######## block 1 ########
### M2 wires, block 1

The bar under the picture is 10 um long.
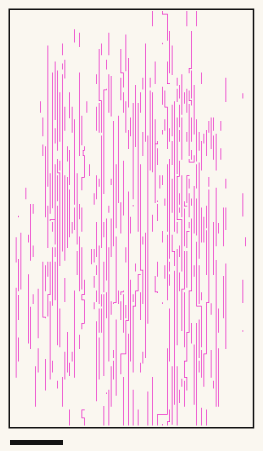

**src/rtl/alu_op_sequencer.sv**
```systemverilog
// alu_op_sequencer: accepts one ALU request per handshake, decodes Opula into
// an ALU Selection plus operand-source selects, issues it (repeating single-bit
// shifts for multi-bit shift amounts) and holds the completion until accepted.
module alu_op_sequencer #(
    parameter int unsigned SHAMT_W     = 5,
    parameter int unsigned MULTI_SHIFT = 1
) (
    input  logic               clock,
    input  logic               reset,
    input  logic               in_valid,
    output logic               in_ready,
    input  logic [4:0]         Opula,
    input  logic [SHAMT_W-1:0] Shamt,
    output logic [4:0]         Selection,
    output logic [1:0]         SrcA_sel,
    output logic [1:0]         SrcB_sel,
    output logic               alu_en,
    output logic               acc_load,
    output logic               out_valid,
    input  logic               out_ready,
    output logic [4:0]         done_op,
    output logic               illegal,
    output logic               busy
);

    localparam int unsigned OP_W  = 5;
    localparam int unsigned SEL_W = 5;
    localparam int unsigned SRC_W = 2;
    localparam bit          MULTI = (MULTI_SHIFT != 0);

    // Requested operation codes
    localparam logic [OP_W-1:0] OP_ADD      = OP_W'(0);
    localparam logic [OP_W-1:0] OP_ADDINC   = OP_W'(1);
    localparam logic [OP_W-1:0] OP_INCA     = OP_W'(2);
    localparam logic [OP_W-1:0] OP_SUBDEC   = OP_W'(3);
    localparam logic [OP_W-1:0] OP_SUB      = OP_W'(4);
    localparam logic [OP_W-1:0] OP_DECA     = OP_W'(5);
    localparam logic [OP_W-1:0] OP_LSL      = OP_W'(6);
    localparam logic [OP_W-1:0] OP_RSL      = OP_W'(7);
    localparam logic [OP_W-1:0] OP_ZEROS    = OP_W'(8);
    localparam logic [OP_W-1:0] OP_AND      = OP_W'(9);
    localparam logic [OP_W-1:0] OP_ANDNOTA  = OP_W'(10);
    localparam logic [OP_W-1:0] OP_ANDNOTB  = OP_W'(11);
    localparam logic [OP_W-1:0] OP_PASSA    = OP_W'(12);
    localparam logic [OP_W-1:0] OP_PASSB    = OP_W'(13);
    localparam logic [OP_W-1:0] OP_XOR      = OP_W'(14);
    localparam logic [OP_W-1:0] OP_OR       = OP_W'(15);
    localparam logic [OP_W-1:0] OP_NAND     = OP_W'(16);
    localparam logic [OP_W-1:0] OP_XNOR     = OP_W'(17);
    localparam logic [OP_W-1:0] OP_PASSNOTA = OP_W'(18);
    localparam logic [OP_W-1:0] OP_ORNOTA   = OP_W'(19);
    localparam logic [OP_W-1:0] OP_ORNOTB   = OP_W'(20);
    localparam logic [OP_W-1:0] OP_NOR      = OP_W'(21);
    localparam logic [OP_W-1:0] OP_ONES     = OP_W'(22);
    localparam logic [OP_W-1:0] OP_ASR      = OP_W'(23);
    localparam logic [OP_W-1:0] OP_LAST     = OP_ASR;

    // ALU function codes
    localparam logic [SEL_W-1:0] SEL_NOT     = SEL_W'(0);
    localparam logic [SEL_W-1:0] SEL_AND     = SEL_W'(1);
    localparam logic [SEL_W-1:0] SEL_ANDNA   = SEL_W'(2);
    localparam logic [SEL_W-1:0] SEL_ANDNB   = SEL_W'(3);
    localparam logic [SEL_W-1:0] SEL_NAND    = SEL_W'(4);
    localparam logic [SEL_W-1:0] SEL_OR      = SEL_W'(5);
    localparam logic [SEL_W-1:0] SEL_ORNA    = SEL_W'(6);
    localparam logic [SEL_W-1:0] SEL_ORNB    = SEL_W'(7);
    localparam logic [SEL_W-1:0] SEL_NOR     = SEL_W'(8);
    localparam logic [SEL_W-1:0] SEL_XOR     = SEL_W'(9);
    localparam logic [SEL_W-1:0] SEL_XNOR    = SEL_W'(10);
    localparam logic [SEL_W-1:0] SEL_ADD     = SEL_W'(11);
    localparam logic [SEL_W-1:0] SEL_ADDINC  = SEL_W'(12);
    localparam logic [SEL_W-1:0] SEL_INCA    = SEL_W'(13);
    localparam logic [SEL_W-1:0] SEL_SUB     = SEL_W'(14);
    localparam logic [SEL_W-1:0] SEL_SUBDEC  = SEL_W'(15);
    localparam logic [SEL_W-1:0] SEL_DECA    = SEL_W'(16);
    localparam logic [SEL_W-1:0] SEL_LSL     = SEL_W'(17);
    localparam logic [SEL_W-1:0] SEL_RSL     = SEL_W'(18);
    localparam logic [SEL_W-1:0] SEL_ASR     = SEL_W'(19);

    // Operand-source selects
    localparam logic [SRC_W-1:0] SRCA_OPA  = SRC_W'(0);
    localparam logic [SRC_W-1:0] SRCA_ZERO = SRC_W'(1);
    localparam logic [SRC_W-1:0] SRCA_ACC  = SRC_W'(2);
    localparam logic [SRC_W-1:0] SRCB_OPB  = SRC_W'(0);
    localparam logic [SRC_W-1:0] SRCB_ZERO = SRC_W'(1);
    localparam logic [SRC_W-1:0] SRCB_ONES = SRC_W'(2);

    typedef struct packed {
        logic [SEL_W-1:0] sel;
        logic [SRC_W-1:0] srca;
        logic [SRC_W-1:0] srcb;
    } dec_t;

    typedef enum logic [1:0] {
        S_IDLE  = 2'd0,
        S_EXEC  = 2'd1,
        S_SHIFT = 2'd2,
        S_DONE  = 2'd3
    } state_t;

    // Opula -> ALU function and operand sources; pseudo-ops reuse add/or with forced sources
    function automatic dec_t decode(input logic [OP_W-1:0] op);
        dec_t d;
        d.sel  = SEL_ADD;
        d.srca = SRCA_OPA;
        d.srcb = SRCB_OPB;
        case (op)
            OP_ADD:      d.sel = SEL_ADD;
            OP_ADDINC:   d.sel = SEL_ADDINC;
            OP_INCA:     d.sel = SEL_INCA;
            OP_SUBDEC:   d.sel = SEL_SUBDEC;
            OP_SUB:      d.sel = SEL_SUB;
            OP_DECA:     d.sel = SEL_DECA;
            OP_LSL:      d.sel = SEL_LSL;
            OP_RSL:      d.sel = SEL_RSL;
            OP_ZEROS: begin
                d.sel  = SEL_ADD;
                d.srca = SRCA_ZERO;
                d.srcb = SRCB_ZERO;
            end
            OP_AND:      d.sel = SEL_AND;
            OP_ANDNOTA:  d.sel = SEL_ANDNA;
            OP_ANDNOTB:  d.sel = SEL_ANDNB;
            OP_PASSA: begin
                d.sel  = SEL_ADD;
                d.srcb = SRCB_ZERO;
            end
            OP_PASSB: begin
                d.sel  = SEL_OR;
                d.srca = SRCA_ZERO;
            end
            OP_XOR:      d.sel = SEL_XOR;
            OP_OR:       d.sel = SEL_OR;
            OP_NAND:     d.sel = SEL_NAND;
            OP_XNOR:     d.sel = SEL_XNOR;
            OP_PASSNOTA: d.sel = SEL_NOT;
            OP_ORNOTA:   d.sel = SEL_ORNA;
            OP_ORNOTB:   d.sel = SEL_ORNB;
            OP_NOR:      d.sel = SEL_NOR;
            OP_ONES: begin
                d.sel  = SEL_ADD;
                d.srca = SRCA_ZERO;
                d.srcb = SRCB_ONES;
            end
            OP_ASR:      d.sel = SEL_ASR;
            default:     d.sel = SEL_ADD;
        endcase
        return d;
    endfunction

    state_t             state_q, state_d;
    logic [OP_W-1:0]    op_q, op_d;
    logic [SHAMT_W-1:0] shamt_q, shamt_d;
    logic [SHAMT_W-1:0] cnt_q, cnt_d;
    logic [SEL_W-1:0]   sel_d;
    logic [SRC_W-1:0]   srca_d, srcb_d;
    logic               alu_en_d, acc_load_d, out_valid_d, illegal_d, busy_d;
    logic [OP_W-1:0]    done_op_d;

    dec_t dec_c;
    logic shift_c;

    // Decode of the captured request and shift-class detection
    always_comb begin
        dec_c   = decode(op_q);
        shift_c = (op_q == OP_LSL) || (op_q == OP_RSL) || (op_q == OP_ASR);
    end

    assign in_ready = (state_q == S_IDLE) && !reset;

    // Next-state and next-output logic; registered outputs follow the current state
    always_comb begin
        state_d     = state_q;
        op_d        = op_q;
        shamt_d     = shamt_q;
        cnt_d       = cnt_q;
        sel_d       = Selection;
        srca_d      = SrcA_sel;
        srcb_d      = SrcB_sel;
        alu_en_d    = 1'b0;
        acc_load_d  = 1'b0;
        out_valid_d = 1'b0;
        done_op_d   = done_op;
        illegal_d   = 1'b0;

        case (state_q)
            S_IDLE: begin
                if (in_valid) begin
                    if (Opula > OP_LAST) begin
                        illegal_d = 1'b1;
                    end else begin
                        op_d    = Opula;
                        shamt_d = Shamt;
                        state_d = S_EXEC;
                    end
                end
            end
            S_EXEC: begin
                alu_en_d   = 1'b1;
                acc_load_d = 1'b1;
                sel_d      = dec_c.sel;
                srca_d     = dec_c.srca;
                srcb_d     = dec_c.srcb;
                cnt_d      = '0;
                state_d    = S_DONE;
                if (shift_c && MULTI) begin
                    if (shamt_q == '0) begin
                        // zero-length shift degenerates to pass A
                        sel_d  = SEL_ADD;
                        srca_d = SRCA_OPA;
                        srcb_d = SRCB_ZERO;
                    end else if (shamt_q > SHAMT_W'(1)) begin
                        cnt_d   = shamt_q - SHAMT_W'(1);
                        state_d = S_SHIFT;
                    end
                end
            end
            S_SHIFT: begin
                // further single-bit shifts operate on the accumulated result
                alu_en_d   = 1'b1;
                acc_load_d = 1'b1;
                sel_d      = dec_c.sel;
                srca_d     = SRCA_ACC;
                srcb_d     = SRCB_OPB;
                if (cnt_q == SHAMT_W'(1)) begin
                    cnt_d   = '0;
                    state_d = S_DONE;
                end else begin
                    cnt_d = cnt_q - SHAMT_W'(1);
                end
            end
            S_DONE: begin
                done_op_d = op_q;
                if (out_valid && out_ready) begin
                    state_d = S_IDLE;
                end else begin
                    out_valid_d = 1'b1;
                end
            end
            default: state_d = S_IDLE;
        endcase

        busy_d = (state_d != S_IDLE);
    end

    // State, captured request and registered outputs
    always_ff @(posedge clock) begin
        if (reset) begin
            state_q   <= S_IDLE;
            op_q      <= '0;
            shamt_q   <= '0;
            cnt_q     <= '0;
            Selection <= '0;
            SrcA_sel  <= '0;
            SrcB_sel  <= '0;
            alu_en    <= 1'b0;
            acc_load  <= 1'b0;
            out_valid <= 1'b0;
            done_op   <= '0;
            illegal   <= 1'b0;
            busy      <= 1'b0;
        end else begin
            state_q   <= state_d;
            op_q      <= op_d;
            shamt_q   <= shamt_d;
            cnt_q     <= cnt_d;
            Selection <= sel_d;
            SrcA_sel  <= srca_d;
            SrcB_sel  <= srcb_d;
            alu_en    <= alu_en_d;
            acc_load  <= acc_load_d;
            out_valid <= out_valid_d;
            done_op   <= done_op_d;
            illegal   <= illegal_d;
            busy      <= busy_d;
        end
    end

endmodule

```
**config.mk**
```make
export PLATFORM = sky130hd
export DESIGN_NAME = alu_op_sequencer
export DESIGN_NICKNAME = d
export VERILOG_FILES = /design/src/rtl/alu_op_sequencer.sv
export SDC_FILE = /design/constraint.sdc
export NUM_CORES = 1
export LEC_CHECK = 0
export ABC_AREA = 0
export CORE_ASPECT_RATIO = 1.75
export CORE_UTILIZATION = 55
export DETAILED_ROUTE_END_ITERATION = 12
export PLACE_DENSITY_LB_ADDON = 0.2
export SYNTH_ARGS = -nofsm -noshare
export SYNTH_HDL_FRONTEND = slang
export SYNTH_SLANG_ARGS = --single-unit
```
**constraint.sdc**
```tcl
create_clock -name clock -period 2.7 [get_ports clock]
set_clock_uncertainty 0.05 [all_clocks]
set_input_delay 0.405 -clock clock [delete_from_list [all_inputs] [get_ports clock]]
set_output_delay 0.405 -clock clock [all_outputs]
set_load 0.05 [all_outputs]
```
######## block 2 ########
### config.mk
export PLATFORM = sky130hd
export DESIGN_NAME = u_alu_op_issue
export DESIGN_NICKNAME = d
export VERILOG_FILES = /design/src/rtl/u_alu_op_issue_pkg.sv /design/src/rtl/u_alu_op_issue_decode.sv /design/src/rtl/u_alu_op_issue.sv
export SDC_FILE = /design/constraint.sdc
export NUM_CORES = 1
export LEC_CHECK = 0
export CORE_MARGIN = 2
export CORE_UTILIZATION = 48
export DETAILED_ROUTE_END_ITERATION = 8
export PLACE_DENSITY = 0.82
export SLEW_MARGIN = 20
export SYNTH_ARGS = -nofsm -noshare
export SYNTH_HDL_FRONTEND = slang
export SYNTH_SLANG_ARGS = --single-unit
### constraint.sdc
create_clock -name clk -period 1.8 [get_ports clk]
set_input_delay 0.27 -clock clk [delete_from_list [all_inputs] [get_ports clk]]
set_output_delay 0.27 -clock clk [all_outputs]
set_load 0.005 [all_outputs]
### src/rtl/u_alu_op_issue_pkg.sv
// Shared decode constants for the ALU issue stage: opcodes, funct codes and plane flag indices.
package u_alu_op_issue_pkg;

    localparam int unsigned INSTR_WIDTH = 32;
    localparam int unsigned ALU_FLAG_W  = 10;

    localparam logic [6:0] OPC_OP     = 7'b0110011;
    localparam logic [6:0] OPC_OP_IMM = 7'b0010011;

    localparam logic [2:0] F3_ADD_SUB = 3'b000;
    localparam logic [2:0] F3_SLL     = 3'b001;
    localparam logic [2:0] F3_SLT     = 3'b010;
    localparam logic [2:0] F3_SLTU    = 3'b011;
    localparam logic [2:0] F3_XOR     = 3'b100;
    localparam logic [2:0] F3_SRL_SRA = 3'b101;
    localparam logic [2:0] F3_OR      = 3'b110;
    localparam logic [2:0] F3_AND     = 3'b111;

    localparam logic [6:0] F7_BASE = 7'b0000000;
    localparam logic [6:0] F7_ALT  = 7'b0100000;

    localparam int unsigned ALU_F_AND  = 0;
    localparam int unsigned ALU_F_OR   = 1;
    localparam int unsigned ALU_F_XOR  = 2;
    localparam int unsigned ALU_F_ADD  = 3;
    localparam int unsigned ALU_F_SUB  = 4;
    localparam int unsigned ALU_F_SLL  = 5;
    localparam int unsigned ALU_F_SRL  = 6;
    localparam int unsigned ALU_F_SRA  = 7;
    localparam int unsigned ALU_F_SLT  = 8;
    localparam int unsigned ALU_F_SLTU = 9;

    function automatic logic [ALU_FLAG_W-1:0] flag_bit(input int unsigned idx);
        return ALU_FLAG_W'(1) << idx;
    endfunction

    // Flag selected by funct3 alone (the non-alternate variant of add/sub and srl/sra).
    function automatic logic [ALU_FLAG_W-1:0] base_flag(input logic [2:0] funct3);
        case (funct3)
            F3_ADD_SUB: return flag_bit(ALU_F_ADD);
            F3_SLL:     return flag_bit(ALU_F_SLL);
            F3_SLT:     return flag_bit(ALU_F_SLT);
            F3_SLTU:    return flag_bit(ALU_F_SLTU);
            F3_XOR:     return flag_bit(ALU_F_XOR);
            F3_SRL_SRA: return flag_bit(ALU_F_SRL);
            F3_OR:      return flag_bit(ALU_F_OR);
            default:    return flag_bit(ALU_F_AND);
        endcase
    endfunction

endpackage

### src/rtl/u_alu_op_issue_decode.sv
// Combinational decode of an OP/OP-IMM instruction into one-hot plane flags and operands.
module u_alu_op_decode_comb
    import u_alu_op_issue_pkg::*;
#(
    parameter int unsigned DATA_WIDTH = 32
) (
    input  logic [INSTR_WIDTH-1:0] instr,
    input  logic [DATA_WIDTH-1:0]  rs1_data,
    input  logic [DATA_WIDTH-1:0]  rs2_data,
    output logic [ALU_FLAG_W-1:0]  flags_c,
    output logic [DATA_WIDTH-1:0]  op1_c,
    output logic [DATA_WIDTH-1:0]  op2_c,
    output logic                   illegal_c
);

    logic [6:0] opcode;
    logic [2:0] funct3;
    logic [6:0] funct7;
    logic       is_shift;
    logic       unused_fields;

    assign opcode   = instr[6:0];
    assign funct3   = instr[14:12];
    assign funct7   = instr[31:25];
    assign is_shift = (funct3 == F3_SLL) || (funct3 == F3_SRL_SRA);
    assign unused_fields = ^{instr[19:15], instr[11:7]};

    always_comb begin
        flags_c   = '0;
        illegal_c = 1'b0;
        op1_c     = rs1_data;
        op2_c     = rs2_data;
        case (opcode)
            OPC_OP: begin
                if (funct7 == F7_BASE) begin
                    flags_c = base_flag(funct3);
                end else if (funct7 == F7_ALT && funct3 == F3_ADD_SUB) begin
                    flags_c = flag_bit(ALU_F_SUB);
                end else if (funct7 == F7_ALT && funct3 == F3_SRL_SRA) begin
                    flags_c = flag_bit(ALU_F_SRA);
                end else begin
                    illegal_c = 1'b1;
                end
            end
            OPC_OP_IMM: begin
                // Shifts take a 5-bit shamt; everything else a sign-extended 12-bit immediate.
                op2_c = is_shift ? DATA_WIDTH'(instr[24:20])
                                 : DATA_WIDTH'($signed(instr[31:20]));
                if (!is_shift || funct7 == F7_BASE) begin
                    flags_c = base_flag(funct3);
                end else if (funct3 == F3_SRL_SRA && funct7 == F7_ALT) begin
                    flags_c = flag_bit(ALU_F_SRA);
                end else begin
                    illegal_c = 1'b1;
                end
            end
            default: illegal_c = 1'b1;
        endcase
    end

endmodule

### src/rtl/u_alu_op_issue.sv
// ALU issue stage: decode, registered output entry and a one-entry skid buffer toward EX.
module u_alu_op_issue
    import u_alu_op_issue_pkg::*;
#(
    parameter int unsigned DATA_WIDTH = 32
) (
    input  logic                   clk,
    input  logic                   rst,
    input  logic                   id_vld,
    input  logic [INSTR_WIDTH-1:0] id_instr,
    input  logic [DATA_WIDTH-1:0]  id_rs1_data,
    input  logic [DATA_WIDTH-1:0]  id_rs2_data,
    output logic                   issue_ready,
    input  logic                   ex_ready,
    input  logic                   ex_flush,
    output logic                   ex_vld,
    output logic [DATA_WIDTH-1:0]  ex_data_in_1,
    output logic [DATA_WIDTH-1:0]  ex_data_in_2,
    output logic [ALU_FLAG_W-1:0]  ex_flags,
    output logic                   ex_illegal
);

    logic [ALU_FLAG_W-1:0] dec_flags;
    logic [DATA_WIDTH-1:0] dec_op1;
    logic [DATA_WIDTH-1:0] dec_op2;
    logic                  dec_illegal;

    logic                  skid_vld;
    logic [DATA_WIDTH-1:0] skid_op1;
    logic [DATA_WIDTH-1:0] skid_op2;
    logic [ALU_FLAG_W-1:0] skid_flags;
    logic                  skid_illegal;

    logic accept;
    logic fire;

    u_alu_op_decode_comb #(.DATA_WIDTH(DATA_WIDTH)) u_decode (
        .instr     (id_instr),
        .rs1_data  (id_rs1_data),
        .rs2_data  (id_rs2_data),
        .flags_c   (dec_flags),
        .op1_c     (dec_op1),
        .op2_c     (dec_op2),
        .illegal_c (dec_illegal)
    );

    assign accept = id_vld & issue_ready;
    assign fire   = ex_vld & ex_ready;

    always_ff @(posedge clk) begin
        if (rst) begin
            ex_vld       <= 1'b0;
            ex_data_in_1 <= '0;
            ex_data_in_2 <= '0;
            ex_flags     <= '0;
            ex_illegal   <= 1'b0;
            skid_vld     <= 1'b0;
            skid_op1     <= '0;
            skid_op2     <= '0;
            skid_flags   <= '0;
            skid_illegal <= 1'b0;
            issue_ready  <= 1'b1;
        end else if (ex_flush) begin
            // Operands may stay stale; flags are cleared so they read zero while invalid.
            ex_vld      <= 1'b0;
            ex_flags    <= '0;
            ex_illegal  <= 1'b0;
            skid_vld    <= 1'b0;
            issue_ready <= 1'b1;
        end else if (fire || !ex_vld) begin
            if (skid_vld) begin
                ex_vld       <= 1'b1;
                ex_data_in_1 <= skid_op1;
                ex_data_in_2 <= skid_op2;
                ex_flags     <= skid_flags;
                ex_illegal   <= skid_illegal;
                skid_vld     <= 1'b0;
                issue_ready  <= 1'b1;
            end else if (accept) begin
                ex_vld       <= 1'b1;
                ex_data_in_1 <= dec_op1;
                ex_data_in_2 <= dec_op2;
                ex_flags     <= dec_flags;
                ex_illegal   <= dec_illegal;
            end else begin
                ex_vld     <= 1'b0;
                ex_flags   <= '0;
                ex_illegal <= 1'b0;
            end
        end else if (accept) begin
            // Output is stalled: park the new entry behind it.
            skid_vld     <= 1'b1;
            skid_op1     <= dec_op1;
            skid_op2     <= dec_op2;
            skid_flags   <= dec_flags;
            skid_illegal <= dec_illegal;
            issue_ready  <= 1'b0;
        end
    end

endmodule

### Power grid, block 2

The bar under the picture is 20 um long. Pins as bars on the die edge.
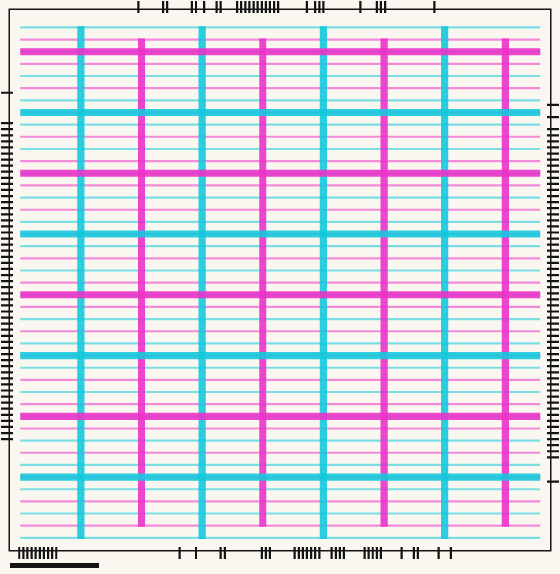
| net | color |
|---|---|
| VSS | cyan |
| VDD | magenta |
signal pins: 178
met1 rails: 43
worst vdd rail ir drop: 0.0004677 V
floorplan core area: 13300 um2
die height: 120.9 um

==> impl_metrics.ini, block 2 <==
; synthesis and place-and-route metrics
[sta]
achievable-frequency_ghz = 0.5857
skew_ns = 0.005038
timing_max_transition_violations_final = 0
setup_violations = 0
timing.slew.headroom_pct = 66.90

[finish]
bufs_w_o_clock = 223
final-clk-cell-share_pct = 6.085
growth_of_design_area_from_synthesis_to_finish_pct = 42.41
layout.comb_gates.multi_input = 514
layout.filler_cells = 1047

[grt]
grt_start_max_net_pins = 53

[setup_path]
timing.reg2reg.worst_path_depth = 7
reg2reg_slack_ns = 0.10
r2r_start = issue_ready
critical_path.endpoint = ex_data_in_1[30]

[cts]
cts_tree = yes

[power_and_ir_drop]
power.share.switching_pct = 23.70
seq-power_uw = 3550
sequentialPowerShare_pct = 44.8
internal_power_uw = 6047

[run]
max_cap_viol_count = 0

[yosys]
syn-cell-area_um2 = 6555
synth-edff-count = 0
synth.ff_latch_count = 153
xor_area_share_pct = 0
yosys_most_used_dff = sky130_fd_sc_hd__dfxtp_1
adder_share_pct = 0
synth.cells.most_frequent = sky130_fd_sc_hd__dfxtp_1 (153), sky130_fd_sc_hd__nand2_1 (106), sky130_fd_sc_hd__nor2_1 (70)

[routing]
detail_route.wirelength_um = 18020

[run_status]
status = complete, no violations

[place]
post-dp-hpwl_um = 12120
[block 2: critical path, delay by kind of cell]
| kind | cells | cell delay, ns |
|---|---|---|
| and+or+nand+nor | 2 | 0.27 |
| buffers and inverters | 4 | 1.10 |
| AOI/OAI and AO/OA | 2 | 0.38 |
[block 2: state kept, by name, indices dropped and copies added, names as in the netlist, 10 cells and up]
name,count
skid_op1,32
ex_data_in_2,32
ex_data_in_1,32
ex_flags,10
skid_op2,32
skid_flags,10
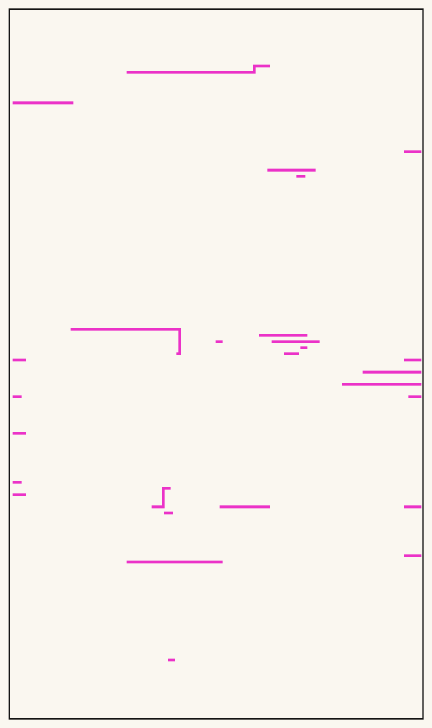
*Signal wires on met3, block 1*
longest straight run: 14.0 um
wire length on this layer: 103 um
nets with wire on the layer: 21
share of all routed wire: 2.5%
total via count after detailed routing: 1581
wire length reported by the detailed router: 4050 um
global-route met3 utilization: 5.747%

Notes on 'M2 wires' of block 1 above:
wire length on this layer: 2290 um
share of all routed wire: 57%
main direction: vertical
global routing met2 resource utilization: 47.14%

==> impl_metrics.ini, block 1 <==
; synthesis and place-and-route metrics
[floorplanning]
floorplan.initialDensity_pct = 58.16
die-area_um2 = 3603

[sta]
post-route-period-util_pct = 72.51

[yosys]
adder_share_pct = 6.775
area_leader_netlist = sky130_fd_sc_hd__dfxtp_1
postSynthNetCount = 241
share_of_synthesized_cell_area_in_and_or_nand_and_nor_gates_pct = 22.02
logic_family = simple AND/OR/NAND/NOR gates

[setup_path]
crit_path_kind = register to register
worst-endpoint-arrival_ns = 2.08

[hold_path]
hold_end = Selection[4]

[power_and_ir_drop]
power.clock.fraction_pct = 21.6

[place]
placedCellCount = 281
globalplace.congestion = 0.8693

[run]
stage_log_warnings = 33

[cts]
postCtsResizedCells = 0

[run_status]
status = complete, no violations
## block 1: per-layer routing
metal  global-route usage (%)  part of all wire [%]
met1                    24.86                    38
met2                    47.14                    56
met3                    5.747                   2.5
met4                    11.18                   2.8
met5                        0                     0
## block 1: area by class of cell
type | instances | area, um2 | area share, %
Tap cell | 43 | 53.80 | 2.348
Inverter | 10 | 37.54 | 1.638
Multi-Input combinational cell | 158 | 1045 | 45.60
Clock inverter | 2 | 16.27 | 0.7100
Timing Repair Buffer | 35 | 355.3 | 15.51
Clock buffer | 6 | 82.58 | 3.605
Sequential cell | 35 | 700.7 | 30.58

######## block 3 ########
**src/rtl/alu_issue_unit_pkg.sv**
```systemverilog
// -----------------------------------------------------------------------------
// alu_issue_unit_pkg
// Shared constants for the ALU issue/write-back front end:
//   - datapath widths
//   - instruction opcodes (OP_LOADI..OP_OR)
//   - ALU function selects (SEL_FWD..SEL_OR)
//   - issue FSM state encoding
// -----------------------------------------------------------------------------
package alu_issue_unit_pkg;

  localparam int DATA_W = 8;
  localparam int IDX_W  = 3;

  // Instruction opcodes; any other value is illegal.
  localparam logic [7:0] OP_LOADI = 8'd0;
  localparam logic [7:0] OP_MOV   = 8'd1;
  localparam logic [7:0] OP_ADD   = 8'd2;
  localparam logic [7:0] OP_SUB   = 8'd3;
  localparam logic [7:0] OP_AND   = 8'd4;
  localparam logic [7:0] OP_OR    = 8'd5;

  // ALU function selects.
  localparam logic [2:0] SEL_FWD = 3'b000;
  localparam logic [2:0] SEL_ADD = 3'b001;
  localparam logic [2:0] SEL_AND = 3'b010;
  localparam logic [2:0] SEL_OR  = 3'b011;

  typedef enum logic [1:0] {
    ST_IDLE = 2'd0,
    ST_EXEC = 2'd1,
    ST_WB   = 2'd2
  } state_t;

endpackage

```
**src/rtl/alu_issue_unit_reg_file_8x8.sv**
```systemverilog
// -----------------------------------------------------------------------------
// reg_file_8x8
// Register file for the issue unit: two combinational read ports, one
// combinational debug read port, one synchronous write port, and an
// asynchronous clear of every entry while reset_i is high.
//
// Ports:
//   clk_i, reset_i          clock, async active-high clear
//   rd_addr1_i/rd_data1_o   read port 1
//   rd_addr2_i/rd_data2_o   read port 2
//   dbg_addr_i/dbg_data_o   debug read port
//   we_i, wr_addr_i, wr_data_i   write port (posedge clk_i)
// -----------------------------------------------------------------------------
module reg_file_8x8
  import alu_issue_unit_pkg::*;
#(
  parameter int NUM_REGS = 8
) (
  input  logic              clk_i,
  input  logic              reset_i,
  input  logic [IDX_W-1:0]  rd_addr1_i,
  output logic [DATA_W-1:0] rd_data1_o,
  input  logic [IDX_W-1:0]  rd_addr2_i,
  output logic [DATA_W-1:0] rd_data2_o,
  input  logic [IDX_W-1:0]  dbg_addr_i,
  output logic [DATA_W-1:0] dbg_data_o,
  input  logic              we_i,
  input  logic [IDX_W-1:0]  wr_addr_i,
  input  logic [DATA_W-1:0] wr_data_i
);

  logic [DATA_W-1:0] regs_q [NUM_REGS];

  // NOTE: this array is cleared by reset on purpose -- software relies on
  // every register reading 0 after reset, so it must be flops, not a RAM macro.
  always_ff @(posedge clk_i or posedge reset_i) begin
    if (reset_i) begin
      for (int i = 0; i < NUM_REGS; i++) begin
        regs_q[i] <= '0;
      end
    end else if (we_i) begin
      regs_q[wr_addr_i] <= wr_data_i;
    end
  end

  assign rd_data1_o = regs_q[rd_addr1_i];
  assign rd_data2_o = regs_q[rd_addr2_i];
  assign dbg_data_o = regs_q[dbg_addr_i];

endmodule

```
**src/rtl/alu_issue_unit.sv**
```systemverilog
// -----------------------------------------------------------------------------
// alu_issue_unit
// Issue/write-back front end for the 8-bit ALU. Accepts one instruction at a
// time, reads its operands from the internal register file, registers them
// toward the ALU, waits EXEC_CYCLES clocks for the ALU to settle and writes
// ALU_RESULT back to the destination register.
//
// Ports:
//   CLK, RESET                      clock, async active-high reset
//   INSTR_VALID/INSTR_READY         instruction handshake
//   OPCODE, DEST, SRC1, SRC2        instruction fields (sampled on accept)
//   ALU_DATA1/ALU_DATA2/ALU_SELECT  registered ALU operands and function
//   ALU_RESULT                      ALU output, written back after settling
//   WB_VALID                        one-cycle pulse on register write
//   ILLEGAL                         one-cycle pulse on illegal opcode
//   DBG_ADDR/DBG_DATA               combinational register read for debug
// -----------------------------------------------------------------------------
module alu_issue_unit
  import alu_issue_unit_pkg::*;
#(
  parameter int unsigned EXEC_CYCLES = 1,
  parameter int          NUM_REGS    = 8
) (
  input  logic       CLK,
  input  logic       RESET,
  input  logic       INSTR_VALID,
  output logic       INSTR_READY,
  input  logic [7:0] OPCODE,
  input  logic [2:0] DEST,
  input  logic [2:0] SRC1,
  input  logic [7:0] SRC2,
  output logic [7:0] ALU_DATA1,
  output logic [7:0] ALU_DATA2,
  output logic [2:0] ALU_SELECT,
  input  logic [7:0] ALU_RESULT,
  output logic       WB_VALID,
  output logic       ILLEGAL,
  input  logic [2:0] DBG_ADDR,
  output logic [7:0] DBG_DATA
);

  if (EXEC_CYCLES == 0 || EXEC_CYCLES > 15) begin : g_bad_exec_cycles
    $error("alu_issue_unit: EXEC_CYCLES must be in 1..15");
  end

  localparam logic [3:0] EXEC_CNT = 4'(EXEC_CYCLES);

  state_t     state_q;
  logic [3:0] cnt_q;
  logic [2:0] dest_q;
  logic [7:0] alu_data1_q;
  logic [7:0] alu_data2_q;
  logic [2:0] alu_select_q;
  logic       wb_valid_q;
  logic       illegal_q;

  logic [7:0] rd_data1;
  logic [7:0] rd_data2;
  logic       rf_we;

  // Write-back happens on the last EXEC edge, when the counter is about to
  // reach zero; ALU_RESULT has then been stable for EXEC_CYCLES clocks.
  assign rf_we = (state_q == ST_EXEC) && (cnt_q == 4'd1);

  reg_file_8x8 #(
    .NUM_REGS (NUM_REGS)
  ) u_reg_file (
    .clk_i      (CLK),
    .reset_i    (RESET),
    .rd_addr1_i (SRC1),
    .rd_data1_o (rd_data1),
    .rd_addr2_i (SRC2[2:0]),
    .rd_data2_o (rd_data2),
    .dbg_addr_i (DBG_ADDR),
    .dbg_data_o (DBG_DATA),
    .we_i       (rf_we),
    .wr_addr_i  (dest_q),
    .wr_data_i  (ALU_RESULT)
  );

  // Decode of the instruction currently presented on the input fields.
  logic       dec_legal;
  logic [7:0] dec_data2;
  logic [2:0] dec_select;

  // NOTE: every output of this block gets a default before the case so that
  // no path leaves a variable unassigned, which would infer a latch.
  always_comb begin
    dec_legal  = 1'b1;
    dec_data2  = rd_data2;
    dec_select = SEL_FWD;
    case (OPCODE)
      OP_LOADI: dec_data2 = SRC2;
      OP_MOV:   dec_data2 = rd_data2;
      OP_ADD:   dec_select = SEL_ADD;
      OP_SUB: begin
        // Subtraction is an add of the two's-complement negation (wraps).
        dec_data2  = (~rd_data2) + 8'd1;
        dec_select = SEL_ADD;
      end
      OP_AND:   dec_select = SEL_AND;
      OP_OR:    dec_select = SEL_OR;
      default:  dec_legal = 1'b0;
    endcase
  end

  // NOTE: all state below uses non-blocking assignments so every flop samples
  // values from before the edge, independent of statement order.
  always_ff @(posedge CLK or posedge RESET) begin
    if (RESET) begin
      state_q      <= ST_IDLE;
      cnt_q        <= '0;
      dest_q       <= '0;
      alu_data1_q  <= '0;
      alu_data2_q  <= '0;
      alu_select_q <= SEL_FWD;
      wb_valid_q   <= 1'b0;
      illegal_q    <= 1'b0;
    end else begin
      wb_valid_q <= 1'b0;
      illegal_q  <= 1'b0;
      case (state_q)
        ST_IDLE: begin
          // READY is implied here: IDLE and not in reset.
          if (INSTR_VALID) begin
            if (dec_legal) begin
              alu_data1_q  <= rd_data1;
              alu_data2_q  <= dec_data2;
              alu_select_q <= dec_select;
              dest_q       <= DEST;
              cnt_q        <= EXEC_CNT;
              state_q      <= ST_EXEC;
            end else begin
              // Illegal: consume it, skip EXEC, leave ALU outputs untouched.
              illegal_q <= 1'b1;
              state_q   <= ST_WB;
            end
          end
        end
        ST_EXEC: begin
          cnt_q <= cnt_q - 4'd1;
          if (cnt_q == 4'd1) begin
            wb_valid_q <= 1'b1;
            state_q    <= ST_WB;
          end
        end
        ST_WB:   state_q <= ST_IDLE;
        default: state_q <= ST_IDLE;
      endcase
    end
  end

  assign INSTR_READY = (state_q == ST_IDLE) && !RESET;
  assign ALU_DATA1   = alu_data1_q;
  assign ALU_DATA2   = alu_data2_q;
  assign ALU_SELECT  = alu_select_q;
  assign WB_VALID    = wb_valid_q;
  assign ILLEGAL     = illegal_q;

endmodule

```
**config.mk**
```make
export PLATFORM = sky130hd
export DESIGN_NAME = alu_issue_unit
export DESIGN_NICKNAME = d
export VERILOG_FILES = /design/src/rtl/alu_issue_unit_pkg.sv /design/src/rtl/alu_issue_unit_reg_file_8x8.sv /design/src/rtl/alu_issue_unit.sv
export SDC_FILE = /design/constraint.sdc
export NUM_CORES = 1
export LEC_CHECK = 0
export ABC_AREA = 1
export CAP_MARGIN = 20
export CORE_MARGIN = 2
export CORE_UTILIZATION = 55
export DETAILED_ROUTE_END_ITERATION = 10
export HOLD_SLACK_MARGIN = 0.15
export PLACE_DENSITY = 0.88
export SETUP_SLACK_MARGIN = 0.05
export SLEW_MARGIN = 15
export SYNTH_ARGS = -nofsm -noshare
export SYNTH_HDL_FRONTEND = slang
export SYNTH_SLANG_ARGS = --single-unit
export TNS_END_PERCENT = 1
```
**constraint.sdc**
```tcl
create_clock -name CLK -period 6.58 [get_ports CLK]
set_input_delay 0.658 -clock CLK [delete_from_list [all_inputs] [get_ports CLK]]
set_output_delay 0.658 -clock CLK [all_outputs]
set_load 0.02 [all_outputs]
```
######## block 4 ########
File: config.mk
export PLATFORM = sky130hd
export DESIGN_NAME = adsr_envelope
export DESIGN_NICKNAME = d
export VERILOG_FILES = /design/src/rtl/adsr_envelope.sv
export SDC_FILE = /design/constraint.sdc
export NUM_CORES = 1
export LEC_CHECK = 0
export CORE_MARGIN = 2
export CORE_UTILIZATION = 59
export CTS_CLUSTER_SIZE = 40
export DETAILED_ROUTE_END_ITERATION = 12
export PLACE_DENSITY = 0.88
export SLEW_MARGIN = 20
export SYNTH_ARGS = -nofsm -noshare
export SYNTH_HDL_FRONTEND = slang
export SYNTH_SLANG_ARGS = --single-unit
File: constraint.sdc
create_clock -name clk -period 5.97 [get_ports clk]
set_clock_uncertainty 0.2 [all_clocks]
set_input_delay 0.597 -clock clk [delete_from_list [all_inputs] [get_ports clk]]
set_output_delay 0.597 -clock clk [all_outputs]
set_load 0.02 [all_outputs]
File: src/rtl/adsr_envelope.sv
// Per-voice ADSR envelope generator with registered offset-binary amplitude scaling.
// Optional build macro ADSR_EXP_RELEASE_EN selects an exponential release tail instead of linear.
`timescale 1ns/1ps

module adsr_envelope #(
    parameter int BITDEPTH  = 12,
    parameter int ENVBITS   = 16,
    parameter int RATEBITS  = 8,
    parameter int STEPSHIFT = 4
) (
    input  logic                clk,
    input  logic                rst,
    input  logic                sample_clock,
    input  logic                gate,
    input  logic [RATEBITS-1:0] attack_rate,
    input  logic [RATEBITS-1:0] decay_rate,
    input  logic [7:0]          sustain_level,
    input  logic [RATEBITS-1:0] release_rate,
    input  logic [BITDEPTH-1:0] sample_in,
    output logic [BITDEPTH-1:0] sample_out,
    output logic [ENVBITS-1:0]  env_level,
    output logic [2:0]          env_state
);

    typedef enum logic [2:0] {
        ST_IDLE    = 3'd0,
        ST_ATTACK  = 3'd1,
        ST_DECAY   = 3'd2,
        ST_SUSTAIN = 3'd3,
        ST_RELEASE = 3'd4
    } state_t;

    // One guard bit above the envelope width keeps every add/subtract free of wrap-around.
    localparam int GW = ENVBITS + 1;
    localparam logic [GW-1:0] FULL_SCALE = {1'b0, {ENVBITS{1'b1}}};
    localparam logic [BITDEPTH-1:0] MIDPOINT = {1'b1, {(BITDEPTH-1){1'b0}}};

    logic sync1_q, sync2_q, sync3_q;
    logic tick_d, tick_q;
    state_t state_d, state_q;
    logic [ENVBITS-1:0] env_d, env_q;
    logic [BITDEPTH-1:0] sample_out_d, sample_out_q;

    logic [GW-1:0] env_ext;
    logic [GW-1:0] atk_step, dec_step, sus_target;
    logic [GW-1:0] atk_sum, dec_diff, rel_dec, rel_diff;
    logic          rel_instant;
`ifdef ADSR_EXP_RELEASE_EN
    logic [GW-1:0] rel_shifted;
`endif

    logic signed [BITDEPTH-1:0] s_signed;
    logic signed [8:0]          gain;
    logic signed [BITDEPTH+8:0] product;
    logic signed [BITDEPTH-1:0] scaled;

    // NOTE: sequential state uses non-blocking assignments so every flop samples pre-edge values.
    always_ff @(posedge clk or posedge rst) begin
        if (rst) begin
            sync1_q      <= 1'b0;
            sync2_q      <= 1'b0;
            sync3_q      <= 1'b0;
            tick_q       <= 1'b0;
            state_q      <= ST_IDLE;
            env_q        <= '0;
            sample_out_q <= MIDPOINT;
        end else begin
            sync1_q      <= sample_clock;
            sync2_q      <= sync1_q;
            sync3_q      <= sync2_q;
            tick_q       <= tick_d;
            state_q      <= state_d;
            env_q        <= env_d;
            sample_out_q <= sample_out_d;
        end
    end

    assign tick_d = sync2_q & ~sync3_q;

    always_comb begin
        env_ext    = {1'b0, env_q};
        atk_step   = GW'({attack_rate, {STEPSHIFT{1'b0}}});
        dec_step   = GW'({decay_rate, {STEPSHIFT{1'b0}}});
        sus_target = GW'({sustain_level, {(ENVBITS-8){1'b0}}});
        atk_sum    = env_ext + atk_step;
        dec_diff   = env_ext - dec_step;
`ifdef ADSR_EXP_RELEASE_EN
        rel_shifted = env_ext >> release_rate[3:0];
        rel_dec     = (rel_shifted == '0) ? GW'(1) : rel_shifted;
        rel_instant = (release_rate[3:0] == 4'd0);
`else
        rel_dec     = GW'({release_rate, {STEPSHIFT{1'b0}}});
        rel_instant = (release_rate == '0);
`endif
        rel_diff   = env_ext - rel_dec;
    end

    // NOTE: defaults first so no path through this block leaves a variable unassigned (no latches).
    always_comb begin
        state_d = state_q;
        env_d   = env_q;
        if (tick_q) begin
            if (gate && (state_q == ST_IDLE || state_q == ST_RELEASE)) begin
                state_d = ST_ATTACK;
            end else if (!gate && (state_q == ST_ATTACK || state_q == ST_DECAY ||
                                   state_q == ST_SUSTAIN)) begin
                state_d = ST_RELEASE;
            end

            // The step is taken in the state just selected by the gate rules.
            case (state_d)
                ST_ATTACK: begin
                    if (attack_rate == '0 || atk_sum >= FULL_SCALE) begin
                        env_d   = FULL_SCALE[ENVBITS-1:0];
                        state_d = ST_DECAY;
                    end else begin
                        env_d = atk_sum[ENVBITS-1:0];
                    end
                end
                ST_DECAY: begin
                    if (decay_rate == '0 || env_ext <= sus_target ||
                        dec_diff[GW-1] || dec_diff <= sus_target) begin
                        env_d   = sus_target[ENVBITS-1:0];
                        state_d = ST_SUSTAIN;
                    end else begin
                        env_d = dec_diff[ENVBITS-1:0];
                    end
                end
                ST_SUSTAIN: begin
                    env_d = sus_target[ENVBITS-1:0];
                end
                ST_RELEASE: begin
                    if (rel_instant || rel_diff[GW-1] || rel_diff == '0) begin
                        env_d   = '0;
                        state_d = ST_IDLE;
                    end else begin
                        env_d = rel_diff[ENVBITS-1:0];
                    end
                end
                default: begin
                    env_d   = '0;
                    state_d = ST_IDLE;
                end
            endcase
        end
    end

    // Offset binary to signed by MSB flip, scale by the top 8 envelope bits, flip back.
    always_comb begin
        s_signed     = {~sample_in[BITDEPTH-1], sample_in[BITDEPTH-2:0]};
        gain         = {1'b0, env_q[ENVBITS-1 -: 8]};
        product      = s_signed * gain;
        scaled       = BITDEPTH'(product >>> 8);
        sample_out_d = {~scaled[BITDEPTH-1], scaled[BITDEPTH-2:0]};
    end

    assign sample_out = sample_out_q;
    assign env_level  = env_q;
    assign env_state  = state_q;

endmodule

######## block 5 ########
### config.mk
export PLATFORM = sky130hd
export DESIGN_NAME = display_arbiter
export DESIGN_NICKNAME = d
export VERILOG_FILES = /design/src/rtl/display_arbiter.sv
export SDC_FILE = /design/constraint.sdc
export NUM_CORES = 1
export LEC_CHECK = 0
export CORE_ASPECT_RATIO = 0.7
export CORE_MARGIN = 3
export CORE_UTILIZATION = 46
export DETAILED_ROUTE_END_ITERATION = 12
export PLACE_DENSITY = 0.92
export SYNTH_ARGS = -nofsm -noshare
export SYNTH_HDL_FRONTEND = slang
export SYNTH_SLANG_ARGS = --single-unit
### constraint.sdc
create_clock -name clk -period 4.6 [get_ports clk]
set_input_delay 0.46 -clock clk [delete_from_list [all_inputs] [get_ports clk]]
set_output_delay 0.46 -clock clk [all_outputs]
set_load 0.1 [all_outputs]
### src/rtl/display_arbiter.sv
// rtl/display_arbiter.sv - display ownership arbiter between operational and setup controllers
//
// Ports:
//   clk                     system clock, all state on the rising edge
//   rst                     asynchronous active-low reset
//   req_o, req_s            level requests from operational / setup controllers
//   pkt_o_in, pkt_s_in      6-digit BCD packets (digit 0 in bits [3:0])
//   ack_o, ack_s            registered ownership flags
//   enable_o, enable_s      display enables, identical to the acks
//   bcd_packet_operacional  registered operational packet
//   bcd_packet_setup        registered setup packet
//   busy                    registered, high whenever the arbiter is not idle

module display_arbiter #(
  parameter int MIN_HOLD = 4,
  parameter int CNT_W    = 8
) (
  input  logic            clk,
  input  logic            rst,
  input  logic            req_o,
  input  logic            req_s,
  input  logic [5:0][3:0] pkt_o_in,
  input  logic [5:0][3:0] pkt_s_in,
  output logic            ack_o,
  output logic            ack_s,
  output logic            enable_o,
  output logic            enable_s,
  output logic [5:0][3:0] bcd_packet_operacional,
  output logic [5:0][3:0] bcd_packet_setup,
  output logic            busy
);

  localparam logic [CNT_W-1:0] HOLD_LAST = CNT_W'(MIN_HOLD - 1);
  localparam logic [CNT_W-1:0] CNT_MAX   = '1;
  localparam logic [23:0]      BLANK_PKT = 24'hBBBBBB;

  typedef enum logic [1:0] {
    IDLE  = 2'd0,
    GNT_O = 2'd1,
    GNT_S = 2'd2,
    GAP   = 2'd3
  } state_t;

  state_t           state;
  state_t           state_nxt;
  logic             tgt_s;      // owner the current gap hands over to: 1 = setup, 0 = operational
  logic             tgt_s_nxt;
  logic [CNT_W-1:0] cnt;
  logic [CNT_W-1:0] cnt_nxt;
  logic             hold_met;
  logic             stay_granted;

  // Counter holds the index of the current grant cycle, so the grant has
  // lasted MIN_HOLD cycles once it reaches MIN_HOLD-1.
  assign hold_met = (cnt >= HOLD_LAST);

  always_comb begin
    state_nxt = state;
    tgt_s_nxt = tgt_s;
    case (state)
      IDLE: begin
        // Setup wins ties.
        if (req_s) begin
          state_nxt = GNT_S;
        end else if (req_o) begin
          state_nxt = GNT_O;
        end
      end
      GNT_O: begin
        // Release ignores the hold time; preemption honours it.
        if (!req_o) begin
          state_nxt = IDLE;
        end else if (req_s && hold_met) begin
          state_nxt = GAP;
          tgt_s_nxt = 1'b1;
        end
      end
      GNT_S: begin
        // Setup is never preempted while it still requests, so the hold
        // time never gates its hand-over.
        if (!req_s) begin
          if (req_o) begin
            state_nxt = GAP;
            tgt_s_nxt = 1'b0;
          end else begin
            state_nxt = IDLE;
          end
        end
      end
      GAP: begin
        // The blank cycle re-examines requests: the target may have
        // given up, in which case the other side may still take over.
        if (tgt_s) begin
          if (req_s) begin
            state_nxt = GNT_S;
          end else if (req_o) begin
            state_nxt = GNT_O;
          end else begin
            state_nxt = IDLE;
          end
        end else begin
          if (req_o) begin
            state_nxt = GNT_O;
          end else if (req_s) begin
            state_nxt = GNT_S;
          end else begin
            state_nxt = IDLE;
          end
        end
      end
      default: begin
        state_nxt = IDLE;
      end
    endcase
  end

  // Counting only continues inside an unbroken grant; every other
  // transition (entry, gap, idle) restarts it from zero.
  assign stay_granted = ((state == GNT_O) && (state_nxt == GNT_O)) ||
                        ((state == GNT_S) && (state_nxt == GNT_S));

  always_comb begin
    cnt_nxt = '0;
    if (stay_granted) begin
      cnt_nxt = (cnt == CNT_MAX) ? cnt : cnt + 1'b1;
    end
  end

  // Outputs are registered from the next state so the enable and the
  // packet it qualifies change on the same edge.
  always_ff @(posedge clk or negedge rst) begin
    if (!rst) begin
      state                  <= IDLE;
      tgt_s                  <= 1'b0;
      cnt                    <= '0;
      ack_o                  <= 1'b0;
      ack_s                  <= 1'b0;
      busy                   <= 1'b0;
      bcd_packet_operacional <= BLANK_PKT;
      bcd_packet_setup       <= BLANK_PKT;
    end else begin
      state <= state_nxt;
      tgt_s <= tgt_s_nxt;
      cnt   <= cnt_nxt;
      ack_o <= (state_nxt == GNT_O);
      ack_s <= (state_nxt == GNT_S);
      busy  <= (state_nxt != IDLE);
      // The non-owner's packet is left untouched so it keeps its last value.
      if (state_nxt == GNT_O) begin
        bcd_packet_operacional <= pkt_o_in;
      end
      if (state_nxt == GNT_S) begin
        bcd_packet_setup <= pkt_s_in;
      end
    end
  end

  assign enable_o = ack_o;
  assign enable_s = ack_s;

endmodule

######## block 6 ########
--- config.mk ---
export PLATFORM = sky130hd
export DESIGN_NAME = nrf_spi_burst_master
export DESIGN_NICKNAME = d
export VERILOG_FILES = /design/src/rtl/nrf_spi_burst_master.sv
export SDC_FILE = /design/constraint.sdc
export NUM_CORES = 1
export LEC_CHECK = 0
export CAP_MARGIN = 40
export CORE_ASPECT_RATIO = 0.8
export CORE_UTILIZATION = 46
export CTS_CLUSTER_DIAMETER = 200
export DETAILED_ROUTE_END_ITERATION = 12
export PLACE_DENSITY = 0.84
export SLEW_MARGIN = 10
export SYNTH_ARGS = -nofsm -noshare
export SYNTH_HDL_FRONTEND = slang
export SYNTH_SLANG_ARGS = --single-unit
--- constraint.sdc ---
create_clock -name clk_in -period 1.7 [get_ports clk_in]
set_clock_uncertainty 0.1 [all_clocks]
set_input_delay 0.17 -clock clk_in [delete_from_list [all_inputs] [get_ports clk_in]]
set_output_delay 0.17 -clock clk_in [all_outputs]
set_load 0.01 [all_outputs]
--- src/rtl/nrf_spi_burst_master.sv ---
// nRF24L01 SPI mode-0 burst master: one command byte plus up to MAX_LEN
// payload bytes per chip-select frame, with tx handshake and rx strobe.
module nrf_spi_burst_master #(
    parameter int CLK_DIV = 5,
    parameter int MAX_LEN = 32,
    parameter int LEN_W   = 6
) (
    input  logic             clk_in,
    input  logic             key0_rst,
    input  logic             start,
    input  logic [7:0]       cmd,
    input  logic [LEN_W-1:0] len,
    input  logic [7:0]       tx_data,
    input  logic             tx_valid,
    output logic             tx_ready,
    output logic [7:0]       rx_data,
    output logic             rx_valid,
    output logic [7:0]       status,
    output logic             busy,
    output logic             done,
    output logic             csn,
    output logic             sck,
    output logic             mosi,
    input  logic             miso
);
    localparam int CW = (CLK_DIV > 1) ? $clog2(CLK_DIV) : 1;
    localparam logic [CW-1:0] CNT_LAST = CW'(CLK_DIV - 1);
    localparam logic [LEN_W-1:0] LEN_MAX = LEN_W'(MAX_LEN);

    typedef enum logic [2:0] {
        IDLE,
        SETUP,
        SHIFT_CMD,
        FETCH,
        SHIFT_DATA,
        HOLD
    } state_t;

    state_t state;
    state_t state_nx;

    logic [CW-1:0]    cnt;
    logic             phase;
    logic [2:0]       bit_cnt;
    logic [7:0]       tx_sh;
    logic [7:0]       rx_sh;
    logic [LEN_W-1:0] rem;

    logic       cnt_last;
    logic       shifting;
    logic       sample;
    logic       bit_end;
    logic       byte_end;
    logic [7:0] rx_nx;
    logic [7:0] rx_byte;

    assign cnt_last = (cnt == CNT_LAST);
    assign shifting = (state == SHIFT_CMD) || (state == SHIFT_DATA);
    assign sample   = shifting && phase && (cnt == '0);
    assign bit_end  = shifting && phase && cnt_last;
    assign byte_end = bit_end && (bit_cnt == 3'd7);
    assign rx_nx    = {rx_sh[6:0], miso};
    // with CLK_DIV=1 the last sample and the byte end share a cycle
    assign rx_byte  = sample ? rx_nx : rx_sh;

    assign csn      = !(state inside {SETUP, SHIFT_CMD, FETCH, SHIFT_DATA});
    assign sck      = shifting && phase;
    assign mosi     = !csn && tx_sh[7];
    assign tx_ready = (state == FETCH);
    assign busy     = (state != IDLE);

    always_ff @(posedge clk_in) begin
        if (!key0_rst) begin
            state <= IDLE;
        end else begin
            state <= state_nx;
        end
    end

    always_comb begin
        state_nx = state;
        unique case (state)
            IDLE: begin
                if (start) state_nx = SETUP;
            end
            SETUP: begin
                if (cnt_last) state_nx = SHIFT_CMD;
            end
            SHIFT_CMD: begin
                if (byte_end) state_nx = (rem == '0) ? HOLD : FETCH;
            end
            FETCH: begin
                if (tx_valid) state_nx = SHIFT_DATA;
            end
            SHIFT_DATA: begin
                if (byte_end) state_nx = (rem == LEN_W'(1)) ? HOLD : FETCH;
            end
            HOLD: begin
                if (cnt_last) state_nx = IDLE;
            end
            default: state_nx = IDLE;
        endcase
    end

    always_ff @(posedge clk_in) begin
        if (!key0_rst) begin
            cnt      <= '0;
            phase    <= 1'b0;
            bit_cnt  <= 3'd0;
            tx_sh    <= 8'h00;
            rx_sh    <= 8'h00;
            rem      <= '0;
            rx_data  <= 8'h00;
            rx_valid <= 1'b0;
            status   <= 8'h00;
            done     <= 1'b0;
        end else begin
            rx_valid <= 1'b0;
            done     <= 1'b0;
            unique case (state)
                IDLE: begin
                    if (start) begin
                        tx_sh   <= cmd;
                        rem     <= (len > LEN_MAX) ? LEN_MAX : len;
                        cnt     <= '0;
                        phase   <= 1'b0;
                        bit_cnt <= 3'd0;
                    end
                end
                SETUP: begin
                    cnt <= cnt_last ? '0 : cnt + CW'(1);
                end
                SHIFT_CMD, SHIFT_DATA: begin
                    if (sample) rx_sh <= rx_nx;
                    if (cnt_last) begin
                        cnt   <= '0;
                        phase <= ~phase;
                        // mosi advances only as sck falls
                        if (phase) begin
                            tx_sh   <= {tx_sh[6:0], 1'b0};
                            bit_cnt <= bit_cnt + 3'd1;
                        end
                    end else begin
                        cnt <= cnt + CW'(1);
                    end
                    if (byte_end) begin
                        if (state == SHIFT_CMD) begin
                            status <= rx_byte;
                        end else begin
                            rx_data  <= rx_byte;
                            rx_valid <= 1'b1;
                            rem      <= rem - LEN_W'(1);
                        end
                    end
                end
                FETCH: begin
                    if (tx_valid) begin
                        tx_sh   <= tx_data;
                        cnt     <= '0;
                        phase   <= 1'b0;
                        bit_cnt <= 3'd0;
                    end
                end
                HOLD: begin
                    if (cnt_last) begin
                        cnt  <= '0;
                        done <= 1'b1;
                    end else begin
                        cnt <= cnt + CW'(1);
                    end
                end
                default: begin
                end
            endcase
        end
    end
endmodule

### Signal wires on met3, block 5

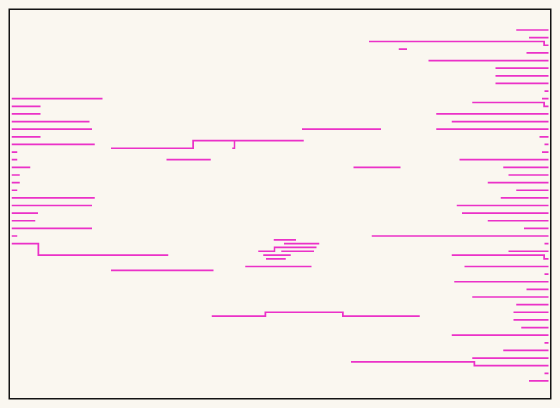
nets with wire on the layer: 75
share of all routed wire: 13%
wire length on this layer: 802 um
total via count after detailed routing: 1849
wire length reported by the detailed router: 6298 um
global-route met3 utilization: 9.978%

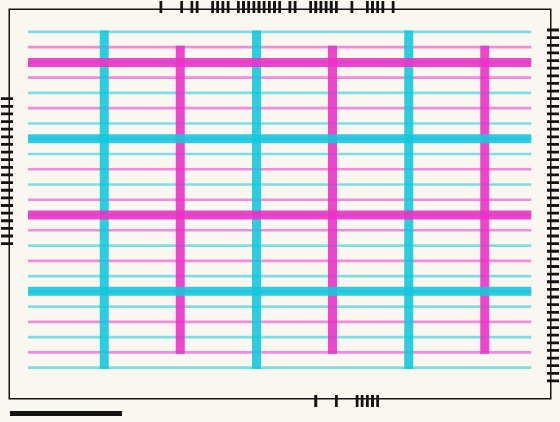
*Power grid, block 5*
The bar under the picture is 20 um long. Pins as bars on the die edge.
| net | color |
|---|---|
| VSS | cyan |
| VDD | magenta |
met4 straps: 6
met5 straps: 4
rows: 22
signal pins: 105
met1 rails: 23
die x size: 96.27 um
worst vdd rail ir drop: 0.0002884 V
floorplan core area: 5368 um2
die height: 69.19 um

==> impl_metrics.ini, block 5 <==
; synthesis and place-and-route metrics
[run_status]
status = complete, no violations

[yosys]
post_synth.cell_area_avg_um2 = 14.66
yosys_most_used_dff = sky130_fd_sc_hd__dfstp_2
synth.most_common_cell = sky130_fd_sc_hd__dfstp_2
share_of_synthesized_cell_area_in_and_or_nand_and_nor_gates_pct = 6.485
number_of_warnings_reported_in_the_yosys_synthesis_log = 0
xor_area_share_pct = 1.001
synth-seq-area-share_pct = 60.85

[setup_path]
stage_delay_of_the_slowest_cell_on_the_critical_path_ns = 1.16
worst-endpoint-arrival_ns = 2.02
crit_chain = clkdlybuf4s50_1

[sta]
timing_max_transition_violations_final = 0
tightest_slew_ns = 1.027
timing.slew.headroom_pct = 31.28

[grt]
antenna_found_initial = 0
grt_first_pass_wirelength_um = 9991

[power_and_ir_drop]
comb_cell_power_uw = 1260
comb_power_share_pct = 50.3
power.clock.fraction_pct = 18.8

[finish]
final_common_cell = sky130_fd_sc_hd__clkdlybuf4s50_1
seq_cells = 62
final_layout_top_logic_cells = sky130_fd_sc_hd__clkdlybuf4s50_1 (103), sky130_fd_sc_hd__dfstp_2 (36), sky130_fd_sc_hd__mux2_2 (29)
finalNetCount = 340

[routing]
drt.antenna.violating_nets = 0

[cts]
cts_tree = yes
cts_max_path_buffers = 2
clock-root-buffer = sky130_fd_sc_hd__clkbuf_8
==> block 5: path summary, 6_finish.rpt <==
path                                                   end  cells past startpoint
worst max-delay path            bcd_packet_operacional[17]                      1
worst min-delay path                                 ack_o                      2
worst max register to register   bcd_packet_operacional[6]                      5
worst min register to register         bcd_packet_setup[6]                      1
max in group asynchronous                           cnt[1]                      2
min in group clk                       bcd_packet_setup[6]                      1
==> block 5: state kept, by name (all words and copies together), names as in the netlist <==
signal,cells
ack_s,1
bcd_packet_operacional,24
bcd_packet_setup,24
tgt_s,1
cnt,8
ack_o,1
busy,1
state,2
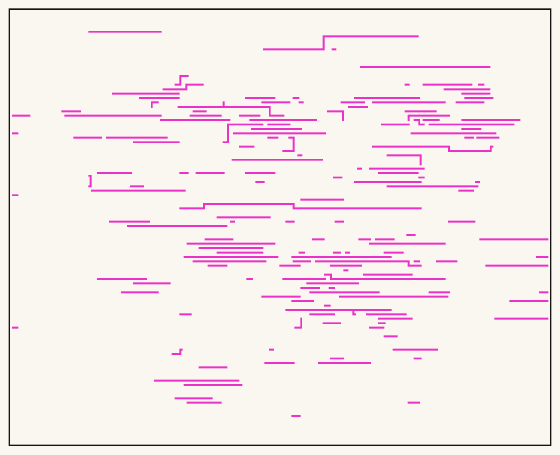
*Signal wires on met3, block 6*
nets with wire on the layer: 115
main direction: horizontal
share of all routed wire: 9.4%
wire length on this layer: 920 um
wire length reported by the detailed router: 9736 um
total via count after detailed routing: 2892

==> impl_metrics.ini, block 6 <==
; synthesis and place-and-route metrics
[sta]
final.setup.tns_ns = -3.024
post-route-worst-setup-slack_ns = -0.1473
post-route-period-util_pct = 108.7
setup_violations = 38

[power_and_ir_drop]
p_total_uw = 6366
power.clock.fraction_pct = 14.7
comb_power_share_pct = 60.8

[cts]
clock_sink_count = 50
clk_pin_slew_ns = 0.11

[yosys]
ys_chip_area_um2 = 2425
xor_area_share_pct = 2.219
yosys.area_share.aoi_pct = 27.66
synthTopCellsByArea = sky130_fd_sc_hd__dfxtp_1 (41%), sky130_fd_sc_hd__a21oi_1 (7.2%), sky130_fd_sc_hd__o21ai_0 (5.8%), sky130_fd_sc_hd__mux2i_1 (3.7%), sky130_fd_sc_hd__ha_1 (3.6%)
number_of_warnings_reported_in_the_yosys_synthesis_log = 0
ys_cells = 280
synth-seq-area-share_pct = 41.28

[run_status]
violations = setup timing
status = finished, violations left

[setup_path]
worstPathBufferInverterCount = 4
regToRegEndpoint = rem[5]
crit_path_frequent_cell = sky130_fd_sc_hd__buf_6
timing.critical_path.to_type = register
critical_path.endpoint = rem[5]
crit_path_start = state[1]

[routing]
drt-initial-drc-count = 342

[hold_path]
hold-path-cell-count = 3
hold_end = tx_sh[1]

[grt]
vias_in_the_first_global_route = 2614
grtUsageMet2_pct = 51.54

[floorplanning]
fp-row-count = 23
die_x_size_um = 83.18

[finish]
seq_area_um2 = 1015
growth_of_design_area_from_synthesis_to_finish_pct = 59.29
stdcell_count = 437
finish.instance_area_um2 = 3862
mi_logic_area_um2 = 1635

[place]
post-dp-hpwl_um = 4790
## block 6: worst register-to-register path, cell delays in order (launching register included)
cell and delay [ns]:
sky130_fd_sc_hd__dfxtp_4 0.40, sky130_fd_sc_hd__buf_6 0.15, sky130_fd_sc_hd__xnor2_4 0.29, sky130_fd_sc_hd__buf_6 0.15
sky130_fd_sc_hd__buf_6 0.11, sky130_fd_sc_hd__buf_4 0.11, sky130_fd_sc_hd__a211oi_1 0.05, sky130_fd_sc_hd__o31ai_1 0.25
sky130_fd_sc_hd__a21oi_1 0.12
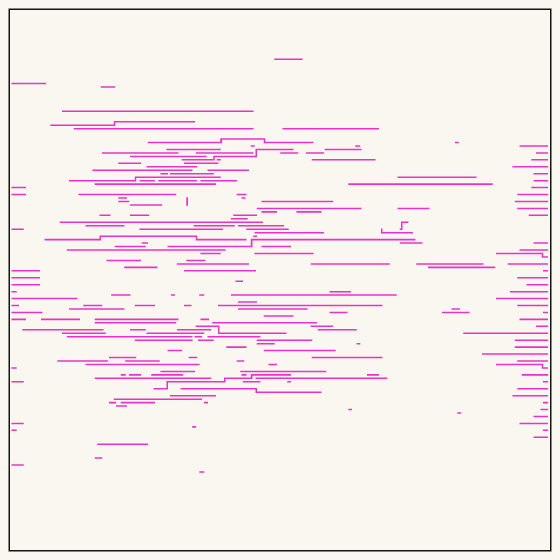
*Signal wires on met3, block 3*
share of all routed wire: 11%
wire length on this layer: 1730 um
main direction: horizontal
longest straight run: 39.6 um
nets with wire on the layer: 141
wire length reported by the detailed router: 16080 um
global-route met3 utilization: 5.442%

==> impl_metrics.ini, block 3 <==
; synthesis and place-and-route metrics
[run_status]
status = complete, no violations

[place]
post-dp-hpwl_um = 11000
port_buffers = 64

[floorplanning]
die_x_size_um = 105.9
coreArea_um2 = 10180

[finish]
number_of_antenna_diodes = 0

[setup_path]
worst-endpoint-arrival_ns = 4.01
r2r_start = state_q[1]
crit_path_kind = input pin to output pin
startpoint_type = input pin
worst_path_max_delay_cell = sky130_fd_sc_hd__clkdlybuf4s50_1

[routing]
dr_pass1_iterations = 5

[yosys]
post_synth_mux_area_share_pct = 0
synth.most_common_cell = sky130_fd_sc_hd__nand2_1

[grt]
grt-ovfl-total = 0
gr-usage-met1_pct = 42.05

[power_and_ir_drop]
leakage_uw = 0.003411
comb_cell_power_uw = 434
-- block 3: sequential cells by signal, summed over array words and instances (netlist names) --
name               flops
ALU_DATA1              8
ALU_SELECT             2
WB_VALID               1
dest_q                 3
cnt_q                  4
u_reg_file.regs_q     64
ALU_DATA2              8
ILLEGAL                1
state_q                2
-- block 3: area by class of cell --
type                            count  area, um2  area share, %
Multi-Input combinational cell    561       2770          42.61
Inverter                           97      372.9          5.735
Clock inverter                      6      70.07          1.078
Clock buffer                        9      123.9          1.905
Sequential cell                    93       2327          35.80
Tap cell                          136      170.2          2.617
Timing Repair Buffer               67      666.9          10.26
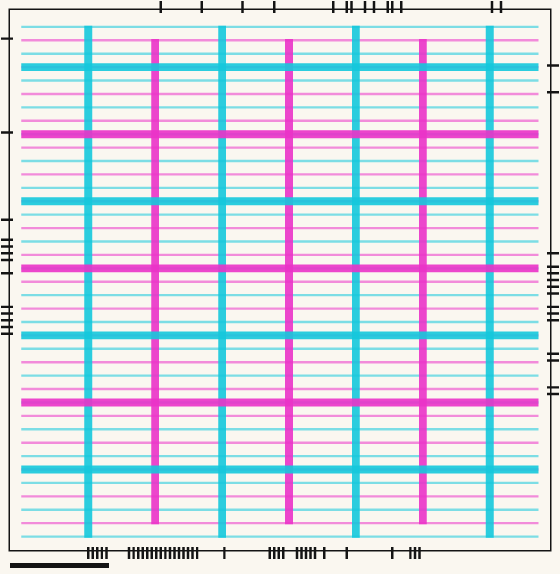
*Power grid, block 4*
The bar under the picture is 20 um long. Pins as bars on the die edge.
| net | color |
|---|---|
| VDD | magenta |
| VSS | cyan |
met4 straps: 7
met5 straps: 7
met1 rails: 39
floorplan core area: 10840 um2
die height: 109.5 um
die x size: 109.5 um

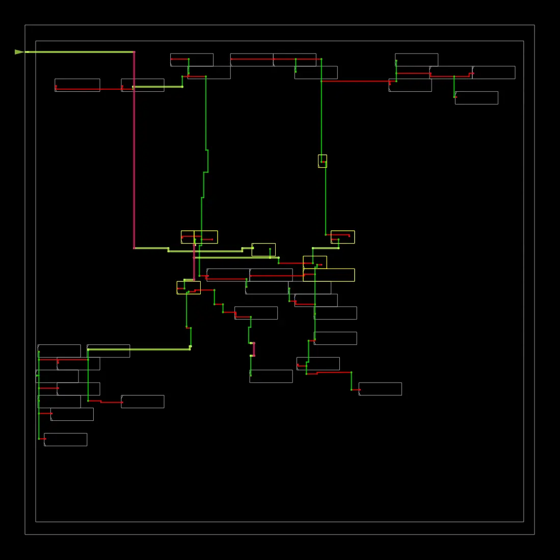
*The clock network, block 4*
clock buffers created by TritonCTS: 5
clock buffer count: 5
seq_cells: 32

==> impl_metrics.ini, block 4 <==
; synthesis and place-and-route metrics
[run]
stage_log_warnings = 26
max_cap_viol_count = 0

[power_and_ir_drop]
p_total_uw = 2527
sequentialPowerShare_pct = 14.9
comb_cell_power_uw = 1930
power.share.switching_pct = 49.83
internal_power_uw = 1268
switchingPower_uw = 1259

[grt]
antenna_found_initial = 0

[setup_path]
startpoint_type = input pin
reg2reg_slack_ns = 0.60

[floorplanning]
top_level_ports = 79

[finish]
number_of_antenna_diodes = 0
comb_share_pct = 67.13
final_common_cell = sky130_fd_sc_hd__inv_1
finalNetCount = 1045
layout.filler_cells = 865
inverters_excl_clock = 148

[routing]
routed_via_density = 5.901
dr_pass1_iterations = 5
num_vias = 5812
detail_route.wirelength_um = 17030

[sta]
timing_max_transition_violations_final = 0
post-route-worst-setup-slack_ns = 0.5366
hold_viol_final = 0
setup_violations = 0
timing.slew.headroom_pct = 37.12
setup_repair_after_global_routing_missed_its_margin = no
period_minus_slack_ns = 5.433

[place]
placedCellCount = 977

[yosys]
ys_chip_area_um2 = 6568
yosys.area.top_type_share_pct = 23.78
post_synth.cell_area_avg_um2 = 8.529
synth.lib_cells_used.distinct = 72
postSynthNetCount = 971
synth-edff-count = 0

[cts]
clock_tree.htree_level_count = 2
cts.hold.buffers_added = 0

[hold_path]
hold-path-cell-count = 0
holdCritStartpoint = sync1_q

[run_status]
status = complete, no violations
block 4: worst max path at each step:
stage,start,end,slack [ns],depth (start not counted)
after CTS,sample_in[5],sample_out[11],0.53,18
final,sample_in[5],sample_out[11],0.54,18
after global routing,sample_in[3],sample_out[11],0.24,19
after global placement,sample_in[3],sample_out[11],0.41,19
after floorplan,env_level[12],sample_out[11],0.88,21
after detailed placement,sample_in[5],sample_out[11],0.27,18
block 4: state kept, by name, indices dropped and copies added, names as in the netlist:
signal,cells
tick_q,1
sync3_q,1
env_state,3
sample_out,12
sync1_q,1
sync2_q,1
env_level,13


==> gallery <==
The clock network.
panel A
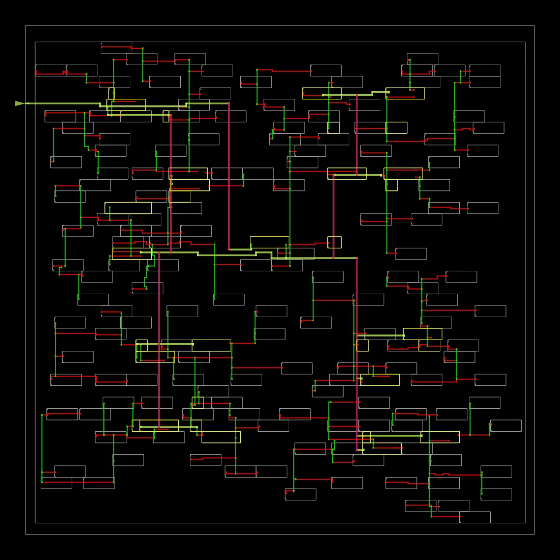
panel B
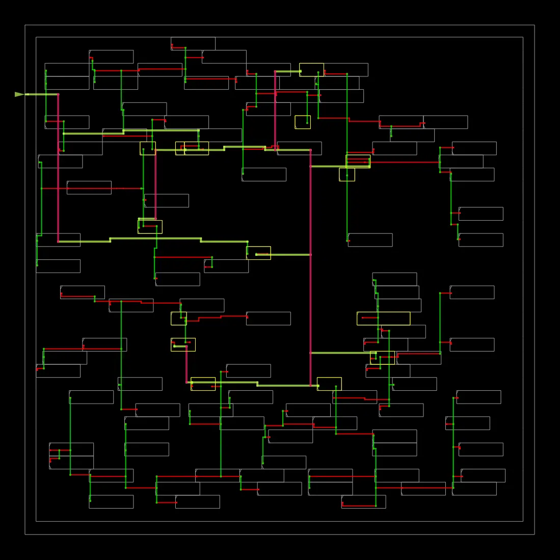
panel C
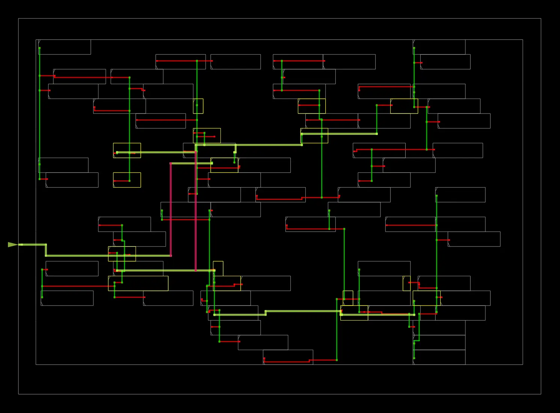
panel D
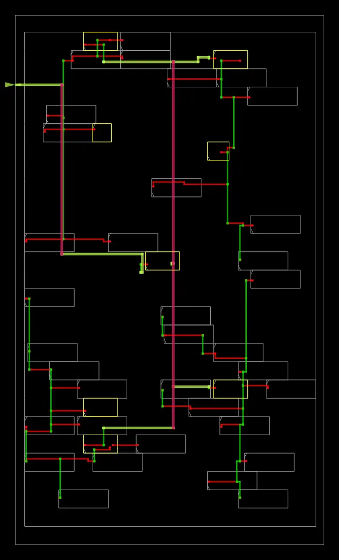
panel E
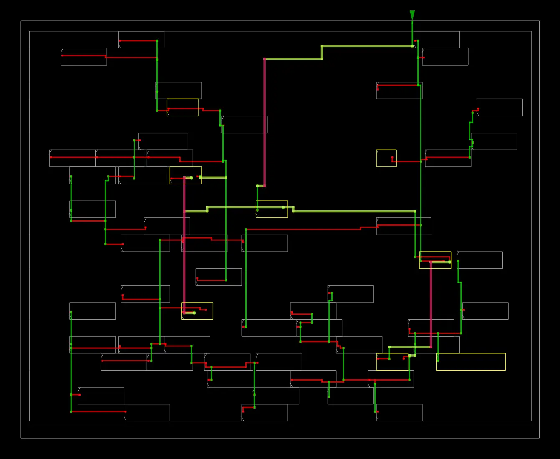
- most sequential cells: panel A
- most clock buffers: panel A
block 3 -> panel B
block 5 -> panel C
block 2 -> panel A
block 1 -> panel D
block 6 -> panel E


==> layout pictures side by side <==
Power grid.
Plate I
The bar under the picture is 10 um long. Pins as bars on the die edge.
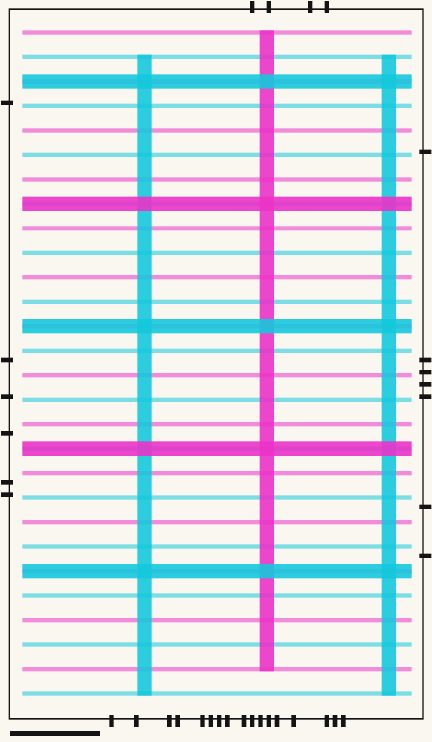
Plate II
The bar under the picture is 20 um long. Pins as bars on the die edge.
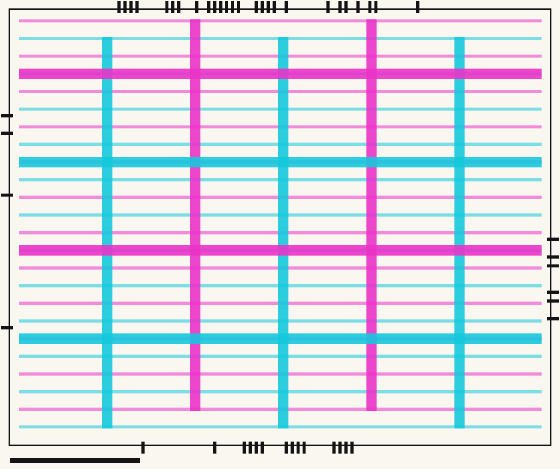
Plate III
The bar under the picture is 20 um long. Pins as bars on the die edge.
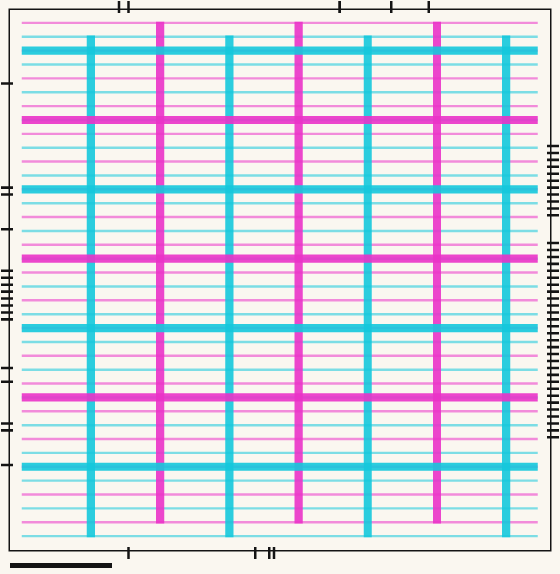
Plate II: block 6
Plate I: block 1
Plate III: block 3
Of these, smallest die: Plate I
Of these, fewest pins: Plate I

Power and IR drop assume default switching activity.
